==================== operand_entry_ctrl
==> operand_entry_ctrl/clk_routes.png <==
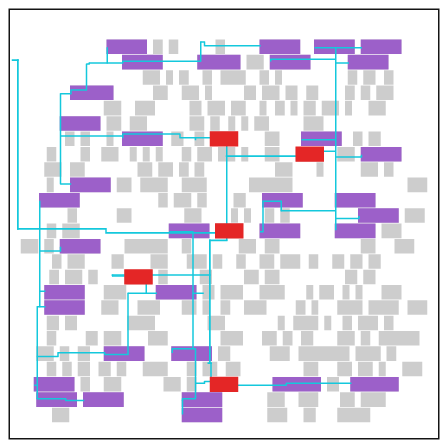

### src/rtl/operand_entry_ctrl_pkg.sv
// Shared definitions for operand entry sequencing: state encodings and
// default timing parameters. The game FSM imports the same package to
// decode Phase.
package operand_entry_ctrl_pkg;

    // 10 s entry window at 50 MHz; the counter must hold TIMEOUT_CYCLES-1.
    localparam int unsigned DEFAULT_TIMEOUT_CYCLES = 500_000_000;
    localparam int unsigned DEFAULT_CNT_W          = 29;

    // Phase encodings; 2'b11 is never entered and falls back to IDLE.
    typedef enum logic [1:0] {
        ST_IDLE   = 2'b00,
        ST_WAIT_A = 2'b01,
        ST_WAIT_B = 2'b10,
        ST_UNUSED = 2'b11
    } state_t;

endpackage

### src/rtl/operand_entry_ctrl_entry_timer.sv
// Entry-window timer: counts cycles while enabled, returns to zero on
// Clear, and flags the last cycle of the window (count == TIMEOUT_CYCLES-1).
// The controller clears it on every state change, so it never wraps.
module entry_timer
    import operand_entry_ctrl_pkg::*;
#(
    parameter int unsigned TIMEOUT_CYCLES = DEFAULT_TIMEOUT_CYCLES,
    parameter int unsigned CNT_W          = DEFAULT_CNT_W
) (
    input  logic Clock,
    input  logic Reset,
    input  logic Clear,
    input  logic Enable,
    output logic Terminal
);

    localparam logic [CNT_W-1:0] LAST_COUNT = CNT_W'(TIMEOUT_CYCLES - 1);

    logic [CNT_W-1:0] count;

    // Cycle counter; Clear has priority over Enable.
    // NOTE: state registers use non-blocking (<=) so every flop samples the
    // pre-edge values of its neighbours, independent of evaluation order.
    always_ff @(posedge Clock) begin
        if (!Reset) begin
            count <= '0;
        end else if (Clear) begin
            count <= '0;
        end else if (Enable) begin
            count <= count + CNT_W'(1);
        end
    end

    assign Terminal = (count == LAST_COUNT);

endmodule

### src/rtl/operand_entry_ctrl.sv
// Operand entry controller: turns successive Load presses into one-cycle
// load strobes for operand A then operand B, and aborts the round if a
// press does not arrive within the entry window.
module operand_entry_ctrl
    import operand_entry_ctrl_pkg::*;
#(
    parameter int unsigned TIMEOUT_CYCLES = DEFAULT_TIMEOUT_CYCLES,
    parameter int unsigned CNT_W          = DEFAULT_CNT_W
) (
    input  logic       Clock,
    input  logic       Reset,
    input  logic       Start,
    input  logic       LoadPress,
    output logic       LoadA,
    output logic       LoadB,
    output logic       EntryDone,
    output logic       TimedOut,
    output logic       Busy,
    output logic [1:0] Phase
);

    state_t state;
    state_t state_next;
    logic   load_a_next;
    logic   load_b_next;
    logic   entry_done_next;
    logic   timed_out_next;
    logic   busy;
    logic   timer_clear;
    logic   timer_terminal;

    assign busy = (state == ST_WAIT_A) || (state == ST_WAIT_B);

    // Timer restarts from zero on entering any WAIT state and stays at zero
    // outside them, so the first WAIT cycle always sees count 0.
    assign timer_clear = !busy || (state_next != state);

    entry_timer #(
        .TIMEOUT_CYCLES (TIMEOUT_CYCLES),
        .CNT_W          (CNT_W)
    ) u_entry_timer (
        .Clock    (Clock),
        .Reset    (Reset),
        .Clear    (timer_clear),
        .Enable   (busy),
        .Terminal (timer_terminal)
    );

    // Next-state and strobe decode; a press always beats the timeout.
    // NOTE: every signal driven here gets a default first, so no path can
    // leave one unassigned and infer a latch.
    always_comb begin
        state_next      = state;
        load_a_next     = 1'b0;
        load_b_next     = 1'b0;
        entry_done_next = 1'b0;
        timed_out_next  = 1'b0;
        case (state)
            ST_IDLE: begin
                if (Start) begin
                    state_next = ST_WAIT_A;
                end
            end
            ST_WAIT_A: begin
                if (LoadPress) begin
                    state_next  = ST_WAIT_B;
                    load_a_next = 1'b1;
                end else if (timer_terminal) begin
                    state_next     = ST_IDLE;
                    timed_out_next = 1'b1;
                end
            end
            ST_WAIT_B: begin
                if (LoadPress) begin
                    state_next      = ST_IDLE;
                    load_b_next     = 1'b1;
                    entry_done_next = 1'b1;
                end else if (timer_terminal) begin
                    state_next     = ST_IDLE;
                    timed_out_next = 1'b1;
                end
            end
            default: begin
                state_next = ST_IDLE;
            end
        endcase
    end

    // State and registered strobes.
    // NOTE: reset clears the strobes as well as the state, so a round
    // aborted by reset never emits a stray load or timeout pulse.
    always_ff @(posedge Clock) begin
        if (!Reset) begin
            state     <= ST_IDLE;
            LoadA     <= 1'b0;
            LoadB     <= 1'b0;
            EntryDone <= 1'b0;
            TimedOut  <= 1'b0;
        end else begin
            state     <= state_next;
            LoadA     <= load_a_next;
            LoadB     <= load_b_next;
            EntryDone <= entry_done_next;
            TimedOut  <= timed_out_next;
        end
    end

    assign Phase = state;
    assign Busy  = busy;

endmodule
### config.mk
export PLATFORM = sky130hd
export DESIGN_NAME = operand_entry_ctrl
export DESIGN_NICKNAME = d
export VERILOG_FILES = /design/src/rtl/operand_entry_ctrl_pkg.sv /design/src/rtl/operand_entry_ctrl_entry_timer.sv /design/src/rtl/operand_entry_ctrl.sv
export SDC_FILE = /design/constraint.sdc
export NUM_CORES = 1
export LEC_CHECK = 0
export ABC_CLOCK_PERIOD_IN_PS = 2000
export CELL_PAD_IN_SITES_DETAIL_PLACEMENT = 1
export CELL_PAD_IN_SITES_GLOBAL_PLACEMENT = 2
export CORE_UTILIZATION = 32
export DETAILED_ROUTE_END_ITERATION = 6
export PLACE_DENSITY_LB_ADDON = 0.05
export SLEW_MARGIN = 10
export SYNTH_ARGS = -nofsm -noshare
export SYNTH_HDL_FRONTEND = slang
export SYNTH_SLANG_ARGS = --single-unit
### constraint.sdc
create_clock -name Clock -period 2 [get_ports Clock]
set_input_delay 0.5 -clock Clock [delete_from_list [all_inputs] [get_ports Clock]]
set_output_delay 0.5 -clock Clock [all_outputs]
set_load 0.02 [all_outputs]
==================== dev_bus_arbiter
## src/rtl/dev_bus_arbiter_pkg.sv

```systemverilog
// Shared definitions for the two-master device bus: arbiter state encoding,
// default burst limit and the word-aligned base addresses of the devices.
package dev_bus_arbiter_pkg;

    typedef enum logic [1:0] {
        IDLE = 2'd0,
        OWN0 = 2'd1,
        OWN1 = 2'd2
    } bus_state_e;

    localparam int MAX_BURST_DEFAULT = 4;

    localparam logic [31:0] COUNTER_BASE = 32'h0000_7F00;
    localparam logic [31:0] SCREEN_BASE  = 32'h0000_8000;

endpackage

```

## src/rtl/dev_bus_arbiter_rr_pick.sv

```systemverilog
// Two-way round-robin selector: a sole requester wins, and on contention the
// master that did not own the bus last wins.
module dev_bus_arbiter_rr_pick (
    input  logic [1:0] req,
    input  logic       last_owner,
    output logic       winner,
    output logic       valid
);

    // Pick the winner from the current request pair and the last owner
    always_comb begin
        valid  = |req;
        winner = 1'b0;
        unique case (req)
            2'b11:   winner = ~last_owner;
            2'b10:   winner = 1'b1;
            default: winner = 1'b0;
        endcase
    end

endmodule

```

## src/rtl/dev_bus_arbiter.sv

```systemverilog
// Arbiter sharing one device bridge between two masters. Each ack commits
// exactly one access at the next rising edge; a locked owner may keep the bus
// for up to MAX_BURST consecutive accesses before it must yield to a waiting
// master. Handshake: mx_req is the master's valid, mx_ack is the arbiter's
// ready; an access happens on a rising edge where both are high, and the
// master holds addr/wd/we/lock stable until it has seen that edge.
module dev_bus_arbiter
    import dev_bus_arbiter_pkg::*;
#(
    parameter int MAX_BURST = MAX_BURST_DEFAULT
) (
    input  logic        clk,
    input  logic        rst_n,
    input  logic        m0_req,
    input  logic        m0_lock,
    input  logic [29:0] m0_addr,
    input  logic [31:0] m0_wd,
    input  logic        m0_we,
    output logic        m0_ack,
    output logic [31:0] m0_rd,
    input  logic        m1_req,
    input  logic        m1_lock,
    input  logic [29:0] m1_addr,
    input  logic [31:0] m1_wd,
    input  logic        m1_we,
    output logic        m1_ack,
    output logic [31:0] m1_rd,
    output logic [29:0] PrAddr,
    output logic [31:0] PrWD,
    output logic        WeCPU,
    input  logic [31:0] PrRD,
    output logic        busy,
    output logic        owner,
    output bus_state_e  state
);

    localparam int CW = (MAX_BURST > 1) ? $clog2(MAX_BURST) : 1;
    localparam logic [CW-1:0] BURST_LAST = CW'(MAX_BURST - 1);

    bus_state_e    state_q, state_d;
    logic [CW-1:0] burst_q, burst_d;
    logic          last_owner_q;

    logic       cur;
    logic       cur_req;
    logic       cur_lock;
    logic       oth_req;
    logic       owning;
    logic       acked;
    logic       pick_winner;
    logic       pick_valid;
    bus_state_e pick_state;

    assign owning   = (state_q != IDLE);
    assign cur      = (state_q == OWN1);
    assign cur_req  = cur ? m1_req  : m0_req;
    assign cur_lock = cur ? m1_lock : m0_lock;
    assign oth_req  = cur ? m0_req  : m1_req;
    assign acked    = owning & cur_req;

    dev_bus_arbiter_rr_pick u_pick (
        .req        ({m1_req, m0_req}),
        .last_owner (last_owner_q),
        .winner     (pick_winner),
        .valid      (pick_valid)
    );

    assign pick_state = !pick_valid ? IDLE : (pick_winner ? OWN1 : OWN0);

    // State register, burst counter and last owner; reset parks the bus idle
    // with m0 favoured at the first contention
    always_ff @(posedge clk or negedge rst_n) begin
        if (!rst_n) begin
            state_q      <= IDLE;
            burst_q      <= '0;
            last_owner_q <= 1'b1;
        end else begin
            state_q <= state_d;
            burst_q <= burst_d;
            if (acked) begin
                last_owner_q <= cur;
            end
        end
    end

    // Next state: arbitrate from idle or after a withdrawal, extend a locked
    // burst while under the limit, otherwise yield to a waiting master
    always_comb begin
        state_d = state_q;
        burst_d = '0;
        case (state_q)
            IDLE: begin
                state_d = pick_state;
            end
            OWN0, OWN1: begin
                if (!cur_req) begin
                    state_d = pick_state;
                end else if (cur_lock && (burst_q < BURST_LAST)) begin
                    state_d = state_q;
                    burst_d = burst_q + 1'b1;
                end else if (oth_req) begin
                    state_d = cur ? OWN0 : OWN1;
                end else begin
                    state_d = state_q;
                end
            end
            default: begin
                state_d = IDLE;
            end
        endcase
    end

    // Outputs: the owner's request drives the bridge only while it is asserted
    always_comb begin
        PrAddr = '0;
        PrWD   = '0;
        WeCPU  = 1'b0;
        m0_ack = 1'b0;
        m1_ack = 1'b0;
        m0_rd  = '0;
        m1_rd  = '0;
        busy   = owning;
        owner  = cur;
        state  = state_q;
        if (acked) begin
            PrAddr = cur ? m1_addr : m0_addr;
            PrWD   = cur ? m1_wd   : m0_wd;
            WeCPU  = cur ? m1_we   : m0_we;
            if (cur) begin
                m1_ack = 1'b1;
                m1_rd  = PrRD;
            end else begin
                m0_ack = 1'b1;
                m0_rd  = PrRD;
            end
        end
    end

endmodule

```

## config.mk

```make
export PLATFORM = sky130hd
export DESIGN_NAME = dev_bus_arbiter
export DESIGN_NICKNAME = d
export VERILOG_FILES = /design/src/rtl/dev_bus_arbiter_pkg.sv /design/src/rtl/dev_bus_arbiter_rr_pick.sv /design/src/rtl/dev_bus_arbiter.sv
export SDC_FILE = /design/constraint.sdc
export NUM_CORES = 1
export LEC_CHECK = 0
export CAP_MARGIN = 30
export CORE_AREA = 2 2 117 119
export CTS_CLUSTER_DIAMETER = 60
export DETAILED_ROUTE_END_ITERATION = 8
export DIE_AREA = 0 0 119 121
export GPL_TIMING_DRIVEN = 0
export PLACE_DENSITY = 0.52
export SLEW_MARGIN = 15
export SYNTH_ARGS = -nofsm -noshare
export SYNTH_HDL_FRONTEND = slang
export SYNTH_SLANG_ARGS = --single-unit
```

## constraint.sdc

```tcl
create_clock -name clk -period 4.9 [get_ports clk]
set_clock_uncertainty 0.2 [all_clocks]
set_input_delay 0.49 -clock clk [delete_from_list [all_inputs] [get_ports clk]]
set_output_delay 0.49 -clock clk [all_outputs]
set_load 0.01 [all_outputs]
```

==================== booth_seq_mult
File: src/rtl/booth_seq_mult.sv
// Sequential radix-2 Booth multiplier for 4-bit signed operands.
// Performs one add/subtract-and-shift step per clock and then presents the 8-bit product with a done pulse.
//
// state | meaning
// IDLE  | waiting for start; operands latched when start is seen
// RUN   | four Booth steps, one per clock, counted by cnt
// DONE  | product valid, done high for one cycle
module booth_seq_mult (
  input  logic       clk,
  input  logic       reset,
  input  logic       start,
  input  logic [3:0] multiplicand,
  input  logic [3:0] multiplier,
  output logic       busy,
  output logic       done,
  output logic [7:0] product
);

  typedef enum logic [1:0] {IDLE, RUN, DONE} state_t;

  state_t     state;
  logic [4:0] a_reg;
  logic [4:0] q_reg;
  logic [4:0] m_reg;
  logic [1:0] cnt;

  logic [4:0] sum;
  logic [4:0] a_next;
  logic [4:0] q_next;

  // A is one bit wider than M so that -M still fits when M = -8
  always_comb begin
    sum = a_reg;
    case (q_reg[1:0])
      2'b01:   sum = a_reg + m_reg;
      2'b10:   sum = a_reg + ~m_reg + 5'd1;
      default: sum = a_reg;
    endcase
    a_next = {sum[4], sum[4:1]};
    q_next = {sum[0], q_reg[4:1]};
  end

  always_ff @(posedge clk or posedge reset) begin
    if (reset) begin
      state   <= IDLE;
      a_reg   <= 5'd0;
      q_reg   <= 5'd0;
      m_reg   <= 5'd0;
      cnt     <= 2'd0;
      product <= 8'h00;
      busy    <= 1'b0;
      done    <= 1'b0;
    end else begin
      case (state)
        IDLE: begin
          if (start) begin
            a_reg <= 5'd0;
            q_reg <= {multiplier, 1'b0};
            m_reg <= {multiplicand[3], multiplicand};
            cnt   <= 2'd0;
            state <= RUN;
            busy  <= 1'b1;
          end
        end
        RUN: begin
          a_reg <= a_next;
          q_reg <= q_next;
          cnt   <= cnt + 2'd1;
          if (cnt == 2'd3) begin
            product <= {a_next[3:0], q_next[4:1]};
            state   <= DONE;
            done    <= 1'b1;
          end
        end
        DONE: begin
          state <= IDLE;
          busy  <= 1'b0;
          done  <= 1'b0;
        end
        default: begin
          state <= IDLE;
          busy  <= 1'b0;
          done  <= 1'b0;
        end
      endcase
    end
  end

endmodule

File: config.mk
export PLATFORM = sky130hd
export DESIGN_NAME = booth_seq_mult
export DESIGN_NICKNAME = d
export VERILOG_FILES = /design/src/rtl/booth_seq_mult.sv
export SDC_FILE = /design/constraint.sdc
export NUM_CORES = 1
export LEC_CHECK = 0
export CORE_MARGIN = 3
export CORE_UTILIZATION = 41
export CTS_CLUSTER_SIZE = 16
export DETAILED_ROUTE_END_ITERATION = 10
export HOLD_SLACK_MARGIN = 0.1
export PLACE_DENSITY_LB_ADDON = 0.05
export SLEW_MARGIN = 10
export SYNTH_ARGS = -nofsm -noshare
export SYNTH_HDL_FRONTEND = slang
export SYNTH_SLANG_ARGS = --single-unit
File: constraint.sdc
create_clock -name clk -period 2.38 [get_ports clk]
set_clock_uncertainty 0.1 [all_clocks]
set_input_delay 0.714 -clock clk [delete_from_list [all_inputs] [get_ports clk]]
set_output_delay 0.714 -clock clk [all_outputs]
set_load 0.05 [all_outputs]
==================== multicycle_control
## src/rtl/mips_ctrl_pkg.sv

```systemverilog
// Shared encodings for the multicycle MIPS control FSM.
package mips_ctrl_pkg;

    // Instruction opcodes (IR[31:26])
    localparam logic [5:0] OP_RTYPE = 6'h00;
    localparam logic [5:0] OP_LW    = 6'h23;
    localparam logic [5:0] OP_SW    = 6'h2B;
    localparam logic [5:0] OP_BEQ   = 6'h04;
    localparam logic [5:0] OP_J     = 6'h02;
    localparam logic [5:0] OP_ADDI  = 6'h08;

    // Control states; encodings 12..15 are unused and recover to FETCH
    typedef enum logic [3:0] {
        S_FETCH    = 4'd0,
        S_DECODE   = 4'd1,
        S_MEMADR   = 4'd2,
        S_MEMRD    = 4'd3,
        S_MEMWB    = 4'd4,
        S_MEMWR    = 4'd5,
        S_EXECUTE  = 4'd6,
        S_ALUWB    = 4'd7,
        S_BRANCH   = 4'd8,
        S_JUMP     = 4'd9,
        S_ADDIEXEC = 4'd10,
        S_ADDIWB   = 4'd11
    } state_e;

    // ALU operand B select
    localparam logic [1:0] SRCB_B      = 2'b00;
    localparam logic [1:0] SRCB_FOUR   = 2'b01;
    localparam logic [1:0] SRCB_IMM    = 2'b10;
    localparam logic [1:0] SRCB_IMMSH2 = 2'b11;

    // PC source select
    localparam logic [1:0] PCSRC_ALU    = 2'b00;
    localparam logic [1:0] PCSRC_ALUOUT = 2'b01;
    localparam logic [1:0] PCSRC_JUMP   = 2'b10;

    // ALUOp to ALU_Control
    localparam logic [1:0] ALUOP_ADD   = 2'b00;
    localparam logic [1:0] ALUOP_SUB   = 2'b01;
    localparam logic [1:0] ALUOP_FUNCT = 2'b10;

    // Full control word driven to the datapath
    typedef struct packed {
        logic       pc_write;
        logic       pc_write_cond;
        logic       iord;
        logic       mem_read;
        logic       mem_write;
        logic       ir_write;
        logic       mem_to_reg;
        logic       reg_dst;
        logic       reg_write;
        logic       alu_src_a;
        logic [1:0] alu_src_b;
        logic [1:0] alu_op;
        logic [1:0] pc_source;
        logic       instr_done;
        logic       illegal_op;
        logic       mem_timeout;
    } ctrl_t;

    // States that wait on the memory ready handshake
    function automatic logic is_mem_state(state_e s);
        return (s == S_FETCH) || (s == S_MEMRD) || (s == S_MEMWR);
    endfunction

endpackage

```

## src/rtl/mem_wait_timer.sv

```systemverilog
// Counts consecutive not-ready cycles in a memory state and flags the abort cycle.
module mem_wait_timer #(
    parameter int WAIT_W   = 4,
    parameter int WAIT_MAX = 15
) (
    input  logic clk,
    input  logic reset_n,
    input  logic clear,
    input  logic waiting,
    output logic expired
);

    localparam logic [WAIT_W-1:0] MAX_CNT = WAIT_MAX[WAIT_W-1:0];

    logic [WAIT_W-1:0] cnt_q, cnt_d;

    // Abort only when still not ready after WAIT_MAX stalled cycles
    assign expired = waiting && (cnt_q == MAX_CNT);

    // Expiry clears the count itself so a FETCH restart (no state change) starts fresh
    always_comb begin
        cnt_d = cnt_q;
        if (clear || expired) cnt_d = '0;
        else if (waiting)     cnt_d = cnt_q + 1'b1;
    end

    // Counter register
    always_ff @(posedge clk or negedge reset_n) begin
        if (!reset_n) cnt_q <= '0;
        else          cnt_q <= cnt_d;
    end

endmodule

```

## src/rtl/multicycle_control.sv

```systemverilog
// Main control FSM for the multicycle MIPS datapath.
module multicycle_control
    import mips_ctrl_pkg::*;
#(
    parameter int WAIT_W   = 4,
    parameter int WAIT_MAX = 15
) (
    input  logic       clk,
    input  logic       reset_n,
    input  logic [5:0] opcode,
    input  logic       mem_ready,
    output logic       PCWrite,
    output logic       PCWriteCond,
    output logic       IorD,
    output logic       MemRead,
    output logic       MemWrite,
    output logic       IRWrite,
    output logic       MemtoReg,
    output logic       RegDst,
    output logic       RegWrite,
    output logic       ALUSrcA,
    output logic [1:0] ALUSrcB,
    output logic       ALUOp1,
    output logic       ALUOp0,
    output logic [1:0] PCSource,
    output logic       instr_done,
    output logic       illegal_op,
    output logic       mem_timeout
);

    state_e state_q, state_d;
    ctrl_t  ctl, ctl_o;
    logic   waiting, expired, illegal;

    assign waiting = is_mem_state(state_q) && !mem_ready;

    mem_wait_timer #(.WAIT_W(WAIT_W), .WAIT_MAX(WAIT_MAX)) u_wait (
        .clk     (clk),
        .reset_n (reset_n),
        .clear   (state_d != state_q),
        .waiting (waiting),
        .expired (expired)
    );

    // Next-state selection; a memory-wait abort overrides everything
    always_comb begin
        state_d = state_q;
        illegal = 1'b0;
        case (state_q)
            S_FETCH:    if (mem_ready) state_d = S_DECODE;
            S_DECODE: begin
                case (opcode)
                    OP_LW, OP_SW: state_d = S_MEMADR;
                    OP_RTYPE:     state_d = S_EXECUTE;
                    OP_BEQ:       state_d = S_BRANCH;
                    OP_J:         state_d = S_JUMP;
                    OP_ADDI:      state_d = S_ADDIEXEC;
                    default: begin
                        state_d = S_FETCH;
                        illegal = 1'b1;
                    end
                endcase
            end
            S_MEMADR:   state_d = (opcode == OP_SW) ? S_MEMWR : S_MEMRD;
            S_MEMRD:    if (mem_ready) state_d = S_MEMWB;
            S_MEMWB:    state_d = S_FETCH;
            S_MEMWR:    if (mem_ready) state_d = S_FETCH;
            S_EXECUTE:  state_d = S_ALUWB;
            S_ALUWB:    state_d = S_FETCH;
            S_BRANCH:   state_d = S_FETCH;
            S_JUMP:     state_d = S_FETCH;
            S_ADDIEXEC: state_d = S_ADDIWB;
            S_ADDIWB:   state_d = S_FETCH;
            default:    state_d = S_FETCH;
        endcase
        if (expired) state_d = S_FETCH;
    end

    // State register
    always_ff @(posedge clk or negedge reset_n) begin
        if (!reset_n) state_q <= S_FETCH;
        else          state_q <= state_d;
    end

    // Moore decode of the control word; FETCH write enables wait for mem_ready
    always_comb begin
        ctl             = '0;
        ctl.illegal_op  = illegal;
        ctl.mem_timeout = expired;
        case (state_q)
            S_FETCH: begin
                ctl.mem_read  = 1'b1;
                ctl.alu_src_b = SRCB_FOUR;
                ctl.ir_write  = mem_ready;
                ctl.pc_write  = mem_ready;
            end
            S_DECODE:   ctl.alu_src_b = SRCB_IMMSH2;
            S_MEMADR: begin
                ctl.alu_src_a = 1'b1;
                ctl.alu_src_b = SRCB_IMM;
            end
            S_MEMRD: begin
                ctl.mem_read = 1'b1;
                ctl.iord     = 1'b1;
            end
            S_MEMWB: begin
                ctl.mem_to_reg = 1'b1;
                ctl.reg_write  = 1'b1;
                ctl.instr_done = 1'b1;
            end
            S_MEMWR: begin
                ctl.mem_write  = 1'b1;
                ctl.iord       = 1'b1;
                ctl.instr_done = mem_ready;
            end
            S_EXECUTE: begin
                ctl.alu_src_a = 1'b1;
                ctl.alu_op    = ALUOP_FUNCT;
            end
            S_ALUWB: begin
                ctl.reg_dst    = 1'b1;
                ctl.reg_write  = 1'b1;
                ctl.instr_done = 1'b1;
            end
            S_BRANCH: begin
                ctl.alu_src_a     = 1'b1;
                ctl.alu_op        = ALUOP_SUB;
                ctl.pc_write_cond = 1'b1;
                ctl.pc_source     = PCSRC_ALUOUT;
                ctl.instr_done    = 1'b1;
            end
            S_JUMP: begin
                ctl.pc_write   = 1'b1;
                ctl.pc_source  = PCSRC_JUMP;
                ctl.instr_done = 1'b1;
            end
            S_ADDIEXEC: begin
                ctl.alu_src_a = 1'b1;
                ctl.alu_src_b = SRCB_IMM;
            end
            S_ADDIWB: begin
                ctl.reg_write  = 1'b1;
                ctl.instr_done = 1'b1;
            end
            default: ctl = '0;
        endcase
    end

    // Reset masks every output immediately, independent of the clock
    assign ctl_o = reset_n ? ctl : '0;

    assign PCWrite     = ctl_o.pc_write;
    assign PCWriteCond = ctl_o.pc_write_cond;
    assign IorD        = ctl_o.iord;
    assign MemRead     = ctl_o.mem_read;
    assign MemWrite    = ctl_o.mem_write;
    assign IRWrite     = ctl_o.ir_write;
    assign MemtoReg    = ctl_o.mem_to_reg;
    assign RegDst      = ctl_o.reg_dst;
    assign RegWrite    = ctl_o.reg_write;
    assign ALUSrcA     = ctl_o.alu_src_a;
    assign ALUSrcB     = ctl_o.alu_src_b;
    assign ALUOp1      = ctl_o.alu_op[1];
    assign ALUOp0      = ctl_o.alu_op[0];
    assign PCSource    = ctl_o.pc_source;
    assign instr_done  = ctl_o.instr_done;
    assign illegal_op  = ctl_o.illegal_op;
    assign mem_timeout = ctl_o.mem_timeout;

endmodule
```

## config.mk

```make
export PLATFORM = sky130hd
export DESIGN_NAME = multicycle_control
export DESIGN_NICKNAME = d
export VERILOG_FILES = /design/src/rtl/mips_ctrl_pkg.sv /design/src/rtl/mem_wait_timer.sv /design/src/rtl/multicycle_control.sv
export SDC_FILE = /design/constraint.sdc
export NUM_CORES = 1
export LEC_CHECK = 0
export ABC_CLOCK_PERIOD_IN_PS = 2600
export CORE_ASPECT_RATIO = 1.5
export CORE_MARGIN = 3
export CORE_UTILIZATION = 46
export DETAILED_ROUTE_END_ITERATION = 10
export PLACE_DENSITY_LB_ADDON = 0.1
export SYNTH_ARGS = -nofsm -noshare
export SYNTH_HDL_FRONTEND = slang
export SYNTH_SLANG_ARGS = --single-unit
export TNS_END_PERCENT = 10
```

## constraint.sdc

```tcl
create_clock -name clk -period 2.6 [get_ports clk]
set_clock_uncertainty 0.05 [all_clocks]
set_input_delay 0.65 -clock clk [delete_from_list [all_inputs] [get_ports clk]]
set_output_delay 0.65 -clock clk [all_outputs]
set_load 0.03 [all_outputs]
```

==> multicycle_control/clk_routes.png <==
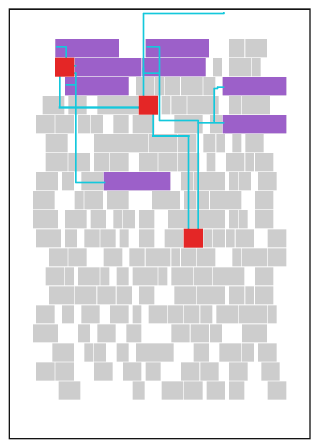
[red] clock drivers | count: 3
[purple] flip-flops | count: 8
[cyan] clock wires | length: 142 um
routed clock nets	4

==> deck_impl_summary.md, multicycle_control <==
Physical Implementation Snapshot

GRT
  • Met2 GRT Util: 45.7%
  • Number of global-route vias before repair: 1205
  • Total track usage: 24.0%

Synthesis
  • Yosys top cell by instances: nor2_1
  • Adder-Cell Fraction of Synth Area: 2.41%
  • Most numerous cell types in the synthesized netlist: 20 x nor2_1, 9 x nor3_1, 8 x dfrtp_1
  • Sequential share of the synthesized area: 21.4%
  • Number of nets at floorplan: 135
  • Share of Yosys cell area claimed by the top area cell type: 21.4%
  • Post-synth area hogs: dfrtp_1 21%, nor2_1 8.0%, nor3_1 4.8%

Routing
  • Length of routed met2 wiring: 1720 um
  • Wire length after detailed routing: 2970 um
  • Number of vias per cell: 6.00

Floorplanning
  • Tap Cells: 21
  • Std-Cell Rows: 19

Final timing
  • Worst setup slack after layout: 0.0460 ns
  • Unrepaired setup endpoints after global routing: true

Critical path
  • Crit path DAT: 1.85 ns
  • Cell breakdown of the critical path: clkdlybuf4s50_1 -> buf_4 -> nand4b_1 -> o21a_1 -> nor2_1 -> nor3_1 -> buf_4
  • Cell repeated most along the worst path: buf_4
  • Largest fanout on the critical path: 3
  • Req. time, crit path: 1.90 ns

Pwr
  • Share of total power in combinational logic: 71.3%
  • Internal portion of total power: 533 uW
  • Pwr Total: 1.07 mW

Placement
  • Count of input and output buffers: 27
  • Placed Area: 0.00135 mm^2
  • Dpl hpwl: 2300 um

Finish
  • Number of flip-flops and latches: 8
  • Number of ordinary inverters in the final layout: 4
  • Post-layout utilization of the core: 75.5%
  • Most frequently placed logic cells in the final layout: 41 x buf_4, 17 x nor2_1, 7 x nor3_1
  • Area added between synthesis and finish: 51.8%
  • Proportion of layout cells with a drive suffix above 1: 39.5%
  • Most instantiated logic cell after routing: buf_4

Status
  • Status: complete, no violations

Clocking
  • Root buf cell: clkbuf_4
multicycle_control: worst paths after layout:
check / from / to / slack (ns) / cells past startpoint
worst min-delay path: reset_n / u_wait.cnt_q[2] / 0.33 / 2
worst max-delay path: opcode[5] / illegal_op / 0.05 / 7
max in group asynchronous: reset_n / state_q[0] / 2.01 / 2
worst max register to register: state_q[3] / u_wait.cnt_q[3] / 0.41 / 7
min in group clk: u_wait.cnt_q[0] / u_wait.cnt_q[0] / 0.58 / 3
worst min register to register: u_wait.cnt_q[0] / u_wait.cnt_q[0] / 0.58 / 3
multicycle_control: kinds of logic (layout without fill, tap and decap cells):
| kind of cell | Yosys count | in the layout |
|---|---|---|
| AND/OR/NAND/NOR | 67 | 67 |
| AND-OR/OR-AND | 26 | 26 |
| buffers and inverters | 12 | 59 |
| XOR/XNOR | 8 | 8 |
| flip-flops | 8 | 8 |
| adder cells (fa/ha/maj) | 2 | 2 |
| multiplexers | 2 | 2 |
multicycle_control: sequential cells by signal (all words and copies together) (netlist names):
register      cells
u_wait.cnt_q      4
state_q           4
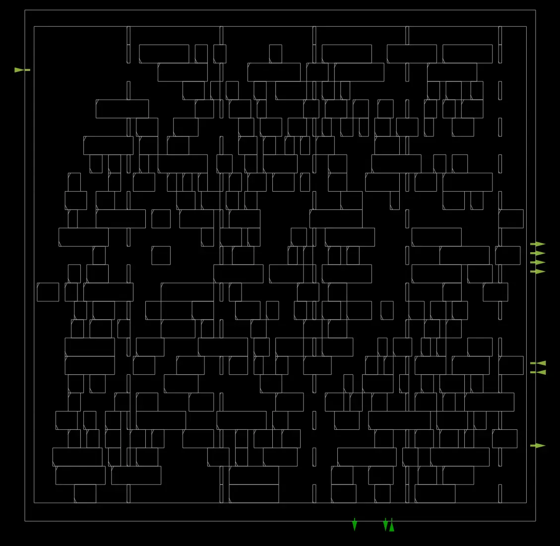
(operand_entry_ctrl/placement.png)
Tap Cells: 70
flop share of the area: 29.7%
Std-Cell Rows: 26

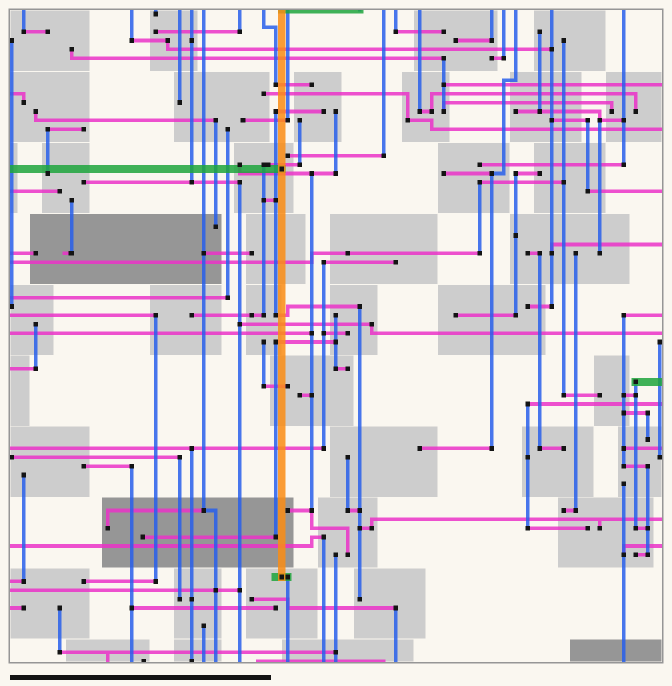
(operand_entry_ctrl/detail.png)
Scale bar: 10 um. Region (25, 10) to (50, 35) um. Cells in gray, sequential cells in the stronger gray; small squares are vias.
color	layer
orange	metal 4
green	metal 3
magenta	metal 1
blue	metal 2
most frequent	buf_4 (8), nor3_1 (4), buf_6 (3)
sequential cells in the window	2
cells with their middle in the window	34
netlist names of flops here include	u_entry_timer.count (2)

Notes on operand_entry_ctrl/clk_routes.png above:
[red] clock drivers | count: 5
[cyan] clock wires | length: 502 um
[purple] flip-flops | count: 34
routed clock nets	6

==> deck_impl_summary.md, operand_entry_ctrl <==
Physical Implementation Snapshot

Clocking
  • CTS sink cnt: 34
  • Root buf cell: clkbuf_8
  • Clock-pin slew on the worst setup and hold paths: 0.07 ns

Floorplanning
  • Core Region: 0.00517 mm^2
  • Y dimension of the die: 75.9 um

Critical path
  • Crit path DAT: 2.17 ns
  • Setup crit start kind: register
  • CP endpoint kind: register
  • Setup slack of the most critical reg-to-reg path: -0.002 ns

Finish
  • Number of flip-flops and latches: 34
  • Number of nets in the finished design: 248
  • Largest contributor to cell area by class: logic gates
  • Area added between synthesis and finish: 33.1%
  • Flip-flop and latch area: 691 um^2
  • Final Non-Filler Cells: 310
  • Number of clock buffers in the layout: 6

Synthesis
  • Sequential share of the synthesized area: 39.0%
  • Post-synth design cell area: 0.00175 mm^2
  • Most used flip-flop cell: dfxtp_1
  • Fraction of synthesis flops using an asynchronous set or reset pin: 0%
  • Count of warnings emitted by yosys: 0

Routing
  • DRC violation count after routing: 0
  • Number of iterations in the first detailed-routing pass: 4

Final timing
  • Worst-case clock skew: 0.00609 ns
  • Post-layout period usage: 100%
  • Worst setup slack after layout: -0.00221 ns
  • Clock period minus final worst setup slack: 2.00 ns
  • Endpoints failing hold: 0
  • Setup-violating endpoint count in the final report: 1

Status
  • Status: complete, but fails checks
  • Violations in the final reports: setup timing

Pwr
  • Pwr Total: 1.45 mW
  • Internal portion of total power: 1.06 mW

GRT
  • Number of global-route vias before repair: 1617

Placement
  • Pre-CTS worst setup slack: -0.289 ns
## operand_entry_ctrl: state kept, by name, indices dropped and copies added, names as in the netlist
signal,count
TimedOut,1
u_entry_timer.count,29
EntryDone,1
LoadA,1
Phase,2
## operand_entry_ctrl: worst max path at each step
| stage | end | start | cells after the start |
|---|---|---|---|
| after floorplan | u_entry_timer.count[19] | Phase[1] | 8 |
| after global placement | u_entry_timer.count[8] | Start | 7 |
| after detailed placement | u_entry_timer.count[11] | Start | 7 |
| after CTS | u_entry_timer.count[2] | Phase[1] | 9 |
| after global routing | u_entry_timer.count[27] | Phase[0] | 9 |
| final | u_entry_timer.count[2] | u_entry_timer.count[12] | 7 |
## operand_entry_ctrl: worst max-delay path, stage by stage (launching register included)
cell     delay, ns
dfxtp_2       0.34
or4b_4        0.52
nor4_4        0.29
nand3_2       0.14
a22oi_2       0.24
buf_4         0.16
buf_6         0.13
nor3_1        0.06
## operand_entry_ctrl: metal layers
layer	vias up	track usage [%]	share of wire, %
met5	-	0	0
met4	0	7.41	1.1
met3	5	4.23	2.2
met2	15	29.8	48
met1	759	23.0	49
li1	793	-	-
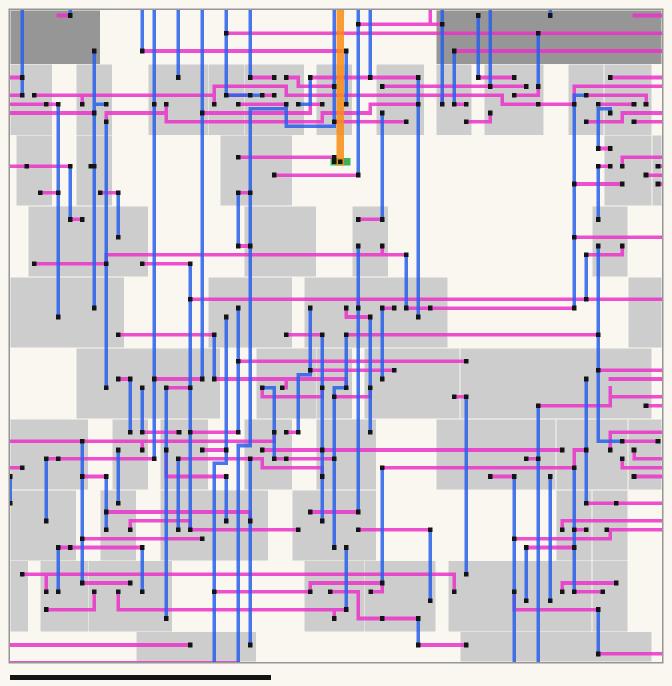
(booth_seq_mult/detail.png)
Scale bar: 10 um. Region (20, 7) to (45, 32) um. Cells in gray, sequential cells in the stronger gray; small squares are vias.
color	layer
green	metal 3
magenta	metal 1
orange	metal 4
blue	metal 2
cells with their middle in the window	47
most frequent	nand2_1 (7), ha_1 (5)
sequential cells in the window	1
netlist names of flops here include	a_reg (1)

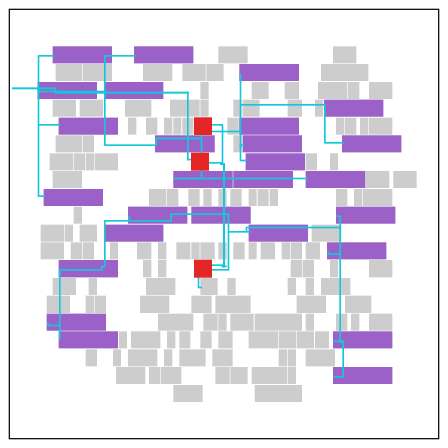
(booth_seq_mult/clk_routes.png)
[cyan] clock wires | length: 324 um
[red] clock drivers | count: 3
[purple] flip-flops | count: 27
routed clock nets	4

==> deck_impl_summary.md, booth_seq_mult <==
Physical Implementation Snapshot

Floorplanning
  • Std-Cell Rows: 20
  • Number of top-level pins: 21

Clocking
  • Number of CTS-inserted buffers: 3
  • Buffers from clock root to sink, at most: 2

Synthesis
  • Count of distinct cell types in the synthesized netlist: 31
  • Synthesized-area fraction occupied by ao, oa, aoi and oai cells: 16.7%
  • Post-synthesis cell count: 146

GRT
  • Total track usage: 13.9%

Routing
  • Number of iterations in the first detailed-routing pass: 4
  • Wire length per cell after detailed routing: 12.9 um

Finish
  • Number of antenna cells inserted: 0
  • Comb gates: 101
  • Non-clock buffer count: 23
  • Clock-cell share: 1.71%
  • Number of flip-flops under the largest register name: 8

Critical path
  • Req. time, crit path: 1.57 ns
  • Reg-to-reg critical path startpoint: a_reg[1]

Final timing
  • Setup-violating endpoint count in the final report: 0
  • Endpoints failing hold: 0
  • Worst-margin pin slew: 0.516 ns

Placement
  • Pre-CTS worst setup slack: 0.201 ns

Status
  • Status: complete, no violations

Pwr
  • Pwr Total: 2.49 mW
## booth_seq_mult: per-layer routing
layer	track usage [%]	routed length, um
met3	2.56	110
met2	23.3	1240
met5	0	0
met1	18.8	1350
met4	3.11	25
## booth_seq_mult: placed cells by master, fill, tap and decap left out, types with 3 or more instances in the layout
master            n
a21oi_1           6
o22ai_1           4
ha_1             11
clkbuf_4          3
inv_1            12
nor2_1            8
mux2i_1           3
dfrtp_1          27
mux2_2            4
nand2b_1          4
dlymetal6s2s_1    6
nand2_1          23
o21ai_0          15
clkdlybuf4s50_1  14
## booth_seq_mult: cells in the mapped netlist (all sizes together) (3+ instances only)
cell type / count
nand2: 23
o22ai: 4
ha: 11
mux2i: 3
clkbuf: 5
mux2: 4
inv: 12
a21oi: 6
nor2: 8
dfrtp: 27
o21ai: 17
nand2b: 4
## booth_seq_mult: power breakdown
part           internal (mW)  switching, mW  total [mW]
combinational          0.587          0.888        1.47
sequential             0.659          0.148       0.807
clock                 0.0644          0.142       0.207
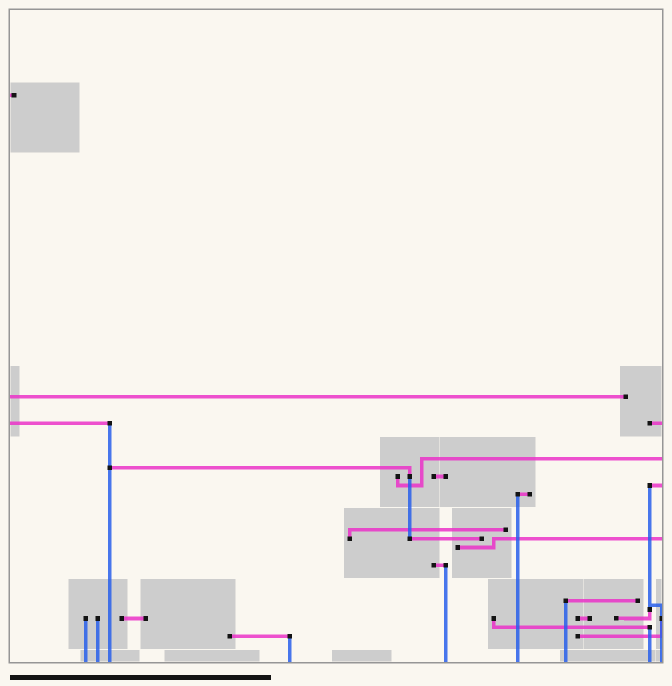
(dev_bus_arbiter/detail.png)
Scale bar: 10 um. Region (47, 24) to (72, 49) um. Cells in gray, sequential cells in the stronger gray; small squares are vias.
color	layer
blue	metal 2
magenta	metal 1
cells with their middle in the window	9
sequential cells in the window	0
most frequent	and2_1 (4), clkdlybuf4s50_1 (4), buf_2 (1)

==> deck_impl_summary.md, dev_bus_arbiter <==
Physical Implementation Snapshot

Status
  • Status: complete, no violations

Finish
  • Area added between synthesis and finish: 219%
  • Number of flip-flops and latches: 5
  • Non-clock buffer count: 317
  • Logic share of the area: 25.1%
  • Final Non-Filler Cells: 661
  • Flop share of the area: 2.66%

Final timing
  • Worst-margin pin slew: 0.316 ns
  • Setup TNS: 0 ns
  • Slew Limit Fails: 0

Routing
  • Met3 WL: 924 um
  • Highest metal layer with signal wires: met4

Synthesis
  • Post-synthesis cell count: 185

Floorplanning
  • Number of top-level pins: 297
  • Tap Cells: 176
  • Std-Cell Rows: 42
  • Core Region: 0.0131 mm^2

Min path
  • Launch instance of the worst min-delay path: burst_q[0]

Clocking
  • TritonCTS clock tree: done
  • Post-CTS Resized: 0

GRT
  • Pin count of the biggest net entering global routing: 11
  • Global-route wire length before repair: 15100 um

Critical path
  • Crit-path slowest cell: clkdlybuf4s50_1
==> dev_bus_arbiter: synth_stat cells <==
cell type | number | share of area, %
dfrtp_1 | 4 | 6.7
a21boi_0 | 1 | 0.51
nand3b_1 | 1 | 0.51
nand2b_1 | 1 | 0.42
o21ba_2 | 1 | 0.67
a2bb2oi_1 | 1 | 0.59
a22o_1 | 63 | 37
nor2_4 | 1 | 0.76
inv_1 | 4 | 1.0
nor2_2 | 1 | 0.42
a22oi_1 | 1 | 0.51
nor3_2 | 1 | 0.67
buf_6 | 7 | 5.3
o21ai_1 | 1 | 0.34
and2_1 | 65 | 27
mux2i_1 | 1 | 0.67
mux2_1 | 2 | 1.5
a31oi_1 | 1 | 0.42
nand2_1 | 2 | 0.51
nand2b_4 | 1 | 0.93
buf_4 | 2 | 1.0
o21ai_0 | 2 | 0.67
nor2b_1 | 1 | 0.42
buf_2 | 12 | 4.0
a32oi_2 | 1 | 1.1
nor3_1 | 2 | 0.67
dfstp_2 | 1 | 1.8
ha_1 | 4 | 3.4
==> dev_bus_arbiter: flip-flops by register name, indices dropped and copies added (netlist names) <==
signal / cells
state: 2
last_owner_q: 1
burst_q: 2

==> notes/layouts.md <==
Pictures saved along the way, in no particular order.

Wire density map.
(a)
The die is cut into 24 by 24 equal tiles; black is low, pale yellow is high, scaled to the fullest tile. Values are wire area over tile area, all layers added.
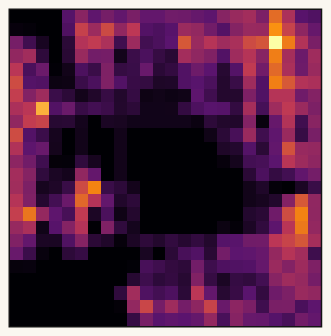
(b)
The die is cut into 13 by 13 equal tiles; black is low, pale yellow is high, scaled to the fullest tile. Values are wire area over tile area, all layers added.
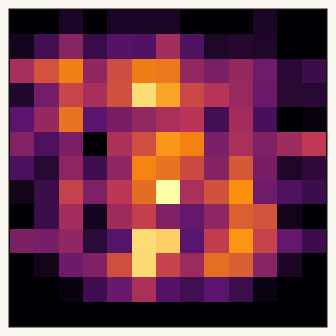
(c)
The die is cut into 9 by 12 equal tiles; black is low, pale yellow is high, scaled to the fullest tile. Values are wire area over tile area, all layers added.
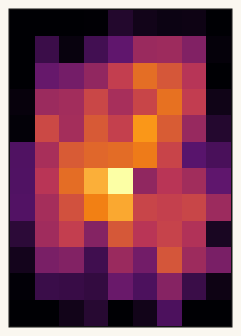
(d)
The die is cut into 15 by 15 equal tiles; black is low, pale yellow is high, scaled to the fullest tile. Values are wire area over tile area, all layers added.
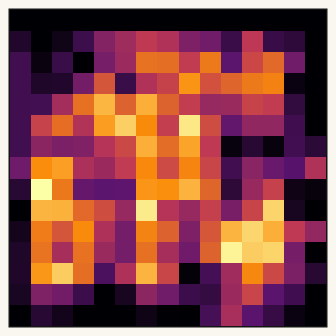
multicycle_control: (c)
operand_entry_ctrl: (d)
dev_bus_arbiter: (a)
booth_seq_mult: (b)


==================== mux_rr_arbiter
File: src/rtl/mux_arb_pkg.sv
`default_nettype none
// ============================================================================
// Module      : mux_arb_pkg
// Description : Shared constants for the round-robin mux arbiter: requester
//               count, select width and FSM state encoding.
// Revision    : 1.0 - initial release
// ============================================================================
package mux_arb_pkg;

    localparam int N_REQ = 4;
    localparam int SEL_W = 2;

    localparam logic [0:0] ST_IDLE  = 1'b0;
    localparam logic [0:0] ST_GRANT = 1'b1;

endpackage
`default_nettype wire

File: src/rtl/rr_pick.sv
`default_nettype none
// ============================================================================
// Module      : rr_pick
// Description : Round-robin picker. Rotates req so that ptr lands at bit 0,
//               priority-encodes the lowest set bit, then adds ptr back to
//               recover the absolute requester index.
// Revision    : 1.0 - initial release
// ============================================================================
module rr_pick
    import mux_arb_pkg::*;
(
    input  logic [N_REQ-1:0] req,
    input  logic [SEL_W-1:0] ptr,
    output logic             found,
    output logic [SEL_W-1:0] idx
);

    // req doubled so a plain part-select yields the rotation; the top bit
    // of the second copy can never be reached and is left out.
    logic [2*N_REQ-2:0] w_dbl;
    logic [N_REQ-1:0]   w_rot;
    logic [SEL_W-1:0]   w_off;

    assign w_dbl = {req[N_REQ-2:0], req};
    assign w_rot = w_dbl[ptr +: N_REQ];

    // Lowest set bit of the rotated vector = distance from ptr to the winner.
    always_comb begin
        w_off = '0;
        for (int i = N_REQ - 1; i >= 0; i--) begin
            if (w_rot[i]) begin
                w_off = SEL_W'(i);
            end
        end
    end

    assign found = |req;
    assign idx   = w_off + ptr;

endmodule
`default_nettype wire

File: src/rtl/mux_rr_arbiter.sv
`default_nettype none
// ============================================================================
// Module      : mux_rr_arbiter
// Description : Round-robin arbiter sharing one 4:1 multiplexed output
//               channel between four requesters with a valid/ready stream.
//               Optional macro ARB_HOLD_LIMIT_EN forces release of the grant
//               after MAX_HOLD transfers.
// Revision    : 1.0 - initial release
// ============================================================================
module mux_rr_arbiter
    import mux_arb_pkg::*;
#(
    parameter int          DATA_W   = 1,
    parameter int unsigned MAX_HOLD = 8
) (
    input  logic                    clk,
    input  logic                    rst,
    input  logic [N_REQ-1:0]        req,
    input  logic [N_REQ*DATA_W-1:0] data_in,
    input  logic                    out_ready,
    output logic [N_REQ-1:0]        gnt,
    output logic [SEL_W-1:0]        select,
    output logic [DATA_W-1:0]       y,
    output logic                    out_valid,
    output logic                    busy
);

    logic [0:0]       r_state;
    logic [N_REQ-1:0] r_gnt;
    logic [SEL_W-1:0] r_select;
    logic [SEL_W-1:0] r_ptr;

    logic             w_found;
    logic [SEL_W-1:0] w_idx;
    logic [DATA_W-1:0] w_lane [N_REQ];

`ifdef ARB_HOLD_LIMIT_EN
    localparam logic [7:0] c_max_hold = 8'(MAX_HOLD);
    logic [7:0] r_hold_cnt;
    logic       w_xfer;
    assign w_xfer = out_valid & out_ready;
`else
    // Hold limit is compiled out; keep the parameter referenced.
    logic [7:0] w_unused_max_hold;
    assign w_unused_max_hold = 8'(MAX_HOLD);
`endif

    rr_pick u_pick (
        .req   (req),
        .ptr   (r_ptr),
        .found (w_found),
        .idx   (w_idx)
    );

    // Arbitration FSM: grant on any request, release when the owner drops
    // its request (or hits the hold limit). ptr moves past each new owner.
    always_ff @(posedge clk) begin
        if (rst) begin
            r_state    <= ST_IDLE;
            r_gnt      <= '0;
            r_select   <= '0;
            r_ptr      <= '0;
`ifdef ARB_HOLD_LIMIT_EN
            r_hold_cnt <= '0;
`endif
        end else begin
            case (r_state)
                ST_IDLE: begin
                    if (w_found) begin
                        r_state    <= ST_GRANT;
                        r_gnt      <= N_REQ'(1) << w_idx;
                        r_select   <= w_idx;
                        r_ptr      <= w_idx + SEL_W'(1);
`ifdef ARB_HOLD_LIMIT_EN
                        r_hold_cnt <= '0;
`endif
                    end
                end
                ST_GRANT: begin
                    if (!req[r_select]) begin
                        r_state <= ST_IDLE;
                        r_gnt   <= '0;
                    end
`ifdef ARB_HOLD_LIMIT_EN
                    else if (w_xfer) begin
                        r_hold_cnt <= r_hold_cnt + 8'd1;
                        if (r_hold_cnt + 8'd1 == c_max_hold) begin
                            r_state <= ST_IDLE;
                            r_gnt   <= '0;
                        end
                    end
`endif
                end
                default: begin
                    r_state <= ST_IDLE;
                    r_gnt   <= '0;
                end
            endcase
        end
    end

    // Split the packed data bus into per-requester lanes.
    for (genvar k = 0; k < N_REQ; k++) begin : g_lane
        assign w_lane[k] = data_in[k*DATA_W +: DATA_W];
    end

    assign gnt       = r_gnt;
    assign select    = r_select;
    assign y         = w_lane[r_select];
    assign busy      = (r_state == ST_GRANT);
    assign out_valid = (r_state == ST_GRANT) & req[r_select];

endmodule
`default_nettype wire
File: config.mk
export PLATFORM = sky130hd
export DESIGN_NAME = mux_rr_arbiter
export DESIGN_NICKNAME = d
export VERILOG_FILES = /design/src/rtl/mux_arb_pkg.sv /design/src/rtl/rr_pick.sv /design/src/rtl/mux_rr_arbiter.sv
export SDC_FILE = /design/constraint.sdc
export NUM_CORES = 1
export LEC_CHECK = 0
export ABC_AREA = 0
export CAP_MARGIN = 5
export CORE_MARGIN = 5
export CORE_UTILIZATION = 45
export CTS_CLUSTER_DIAMETER = 50
export DETAILED_ROUTE_END_ITERATION = 6
export PLACE_DENSITY = 0.77
export SLEW_MARGIN = 20
export SYNTH_ARGS = -nofsm -noshare
export SYNTH_HDL_FRONTEND = slang
export SYNTH_HIERARCHICAL = 1
export SYNTH_SLANG_ARGS = --single-unit
File: constraint.sdc
create_clock -name clk -period 2.8 [get_ports clk]
set_clock_uncertainty 0.05 [all_clocks]
set_input_delay 0.42 -clock clk [delete_from_list [all_inputs] [get_ports clk]]
set_output_delay 0.42 -clock clk [all_outputs]
set_load 0.02 [all_outputs]
==================== ptp_bridge_dbg_cntr_bank_flat
### config.mk
export PLATFORM = sky130hd
export DESIGN_NAME = ptp_bridge_dbg_cntr_bank_flat
export DESIGN_NICKNAME = d
export VERILOG_FILES = /design/src/rtl/ptp_bridge_dbg_cntr_bank_if.sv /design/src/rtl/ptp_bridge_dbg_cntr_bank.sv /design/src/flat_wrapper.sv
export SDC_FILE = /design/constraint.sdc
export NUM_CORES = 1
export LEC_CHECK = 0
export CAP_MARGIN = 0
export CORE_MARGIN = 2
export CORE_UTILIZATION = 35
export CTS_CLUSTER_DIAMETER = 150
export DETAILED_ROUTE_END_ITERATION = 8
export PLACE_DENSITY_LB_ADDON = 0.3
export SYNTH_ARGS = -nofsm -noshare
export SYNTH_HDL_FRONTEND = slang
export SYNTH_SLANG_ARGS = --single-unit
### constraint.sdc
create_clock -name clk -period 27 [get_ports clk]
set_clock_uncertainty 0.1 [all_clocks]
set_input_delay 5.4 -clock clk [delete_from_list [all_inputs] [get_ports clk]]
set_output_delay 5.4 -clock clk [all_outputs]
set_load 0.02 [all_outputs]
### src/rtl/ptp_bridge_dbg_cntr_bank_if.sv
// Indexed read port of the debug counter bank: one request per cycle,
// response one cycle later, no backpressure.
interface ptp_bridge_dbg_cntr_bank_if #(
    parameter int ADDR_WIDTH = 3,
    parameter int CNTR_WIDTH = 32
) ();
    logic                  rd_req;
    logic [ADDR_WIDTH-1:0] rd_addr;
    logic                  rd_valid;
    logic [CNTR_WIDTH-1:0] rd_data;
    logic                  rd_err;

    modport master (
        output rd_req,
        output rd_addr,
        input  rd_valid,
        input  rd_data,
        input  rd_err
    );

    modport slave (
        input  rd_req,
        input  rd_addr,
        output rd_valid,
        output rd_data,
        output rd_err
    );
endinterface

### src/rtl/ptp_bridge_dbg_cntr_bank.sv
// Bank of PTP bridge debug event counters with wrap/saturate, sticky overflow and indexed reads.
// Define PTP_BRIDGE_DBG_CNTR_SNAPSHOT_EN to build shadow registers; reads then return the last snapshot.
module ptp_bridge_dbg_cntr_bank #(
    parameter int CNTR_WIDTH = 32,
    parameter int NUM_CNTR   = 8,
    parameter int INC_WIDTH  = 4,
    parameter int SATURATE   = 0,
    parameter int ADDR_WIDTH = (NUM_CNTR > 1) ? $clog2(NUM_CNTR) : 1
) (
    input  logic                          clk,
    input  logic                          rst,
    input  logic [NUM_CNTR-1:0]           inc_valid,
    input  logic [NUM_CNTR*INC_WIDTH-1:0] inc_val,
    input  logic                          clear_all,
    input  logic                          snapshot,
    output logic [NUM_CNTR-1:0]           ovf,
    ptp_bridge_dbg_cntr_bank_if.slave     rd
);

    // Per-counter value presented to the read mux (shadow or live).
    logic [CNTR_WIDTH-1:0] src_vec [NUM_CNTR];

    genvar gi;
    generate
        for (gi = 0; gi < NUM_CNTR; gi++) begin : g_cntr
            logic [CNTR_WIDTH-1:0] cnt_reg;
            logic                  ovf_reg;
            logic [CNTR_WIDTH:0]   sum;

            // One extra bit so the carry out of the counter width is visible.
            assign sum = {1'b0, cnt_reg}
                       + {{(CNTR_WIDTH + 1 - INC_WIDTH){1'b0}}, inc_val[gi*INC_WIDTH +: INC_WIDTH]};

            always_ff @(posedge clk or posedge rst) begin
                if (rst) begin
                    cnt_reg <= '0;
                    ovf_reg <= 1'b0;
                end else if (clear_all) begin
                    cnt_reg <= '0;
                    ovf_reg <= 1'b0;
                end else if (inc_valid[gi]) begin
                    if (sum[CNTR_WIDTH]) begin
                        ovf_reg <= 1'b1;
                        cnt_reg <= (SATURATE != 0) ? {CNTR_WIDTH{1'b1}} : sum[CNTR_WIDTH-1:0];
                    end else begin
                        cnt_reg <= sum[CNTR_WIDTH-1:0];
                    end
                end
            end

            assign ovf[gi] = ovf_reg;

`ifdef PTP_BRIDGE_DBG_CNTR_SNAPSHOT_EN
            logic [CNTR_WIDTH-1:0] shadow_reg;

            // Captures the pre-increment, pre-clear value of the snapshot cycle.
            always_ff @(posedge clk or posedge rst) begin
                if (rst) begin
                    shadow_reg <= '0;
                end else if (snapshot) begin
                    shadow_reg <= cnt_reg;
                end
            end

            assign src_vec[gi] = shadow_reg;
`else
            assign src_vec[gi] = cnt_reg;
`endif
        end
    endgenerate

`ifndef PTP_BRIDGE_DBG_CNTR_SNAPSHOT_EN
    logic unused_snapshot;
    assign unused_snapshot = snapshot;
`endif

    logic                  addr_err;
    logic [ADDR_WIDTH-1:0] rd_idx;
    logic                  rd_valid_reg;
    logic [CNTR_WIDTH-1:0] rd_data_reg;
    logic                  rd_err_reg;

    assign addr_err = ({1'b0, rd.rd_addr} >= (ADDR_WIDTH + 1)'(NUM_CNTR));
    // Keep the array index in range even for a bad address.
    assign rd_idx   = addr_err ? '0 : rd.rd_addr;

    always_ff @(posedge clk or posedge rst) begin
        if (rst) begin
            rd_valid_reg <= 1'b0;
            rd_data_reg  <= '0;
            rd_err_reg   <= 1'b0;
        end else begin
            rd_valid_reg <= rd.rd_req;
            if (rd.rd_req) begin
                rd_data_reg <= addr_err ? '0 : src_vec[rd_idx];
                rd_err_reg  <= addr_err;
            end
        end
    end

    assign rd.rd_valid = rd_valid_reg;
    assign rd.rd_data  = rd_data_reg;
    assign rd.rd_err   = rd_err_reg;

endmodule

### src/flat_wrapper.sv
// flat-port wrapper written by rule: the top's interface ports become plain ports
module ptp_bridge_dbg_cntr_bank_flat 
#(
    parameter int CNTR_WIDTH = 32,
    parameter int NUM_CNTR   = 8,
    parameter int INC_WIDTH  = 4,
    parameter int SATURATE   = 0,
    parameter int ADDR_WIDTH = (NUM_CNTR > 1) ? $clog2(NUM_CNTR) : 1
)
  (clk, rst, inc_valid, inc_val, clear_all, snapshot, ovf, rd_rd_req, rd_rd_addr, rd_rd_valid, rd_rd_data, rd_rd_err);
  ptp_bridge_dbg_cntr_bank_if #(.ADDR_WIDTH(ADDR_WIDTH), .CNTR_WIDTH(CNTR_WIDTH)) rd_i ();
  input  logic clk;
  input  logic rst;
  input  logic [NUM_CNTR-1:0] inc_valid;
  input  logic [NUM_CNTR*INC_WIDTH-1:0] inc_val;
  input  logic clear_all;
  input  logic snapshot;
  output logic [NUM_CNTR-1:0] ovf;
  input wire logic [$bits(rd_i.rd_req)-1:0] rd_rd_req;
  input wire logic [$bits(rd_i.rd_addr)-1:0] rd_rd_addr;
  output wire logic [$bits(rd_i.rd_valid)-1:0] rd_rd_valid;
  output wire logic [$bits(rd_i.rd_data)-1:0] rd_rd_data;
  output wire logic [$bits(rd_i.rd_err)-1:0] rd_rd_err;
  assign rd_i.rd_req = rd_rd_req;
  assign rd_i.rd_addr = rd_rd_addr;
  assign rd_rd_valid = rd_i.rd_valid;
  assign rd_rd_data = rd_i.rd_data;
  assign rd_rd_err = rd_i.rd_err;
  ptp_bridge_dbg_cntr_bank #(.CNTR_WIDTH(CNTR_WIDTH), .NUM_CNTR(NUM_CNTR), .INC_WIDTH(INC_WIDTH), .SATURATE(SATURATE), .ADDR_WIDTH(ADDR_WIDTH)) u_core (.clk(clk), .rst(rst), .inc_valid(inc_valid), .inc_val(inc_val), .clear_all(clear_all), .snapshot(snapshot), .ovf(ovf), .rd(rd_i));
endmodule
==================== dm_port_arbiter_flat
### config.mk
export PLATFORM = sky130hd
export DESIGN_NAME = dm_port_arbiter_flat
export DESIGN_NICKNAME = d
export VERILOG_FILES = /design/src/rtl/dm_port_arbiter_if.sv /design/src/rtl/dm_port_arbiter.sv /design/src/flat_wrapper.sv
export SDC_FILE = /design/constraint.sdc
export NUM_CORES = 1
export LEC_CHECK = 0
export ABC_AREA = 1
export CELL_PAD_IN_SITES_DETAIL_PLACEMENT = 1
export CELL_PAD_IN_SITES_GLOBAL_PLACEMENT = 2
export CORE_ASPECT_RATIO = 0.5
export CORE_UTILIZATION = 25
export DETAILED_ROUTE_END_ITERATION = 10
export GPL_TIMING_DRIVEN = 0
export MAX_ROUTING_LAYER = met4
export PLACE_DENSITY_LB_ADDON = 0.1
export SYNTH_ARGS = -nofsm -noshare
export SYNTH_HDL_FRONTEND = slang
export SYNTH_SLANG_ARGS = --single-unit
### constraint.sdc
create_clock -name clk -period 12.7 [get_ports clk]
set_clock_uncertainty 0.2 [all_clocks]
set_input_delay 1.905 -clock clk [delete_from_list [all_inputs] [get_ports clk]]
set_output_delay 1.905 -clock clk [all_outputs]
set_load 0.02 [all_outputs]
### src/rtl/dm_port_arbiter_if.sv
// Requester-side bundle for one data-memory port of dm_port_arbiter.
// master = requester (core or AHB/debug side), slave = the arbiter.
interface dm_port_arbiter_if #(
    parameter int ADDR_WIDTH = 16,
    parameter int DATA_WIDTH = 32
);
    localparam int MASK_WIDTH = DATA_WIDTH / 8;

    logic                  req;
    logic                  write;
    logic [ADDR_WIDTH-1:0] addr;
    logic [DATA_WIDTH-1:0] wdata;
    logic [MASK_WIDTH-1:0] wstrb;
    logic                  gnt;
    logic                  rvalid;
    logic [DATA_WIDTH-1:0] rdata;

    modport master (output req, write, addr, wdata, wstrb, input gnt, rvalid, rdata);
    modport slave  (input req, write, addr, wdata, wstrb, output gnt, rvalid, rdata);
endinterface

### src/rtl/dm_port_arbiter.sv
// Two-port arbiter for the single-port DM; partial writes become read-modify-write.
// Define DM_ARB_FIXED_PRIO_EN for fixed port-0 priority instead of round-robin.
module dm_port_arbiter #(
    parameter int ADDR_WIDTH = 16,
    parameter int DATA_WIDTH = 32
) (
    input  logic                  clk,
    input  logic                  rst,
    dm_port_arbiter_if.slave      p0,
    dm_port_arbiter_if.slave      p1,
    output logic                  busy,
    output logic                  DM_enable,
    output logic                  DM_write,
    output logic [ADDR_WIDTH-1:0] DM_address,
    output logic [DATA_WIDTH-1:0] DM_in,
    input  logic [DATA_WIDTH-1:0] DM_out
);
    localparam int MASK_WIDTH = DATA_WIDTH / 8;

    // state  | meaning
    // IDLE   | arbitrate and issue reads, full writes, or the read half of an RMW
    // RMW_WR | write back the merged word; no grants this cycle
    typedef enum logic {IDLE = 1'b0, RMW_WR = 1'b1} state_t;

    state_t                state, state_nxt;
    logic                  sel;
    logic                  any_req;
    logic                  grant;
    logic                  rd_go;
    logic                  rmw_go;
    logic                  req_write;
    logic [ADDR_WIDTH-1:0] req_addr;
    logic [DATA_WIDTH-1:0] req_wdata;
    logic [MASK_WIDTH-1:0] req_wstrb;
    logic [DATA_WIDTH-1:0] merged;
    logic [DATA_WIDTH-1:0] merge_data_q;
    logic [ADDR_WIDTH-1:0] merge_addr_q;
    logic                  rvalid0_q, rvalid1_q;
    logic [DATA_WIDTH-1:0] rdata0_q, rdata1_q;
`ifndef DM_ARB_FIXED_PRIO_EN
    logic                  ptr;
`endif

    always_comb begin
        any_req = p0.req | p1.req;
`ifdef DM_ARB_FIXED_PRIO_EN
        sel = ~p0.req;
`else
        sel = (p0.req & p1.req) ? ptr : p1.req;
`endif
        req_write = sel ? p1.write : p0.write;
        req_addr  = sel ? p1.addr  : p0.addr;
        req_wdata = sel ? p1.wdata : p0.wdata;
        req_wstrb = sel ? p1.wstrb : p0.wstrb;
    end

    // Merge is taken straight from DM_out during the read half, so only the result is stored.
    always_comb begin
        merged = DM_out;
        for (int i = 0; i < MASK_WIDTH; i++) begin
            if (req_wstrb[i]) merged[8*i +: 8] = req_wdata[8*i +: 8];
        end
    end

    always_comb begin
        state_nxt  = state;
        grant      = 1'b0;
        rd_go      = 1'b0;
        rmw_go     = 1'b0;
        DM_enable  = 1'b0;
        DM_write   = 1'b0;
        DM_address = '0;
        DM_in      = '0;
        if (!rst) begin
            case (state)
                IDLE: begin
                    if (any_req) begin
                        grant = 1'b1;
                        if (!req_write) begin
                            DM_enable  = 1'b1;
                            DM_address = req_addr;
                            rd_go      = 1'b1;
                        end else if (&req_wstrb) begin
                            DM_enable  = 1'b1;
                            DM_write   = 1'b1;
                            DM_address = req_addr;
                            DM_in      = req_wdata;
                        end else if (|req_wstrb) begin
                            DM_enable  = 1'b1;
                            DM_address = req_addr;
                            rmw_go     = 1'b1;
                            state_nxt  = RMW_WR;
                        end
                    end
                end
                RMW_WR: begin
                    DM_enable  = 1'b1;
                    DM_write   = 1'b1;
                    DM_address = merge_addr_q;
                    DM_in      = merge_data_q;
                    state_nxt  = IDLE;
                end
            endcase
        end
    end

    always_ff @(posedge clk or posedge rst) begin
        if (rst) begin
            state        <= IDLE;
            rvalid0_q    <= 1'b0;
            rvalid1_q    <= 1'b0;
            rdata0_q     <= '0;
            rdata1_q     <= '0;
            merge_addr_q <= '0;
            merge_data_q <= '0;
        end else begin
            state     <= state_nxt;
            rvalid0_q <= rd_go & ~sel;
            rvalid1_q <= rd_go & sel;
            if (rd_go && !sel) rdata0_q <= DM_out;
            if (rd_go && sel)  rdata1_q <= DM_out;
            if (rmw_go) begin
                merge_addr_q <= req_addr;
                merge_data_q <= merged;
            end
        end
    end

`ifndef DM_ARB_FIXED_PRIO_EN
    always_ff @(posedge clk or posedge rst) begin
        if (rst)        ptr <= 1'b0;
        else if (grant) ptr <= ~sel;
    end
`endif

    assign p0.gnt    = grant & ~sel;
    assign p1.gnt    = grant & sel;
    assign p0.rvalid = rvalid0_q;
    assign p1.rvalid = rvalid1_q;
    assign p0.rdata  = rdata0_q;
    assign p1.rdata  = rdata1_q;
    assign busy      = (state == RMW_WR) & ~rst;
endmodule

### src/flat_wrapper.sv
// flat-port wrapper written by rule: the top's interface ports become plain ports
module dm_port_arbiter_flat 
#(
    parameter int ADDR_WIDTH = 16,
    parameter int DATA_WIDTH = 32
)
  (clk, rst, busy, DM_enable, DM_write, DM_address, DM_in, DM_out, p0_req, p0_write, p0_addr, p0_wdata, p0_wstrb, p0_gnt, p0_rvalid, p0_rdata, p1_req, p1_write, p1_addr, p1_wdata, p1_wstrb, p1_gnt, p1_rvalid, p1_rdata);
  dm_port_arbiter_if #(.ADDR_WIDTH(ADDR_WIDTH), .DATA_WIDTH(DATA_WIDTH)) p0_i ();
  dm_port_arbiter_if #(.ADDR_WIDTH(ADDR_WIDTH), .DATA_WIDTH(DATA_WIDTH)) p1_i ();
  input  logic clk;
  input  logic rst;
  output logic busy;
  output logic DM_enable;
  output logic DM_write;
  output logic [ADDR_WIDTH-1:0] DM_address;
  output logic [DATA_WIDTH-1:0] DM_in;
  input  logic [DATA_WIDTH-1:0] DM_out;
  input wire logic [$bits(p0_i.req)-1:0] p0_req;
  input wire logic [$bits(p0_i.write)-1:0] p0_write;
  input wire logic [$bits(p0_i.addr)-1:0] p0_addr;
  input wire logic [$bits(p0_i.wdata)-1:0] p0_wdata;
  input wire logic [$bits(p0_i.wstrb)-1:0] p0_wstrb;
  output wire logic [$bits(p0_i.gnt)-1:0] p0_gnt;
  output wire logic [$bits(p0_i.rvalid)-1:0] p0_rvalid;
  output wire logic [$bits(p0_i.rdata)-1:0] p0_rdata;
  input wire logic [$bits(p1_i.req)-1:0] p1_req;
  input wire logic [$bits(p1_i.write)-1:0] p1_write;
  input wire logic [$bits(p1_i.addr)-1:0] p1_addr;
  input wire logic [$bits(p1_i.wdata)-1:0] p1_wdata;
  input wire logic [$bits(p1_i.wstrb)-1:0] p1_wstrb;
  output wire logic [$bits(p1_i.gnt)-1:0] p1_gnt;
  output wire logic [$bits(p1_i.rvalid)-1:0] p1_rvalid;
  output wire logic [$bits(p1_i.rdata)-1:0] p1_rdata;
  assign p0_i.req = p0_req;
  assign p0_i.write = p0_write;
  assign p0_i.addr = p0_addr;
  assign p0_i.wdata = p0_wdata;
  assign p0_i.wstrb = p0_wstrb;
  assign p0_gnt = p0_i.gnt;
  assign p0_rvalid = p0_i.rvalid;
  assign p0_rdata = p0_i.rdata;
  assign p1_i.req = p1_req;
  assign p1_i.write = p1_write;
  assign p1_i.addr = p1_addr;
  assign p1_i.wdata = p1_wdata;
  assign p1_i.wstrb = p1_wstrb;
  assign p1_gnt = p1_i.gnt;
  assign p1_rvalid = p1_i.rvalid;
  assign p1_rdata = p1_i.rdata;
  dm_port_arbiter #(.ADDR_WIDTH(ADDR_WIDTH), .DATA_WIDTH(DATA_WIDTH)) u_core (.clk(clk), .rst(rst), .p0(p0_i), .p1(p1_i), .busy(busy), .DM_enable(DM_enable), .DM_write(DM_write), .DM_address(DM_address), .DM_in(DM_in), .DM_out(DM_out));
endmodule
==================== aes_shift_rows_serial_flat
$ cat src/rtl/aes_shift_rows_serial_if.sv
// Column stream bundle for aes_shift_rows_serial: one 32-bit state column per
// beat with valid/ready on both the input and the output side.
// Ports: mode_inv/in_valid/in_col/in_ready (input stream), out_valid/out_col/
//        out_last/out_inv/out_ready (output stream). slave = unit, master = peer.
interface aes_shift_rows_serial_if;
  logic        mode_inv;
  logic        in_valid;
  logic [31:0] in_col;
  logic        in_ready;
  logic        out_valid;
  logic [31:0] out_col;
  logic        out_last;
  logic        out_inv;
  logic        out_ready;

  modport slave (
    input  mode_inv, in_valid, in_col, out_ready,
    output in_ready, out_valid, out_col, out_last, out_inv
  );

  modport master (
    output mode_inv, in_valid, in_col, out_ready,
    input  in_ready, out_valid, out_col, out_last, out_inv
  );
endinterface

$ cat src/rtl/aes_shift_rows_serial.sv
// Purpose: column-serial AES ShiftRows/InvShiftRows over a ping-pong pair of NB-column banks.
// Latency: last input column accepted in cycle t -> shifted column 0 valid in cycle t+1 (if other bank idle).
// Backpressure: out_ready low freezes outputs; in_ready drops when the write bank is full/draining.
// Ports: clk, rst (sync, active-high); bus (slave modport) carries mode_inv, in_valid/in_col/in_ready,
//        out_valid/out_col/out_last/out_inv/out_ready. Column bytes: [31:24]=row0 .. [7:0]=row3.
module aes_shift_rows_serial #(
  parameter int NB     = 4,
  parameter bit INV_EN = 1'b1
) (
  input  logic                    clk,
  input  logic                    rst,
  aes_shift_rows_serial_if.slave  bus
);

  generate
    if (!(NB == 4 || NB == 6 || NB == 8)) begin : g_bad_nb
      $fatal(1, "aes_shift_rows_serial: NB must be 4, 6 or 8");
    end
  endgenerate

  localparam int IW = $clog2(NB);
  // Rijndael row offsets: rows 2 and 3 shift one further for 256-bit blocks.
  localparam int C2 = (NB == 8) ? 3 : 2;
  localparam int C3 = (NB == 8) ? 4 : 3;

  typedef enum logic [1:0] {
    ST_EMPTY    = 2'd0,
    ST_FILLING  = 2'd1,
    ST_FULL     = 2'd2,
    ST_DRAINING = 2'd3
  } bank_st_e;

  logic [31:0]   mem_q [2][NB];
  logic [31:0]   mem_d [2][NB];
  bank_st_e      st_q  [2];
  bank_st_e      st_d  [2];
  logic          inv_q [2];
  logic          inv_d [2];
  logic          wr_bank_q, wr_bank_d;
  logic          rd_bank_q, rd_bank_d;
  logic [IW-1:0] wr_idx_q, wr_idx_d;
  logic [IW-1:0] rd_idx_q, rd_idx_d;
  logic          in_ready_q, in_ready_d;
  logic          out_valid_q, out_valid_d;
  logic [31:0]   out_col_q, out_col_d;
  logic          out_last_q, out_last_d;
  logic          out_inv_q, out_inv_d;

  logic wr_fire;
  logic rd_fire;

  assign wr_fire = bus.in_valid && bus.in_ready;
  assign rd_fire = out_valid_q && bus.out_ready;

  // in_ready depends only on registered state; rst gating keeps it low while reset is held.
  assign bus.in_ready  = in_ready_q && !rst;
  assign bus.out_valid = out_valid_q;
  assign bus.out_col   = out_col_q;
  assign bus.out_last  = out_last_q;
  assign bus.out_inv   = out_inv_q;

  always_comb begin
    int sh;
    int src;
    sh        = 0;
    src       = 0;
    mem_d     = mem_q;
    st_d      = st_q;
    inv_d     = inv_q;
    wr_bank_d = wr_bank_q;
    rd_bank_d = rd_bank_q;
    wr_idx_d  = wr_idx_q;
    rd_idx_d  = rd_idx_q;

    // Read side first so a bank emptied this cycle can be re-targeted below.
    if (rd_fire) begin
      if (rd_idx_q == IW'(NB - 1)) begin
        rd_idx_d        = '0;
        st_d[rd_bank_q] = ST_EMPTY;
        rd_bank_d       = ~rd_bank_q;
      end else begin
        rd_idx_d = rd_idx_q + IW'(1);
      end
    end

    if (wr_fire) begin
      mem_d[wr_bank_q][wr_idx_q] = bus.in_col;
      if (wr_idx_q == '0) begin
        st_d[wr_bank_q]  = ST_FILLING;
        inv_d[wr_bank_q] = INV_EN && bus.mode_inv;
      end
      if (wr_idx_q == IW'(NB - 1)) begin
        st_d[wr_bank_q] = ST_FULL;
        wr_idx_d        = '0;
        wr_bank_d       = ~wr_bank_q;
      end else begin
        wr_idx_d = wr_idx_q + IW'(1);
      end
    end

    // A full bank that is (or just became) the read bank starts draining at once,
    // which gives the single-cycle fill-to-output latency.
    if (st_d[rd_bank_d] == ST_FULL) begin
      st_d[rd_bank_d] = ST_DRAINING;
    end

    in_ready_d  = (st_d[wr_bank_d] == ST_EMPTY) || (st_d[wr_bank_d] == ST_FILLING);
    out_valid_d = (st_d[rd_bank_d] == ST_DRAINING);
    out_inv_d   = out_valid_d && inv_d[rd_bank_d];
    out_last_d  = out_valid_d && (rd_idx_d == IW'(NB - 1));

    // Outputs are precomputed from next state so they leave the unit registered.
    out_col_d = '0;
    if (out_valid_d) begin
      for (int r = 0; r < 4; r++) begin
        sh = (r == 0) ? 0 : (r == 1) ? 1 : (r == 2) ? C2 : C3;
        if (out_inv_d) begin
          src = int'(rd_idx_d) - sh + NB;
        end else begin
          src = int'(rd_idx_d) + sh;
        end
        if (src >= NB) begin
          src = src - NB;
        end
        out_col_d[31-8*r -: 8] = mem_d[rd_bank_d][src[IW-1:0]][31-8*r -: 8];
      end
    end
  end

  always_ff @(posedge clk) begin
    mem_q <= mem_d;
    if (rst) begin
      st_q        <= '{ST_EMPTY, ST_EMPTY};
      inv_q       <= '{1'b0, 1'b0};
      wr_bank_q   <= 1'b0;
      rd_bank_q   <= 1'b0;
      wr_idx_q    <= '0;
      rd_idx_q    <= '0;
      in_ready_q  <= 1'b1;
      out_valid_q <= 1'b0;
      out_col_q   <= '0;
      out_last_q  <= 1'b0;
      out_inv_q   <= 1'b0;
    end else begin
      st_q        <= st_d;
      inv_q       <= inv_d;
      wr_bank_q   <= wr_bank_d;
      rd_bank_q   <= rd_bank_d;
      wr_idx_q    <= wr_idx_d;
      rd_idx_q    <= rd_idx_d;
      in_ready_q  <= in_ready_d;
      out_valid_q <= out_valid_d;
      out_col_q   <= out_col_d;
      out_last_q  <= out_last_d;
      out_inv_q   <= out_inv_d;
    end
  end

endmodule

$ cat src/flat_wrapper.sv
// flat-port wrapper written by rule: the top's interface ports become plain ports
module aes_shift_rows_serial_flat 
#(
  parameter int NB     = 4,
  parameter bit INV_EN = 1'b1
)
  (clk, rst, bus_mode_inv, bus_in_valid, bus_in_col, bus_out_ready, bus_in_ready, bus_out_valid, bus_out_col, bus_out_last, bus_out_inv);
  aes_shift_rows_serial_if bus_i ();
  input  logic clk;
  input  logic rst;
  input wire logic [$bits(bus_i.mode_inv)-1:0] bus_mode_inv;
  input wire logic [$bits(bus_i.in_valid)-1:0] bus_in_valid;
  input wire logic [$bits(bus_i.in_col)-1:0] bus_in_col;
  input wire logic [$bits(bus_i.out_ready)-1:0] bus_out_ready;
  output wire logic [$bits(bus_i.in_ready)-1:0] bus_in_ready;
  output wire logic [$bits(bus_i.out_valid)-1:0] bus_out_valid;
  output wire logic [$bits(bus_i.out_col)-1:0] bus_out_col;
  output wire logic [$bits(bus_i.out_last)-1:0] bus_out_last;
  output wire logic [$bits(bus_i.out_inv)-1:0] bus_out_inv;
  assign bus_i.mode_inv = bus_mode_inv;
  assign bus_i.in_valid = bus_in_valid;
  assign bus_i.in_col = bus_in_col;
  assign bus_i.out_ready = bus_out_ready;
  assign bus_in_ready = bus_i.in_ready;
  assign bus_out_valid = bus_i.out_valid;
  assign bus_out_col = bus_i.out_col;
  assign bus_out_last = bus_i.out_last;
  assign bus_out_inv = bus_i.out_inv;
  aes_shift_rows_serial #(.NB(NB), .INV_EN(INV_EN)) u_core (.clk(clk), .rst(rst), .bus(bus_i));
endmodule
$ cat config.mk
export PLATFORM = sky130hd
export DESIGN_NAME = aes_shift_rows_serial_flat
export DESIGN_NICKNAME = d
export VERILOG_FILES = /design/src/rtl/aes_shift_rows_serial_if.sv /design/src/rtl/aes_shift_rows_serial.sv /design/src/flat_wrapper.sv
export SDC_FILE = /design/constraint.sdc
export NUM_CORES = 1
export LEC_CHECK = 0
export CAP_MARGIN = 20
export CORE_MARGIN = 8
export CORE_UTILIZATION = 51
export CTS_BUF_LIST = sky130_fd_sc_hd__clkbuf_16
export CTS_CLUSTER_DIAMETER = 150
export DETAILED_ROUTE_END_ITERATION = 8
export PLACE_DENSITY_LB_ADDON = 0.1
export SYNTH_ARGS = -nofsm -noshare
export SYNTH_HDL_FRONTEND = slang
export SYNTH_SLANG_ARGS = --single-unit
$ cat constraint.sdc
create_clock -name clk -period 7.38 [get_ports clk]
set_input_delay 0.738 -clock clk [delete_from_list [all_inputs] [get_ports clk]]
set_output_delay 0.738 -clock clk [all_outputs]
set_load 0.02 [all_outputs]
==> mux_rr_arbiter/logic_types.png <==
Scale bar: 10 um.
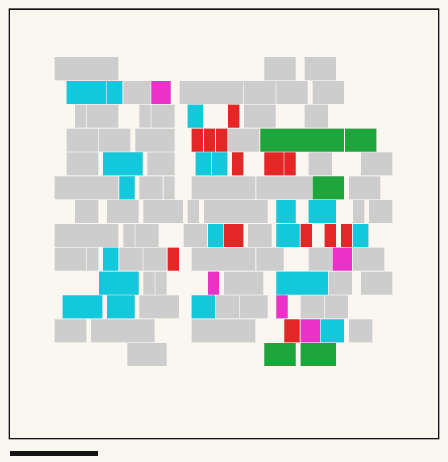
color	family	cells	most used
cyan	inverting AOI/OAI gates	19	a21oi_1
magenta	NOR gates	5	nor2b_1
red	NAND gates	13	nand2_1
green	multiplexers	5	mux2i_1

==> deck_impl_summary.md, mux_rr_arbiter <==
Physical Implementation Snapshot

GRT
  • GRT busiest layer: met2
  • Pin count of the biggest net entering global routing: 10
  • GRT met3 Usage: 4.28%
  • Met1 Track Usage GR: 17.1%

Critical path
  • CP endpoint kind: register
  • Reg-to-reg critical path startpoint: r_ptr[1]
  • Crit path kind: input pin to register
  • Largest fanout on the critical path: 5

Placement
  • Routability Congestion: 0.785
  • Count of input and output buffers: 18

Routing
  • Number of iterations in the first detailed-routing pass: 4
  • Met1 WL: 707 um
  • Wire length per cell after detailed routing: 12.5 um
  • DRC violation count after routing: 0

Pwr
  • Worst ir drop on vdd: 0.648 mV
  • Pwr Density: 844 mW/mm^2
  • Static Leak: 0.387 nW

Synthesis
  • Synthesized area divided by synthesized cell count: 8.94 um^2
  • Number of nets at floorplan: 92
  • Yosys Instances: 76
  • Post-synth area hogs: dfxtp_1 27%, ha_1 9.2%, a211oi_2 7.4%
  • Sequential share of the synthesized area: 26.5%
  • Area fraction in mux cells: 9.94%
  • Xor/xnor share: 2.58%
  • Yosys simple share: 14.2%
  • Flip-flops with a built-in enable: 0

Status
  • Status: complete, no violations

Floorplanning
  • Core Region: 0.00147 mm^2
  • Effective utilization at floorplan: 46.2%
  • Area enclosed by the die boundary: 0.00239 mm^2

Final timing
  • Worst slew slack as a fraction of its limit: 56.9%
  • Worst-margin pin slew: 0.645 ns
  • Worst Hold Slack: 0.452 ns
  • Worst setup slack after layout: 0.195 ns
  • Endpoints failing hold: 0

Clocking
  • Root buf cell: clkbuf_4
  • Post-CTS Resized: 0

Min path
  • Launch instance of the worst min-delay path: select[1]

Run
  • Count of maximum capacitance violations: 0

Finish
  • Number of flip-flops under the largest register name: 4
-- mux_rr_arbiter: where the power goes --
part / total (mW) / leakage, nW / switching (mW) / internal [mW]
Combinational: 0.513 / 0.298 / 0.248 / 0.265
Sequential: 0.201 / 0.0738 / 0.0410 / 0.160
Clock: 0.0948 / 0.0150 / 0.0402 / 0.0546
-- mux_rr_arbiter: final timing paths --
check | slack [ns] | cells past startpoint | endpoint
setup / recovery | 0.20 | 14 | gnt[1]
hold / removal | 0.45 | 2 | select[1]
setup reg to reg | 0.49 | 13 | gnt[1]
hold reg to reg | 0.45 | 2 | select[1]
-- mux_rr_arbiter: layout make-up --
| class | count | area [um^2] |
|---|---|---|
| Fill cell | 140 | 513 |
| Multi-Input combinational cell | 57 | 454 |
| Timing Repair Buffer | 27 | 248 |
| Sequential cell | 9 | 180 |
| Inverter | 8 | 30.0 |
| Clock buffer | 4 | 26.3 |
| Tap cell | 16 | 20.0 |
-- mux_rr_arbiter: metrics by stage --
stage | std cells | setup TNS [ns]
3_3_place_gp | 117 | -0.0233
5_1_grt | 121 | 0
2_1_floorplan | 76 | 0
3_5_place_dp | 117 | -0.0948
6_report | 121 | 0
4_1_cts | 121 | 0
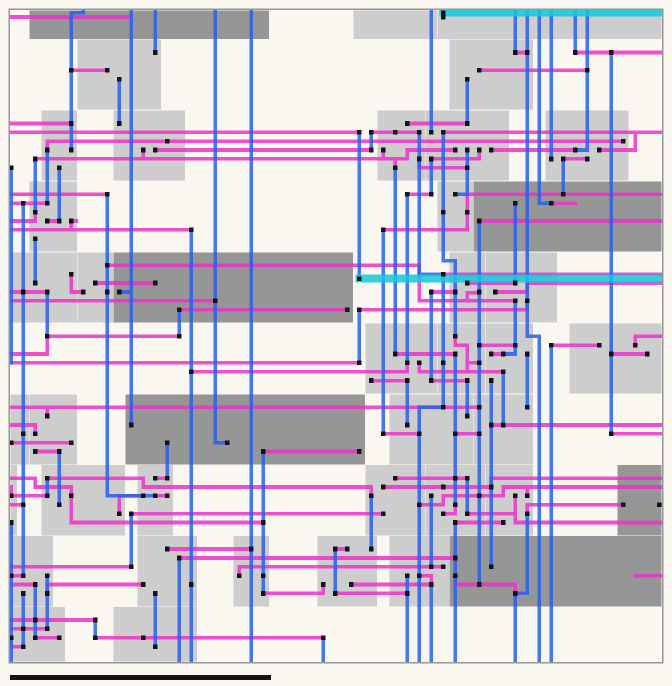
(ptp_bridge_dbg_cntr_bank_flat/detail.png)
Scale bar: 10 um. Region (100, 55) to (125, 80) um. Cells in gray, sequential cells in the stronger gray; small squares are vias.
color	layer
magenta	metal 1
cyan	metal 3
blue	metal 2
cells with their middle in the window	36
sequential cells in the window	4
most frequent	xnor2_1 (6)
netlist names of flops here include	u_core.g_cntr.cnt_reg (4)

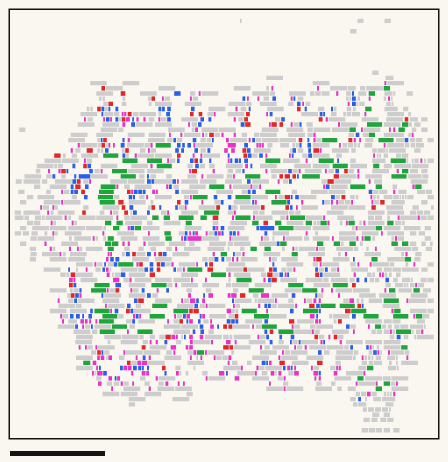
(ptp_bridge_dbg_cntr_bank_flat/logic_types.png)
Scale bar: 50 um.
color	family	cells	most used
blue	NAND gates	253	nand4_1
red	AND and OR gates	103	and3_1
magenta	NOR gates	372	nor2_1
green	multiplexers	121	mux4_2

==> deck_impl_summary.md, ptp_bridge_dbg_cntr_bank_flat <==
Physical Implementation Snapshot

Final timing
  • Worst Hold Slack: 0.402 ns
  • Post-layout period usage: 29.3%
  • Worst slew slack as a fraction of its limit: 14.4%
  • Setup TNS: 0 ns

Floorplanning
  • Effective utilization at floorplan: 35.6%
  • Std-Cell Rows: 80

Status
  • Status: complete, no violations

Routing
  • DRC violation count after routing: 0

Synthesis
  • Post-synth area hogs: dfrtp_1 44%, mux4_2 8.3%, xor2_1 7.2%
  • Number of nets at floorplan: 1770
  • Synthesized area divided by synthesized cell count: 10.1 um^2
  • Post-synth area from yosys stat: 0.0170 mm^2

Pwr
  • Combinational power: 117 uW

GRT
  • Global-route wire length before repair: 73600 um

Finish
  • Proportion of layout cells with a drive suffix above 1: 9.08%
  • Number of nets in the finished design: 1818

Clocking
  • Clock network latency to the later pin of the worst-skew pair: 0.52 ns
==> ptp_bridge_dbg_cntr_bank_flat: routing by layer <==
layer / GRT usage, % / vias to the layer above / share of wire, %
met5: 0 / - / 0.029
li1: - / 6040 / -
met3: 2.87 / 55 / 6.5
met1: 27.2 / 6492 / 47
met4: 4.76 / 2 / 1.9
met2: 27.9 / 367 / 45
==> ptp_bridge_dbg_cntr_bank_flat: worst reg2reg max path: stages, from the launching register on <==
cell,delay (ns)
dfrtp_1,0.41
ha_1,0.20
inv_1,0.06
fa_1,0.42
nand2b_1,0.24
a2111oi_1,0.96
nand3_1,0.22
xor2_1,0.20
nor2_1,0.06
==> ptp_bridge_dbg_cntr_bank_flat: area by class of cell <==
type	count	area [um^2]	area share, %
timing repair buffer	107	1020	5.22
clock buffer	50	1040	5.35
clock inverter	7	85.1	0.435
sequential	297	7430	38.0
inverter	43	169	0.865
multi-input combinational	1247	9020	46.2
tap	615	769	3.94
==> ptp_bridge_dbg_cntr_bank_flat: logic make-up (layout without fill, tap and decap cells) <==
logic type      count (synthesis)  in the layout
compound gates                138            138
xor+xnor                      219            219
fa+ha+maj                      40             40
buf+inv                       138            207
flops                         297            297
mux                           121            121
other cells                     1              1
simple gates                  728            728
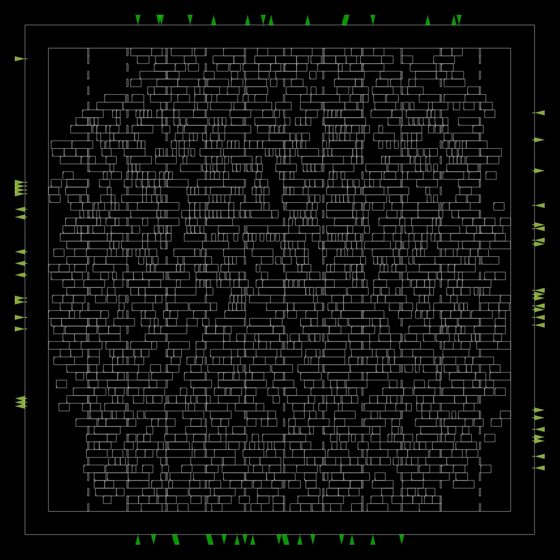
(aes_shift_rows_serial_flat/placement.png)
Std-Cell Rows: 60
Tap Cells: 341
number of flip-flops and latches: 302
fill count: 2395
flop share of the area: 39.3%

==> deck_impl_summary.md, aes_shift_rows_serial_flat <==
Physical Implementation Snapshot

Placement
  • Count of input and output buffers: 72

GRT
  • GRT busiest layer: met2
  • Met2 GRT Util: 36.3%
  • Global-route wire length before repair: 60500 um
  • Total track usage: 22.8%

Finish
  • Flip-flop and latch area: 0.00605 mm^2
  • Most instantiated logic cell after routing: dfxtp_1
  • Number of flip-flops under the largest register name: 256
  • Signal buffers share of area: 6.05%
  • Area added between synthesis and finish: 12.8%

Critical path
  • Reg-to-reg critical path startpoint: u_core.wr_idx_q[0]
  • End of the critical path: u_core.bus.out_col[1]
  • Req. time, crit path: 7.79 ns

Pwr
  • Static Leak: 7.10 nW
  • Pwr Total: 4.32 mW
  • Internal portion of total power: 3.20 mW
  • Power dissipated in the clock network: 1.60 mW
  • Worst ir drop on vdd: 0.211 mV

Synthesis
  • Cell taking the most area after synthesis: dfxtp_1
  • Synthesized area divided by synthesized cell count: 9.46 um^2

Status
  • Status: complete, no violations

Routing
  • Number of iterations in the first detailed-routing pass: 8
  • Met3 WL: 2180 um

Clocking
  • Number of CTS-inserted buffers: 34

Floorplanning
  • Die Width: 180 um

Final timing
  • Clock period minus final worst setup slack: 3.92 ns
-- aes_shift_rows_serial_flat: kinds of logic (layout without fill, tap and decap cells) --
family                     Yosys count  in the layout  synth area share, %
AOI/OAI and AO/OA                  335            335                 19.6
xor gates and xnor gates             2              2                0.184
adders and majority gates            8              8                0.734
buffers and inverters              160            179                 5.73
DFF                                302            302                 44.3
muxes                              167            167                 13.4
and+or+nand+nor                    467            467                 16.0
-- aes_shift_rows_serial_flat: worst min-delay path by stage --
stage / from / cells after the start / end
finish: u_core.mem_q[222] / 2 / u_core.mem_q[222]
global route: u_core.mem_q[124] / 2 / u_core.mem_q[124]
CTS: u_core.mem_q[222] / 2 / u_core.mem_q[222]
detailed placement: u_core.mem_q[222] / 2 / u_core.mem_q[222]
global placement: u_core.mem_q[220] / 2 / u_core.mem_q[220]
floorplan: u_core.mem_q[220] / 2 / u_core.mem_q[220]
-- aes_shift_rows_serial_flat: stage by stage --
step	cells	area [um^2]	setup WS, ns
2_1_floorplan	1441	13600	4.57
3_3_place_gp	1737	14300	3.03
3_5_place_dp	1738	14300	2.97
4_1_cts	1799	15300	3.48
5_1_grt	1801	15400	3.25
6_report	1801	15400	3.46
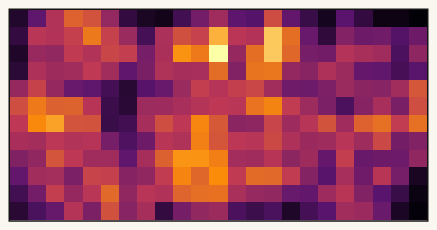
(dm_port_arbiter_flat/metal_density.png)
The die is cut into 23 by 12 equal tiles; black is low, pale yellow is high, scaled to the fullest tile. Values are wire area over tile area, all layers added.
fullest tile	0.41
tiles over half the peak	28%
nearly empty tiles	0.70%

==> deck_impl_summary.md, dm_port_arbiter_flat <==
Physical Implementation Snapshot

Finish
  • Comb gates: 738
  • Non-clock buffer count: 323
  • Number of antenna cells inserted: 1

Floorplanning
  • Y dimension of the die: 118 um
  • Effective utilization at floorplan: 26.0%

Routing
  • First-iteration detailed-routing DRC count: 463
  • Number of iterations in the first detailed-routing pass: 5
  • Met1 WL: 15100 um

Synthesis
  • Yosys top cell by instances: nand2_1
  • Synthesized area divided by synthesized cell count: 6.93 um^2
  • Yosys Instances: 963

Final timing
  • Worst slew slack as a fraction of its limit: 60.2%

Critical path
  • Req. time, crit path: 10.60 ns
  • Setup crit start kind: input pin
  • CP endpoint kind: output port

Clocking
  • Root buf cell: clkbuf_16

Placement
  • Count of input and output buffers: 260
  • Instance count after placement with tap cells included: 1568

GRT
  • Global route overflow: 0
  • Pin count of the biggest net entering global routing: 91

Status
  • Status: complete, no violations
==> dm_port_arbiter_flat: cell families after synthesis <==
logic type,count (synthesis),synth area share [%]
DFF,116,43.5
buffers and inverters,109,7.35
and+or+nand+nor,638,41.4
AOI/OAI and AO/OA,100,7.76
==> dm_port_arbiter_flat: metal layers <==
layer | GRT usage, % | vias up
li1 | - | 3644
met1 | 32.2 | 3590
met2 | 33.7 | 141
met3 | 4.58 | 21
met4 | 6.05 | 0
met5 | - | -
==> dm_port_arbiter_flat: power by group <==
part           switching, mW  internal (mW)  total [mW]
clock                  0.204          0.300       0.504
combinational          0.367          0.277       0.644
sequential            0.0699          0.498       0.568
==> dm_port_arbiter_flat: sequential cells by signal, summed over array words and instances (netlist names) <==
name                 flops
u_core.merge_data_q     32
u_core.p0.rdata         32
u_core.p1.rdata         32
u_core.merge_addr_q     16
u_core.p0.rvalid         1
u_core.p1.rvalid         1
u_core.ptr               1
u_core.state             1
==> dm_port_arbiter_flat: tightest hold or removal path, stage by stage (launching register included) <==
cell and delay [ns]:
dfrtp_1 0.34, nand2_1 0.05, nand2_1 0.05


==> notes/layouts.md <==
Pictures saved along the way, in no particular order.

Placement view.
panel A
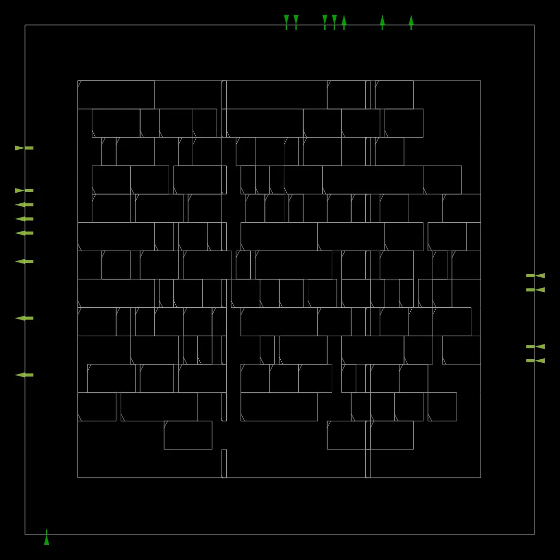
panel B
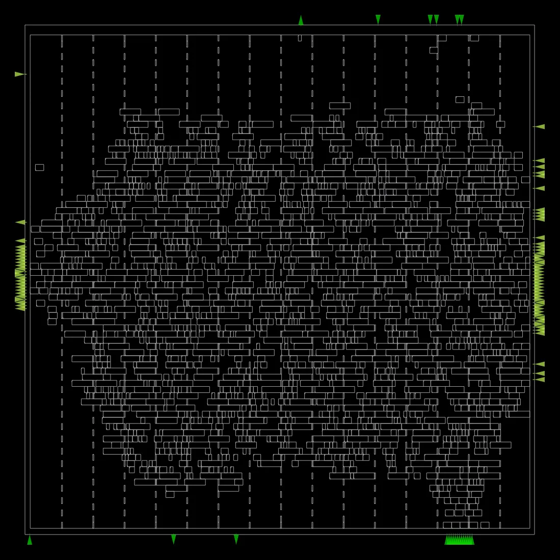
panel C
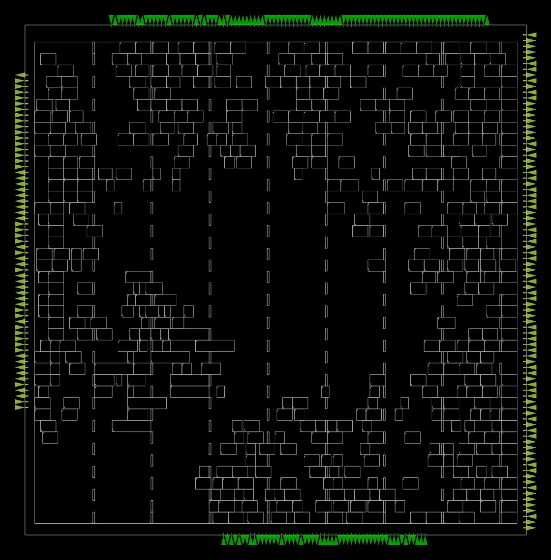
panel D
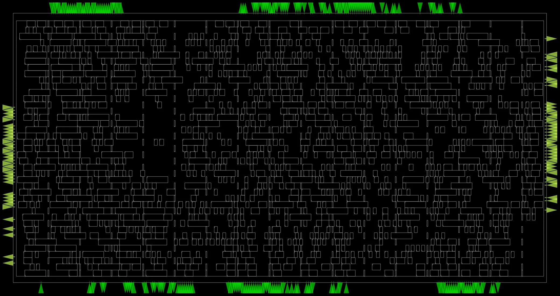
panel E
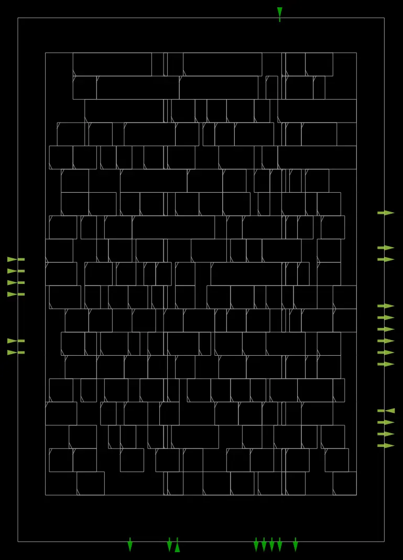
- panel A = mux_rr_arbiter
- panel B = ptp_bridge_dbg_cntr_bank_flat
- panel E = multicycle_control
- panel C = dev_bus_arbiter
- panel D = dm_port_arbiter_flat


==> screenshots <==
Clock network drawn from the DEF.
picture 1
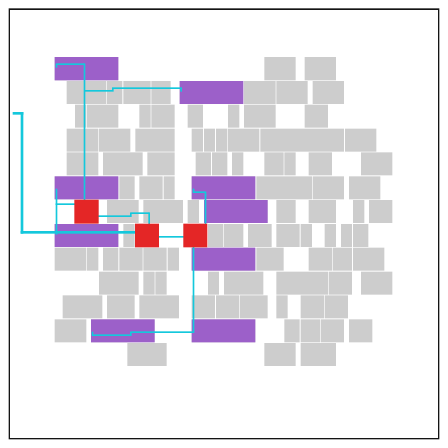
picture 2
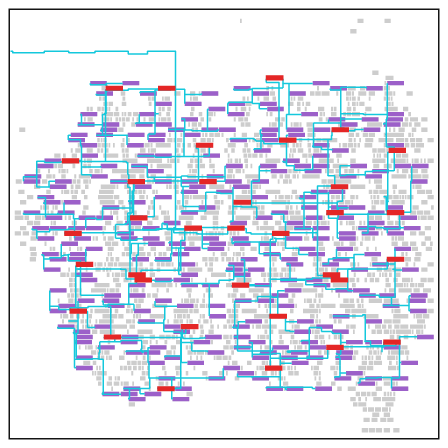
picture 3
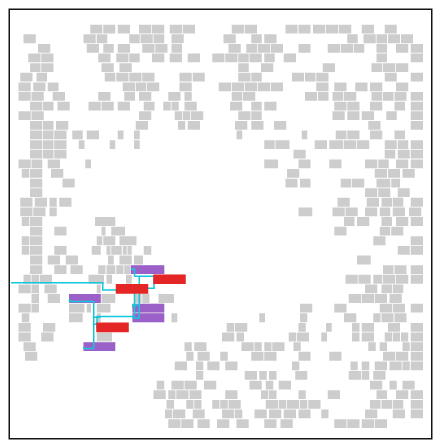
picture 4
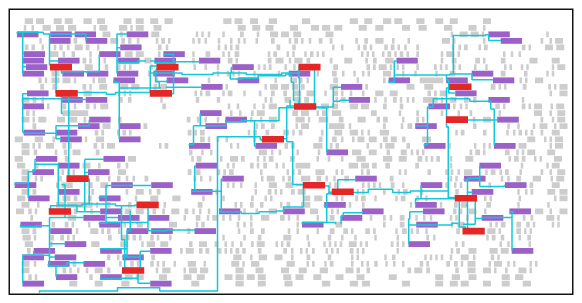
picture 5
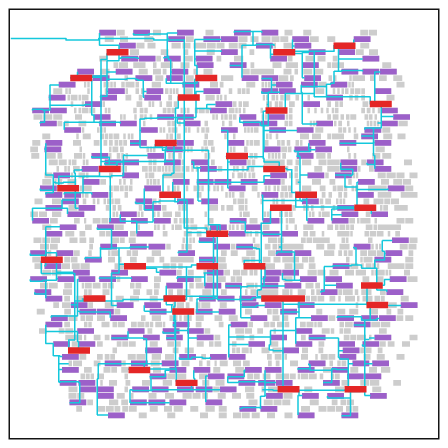
aes_shift_rows_serial_flat: picture 5
dev_bus_arbiter: picture 3
dm_port_arbiter_flat: picture 4
mux_rr_arbiter: picture 1
ptp_bridge_dbg_cntr_bank_flat: picture 2

Power figures rest on the tool's default switching activity, not on a simulated workload.
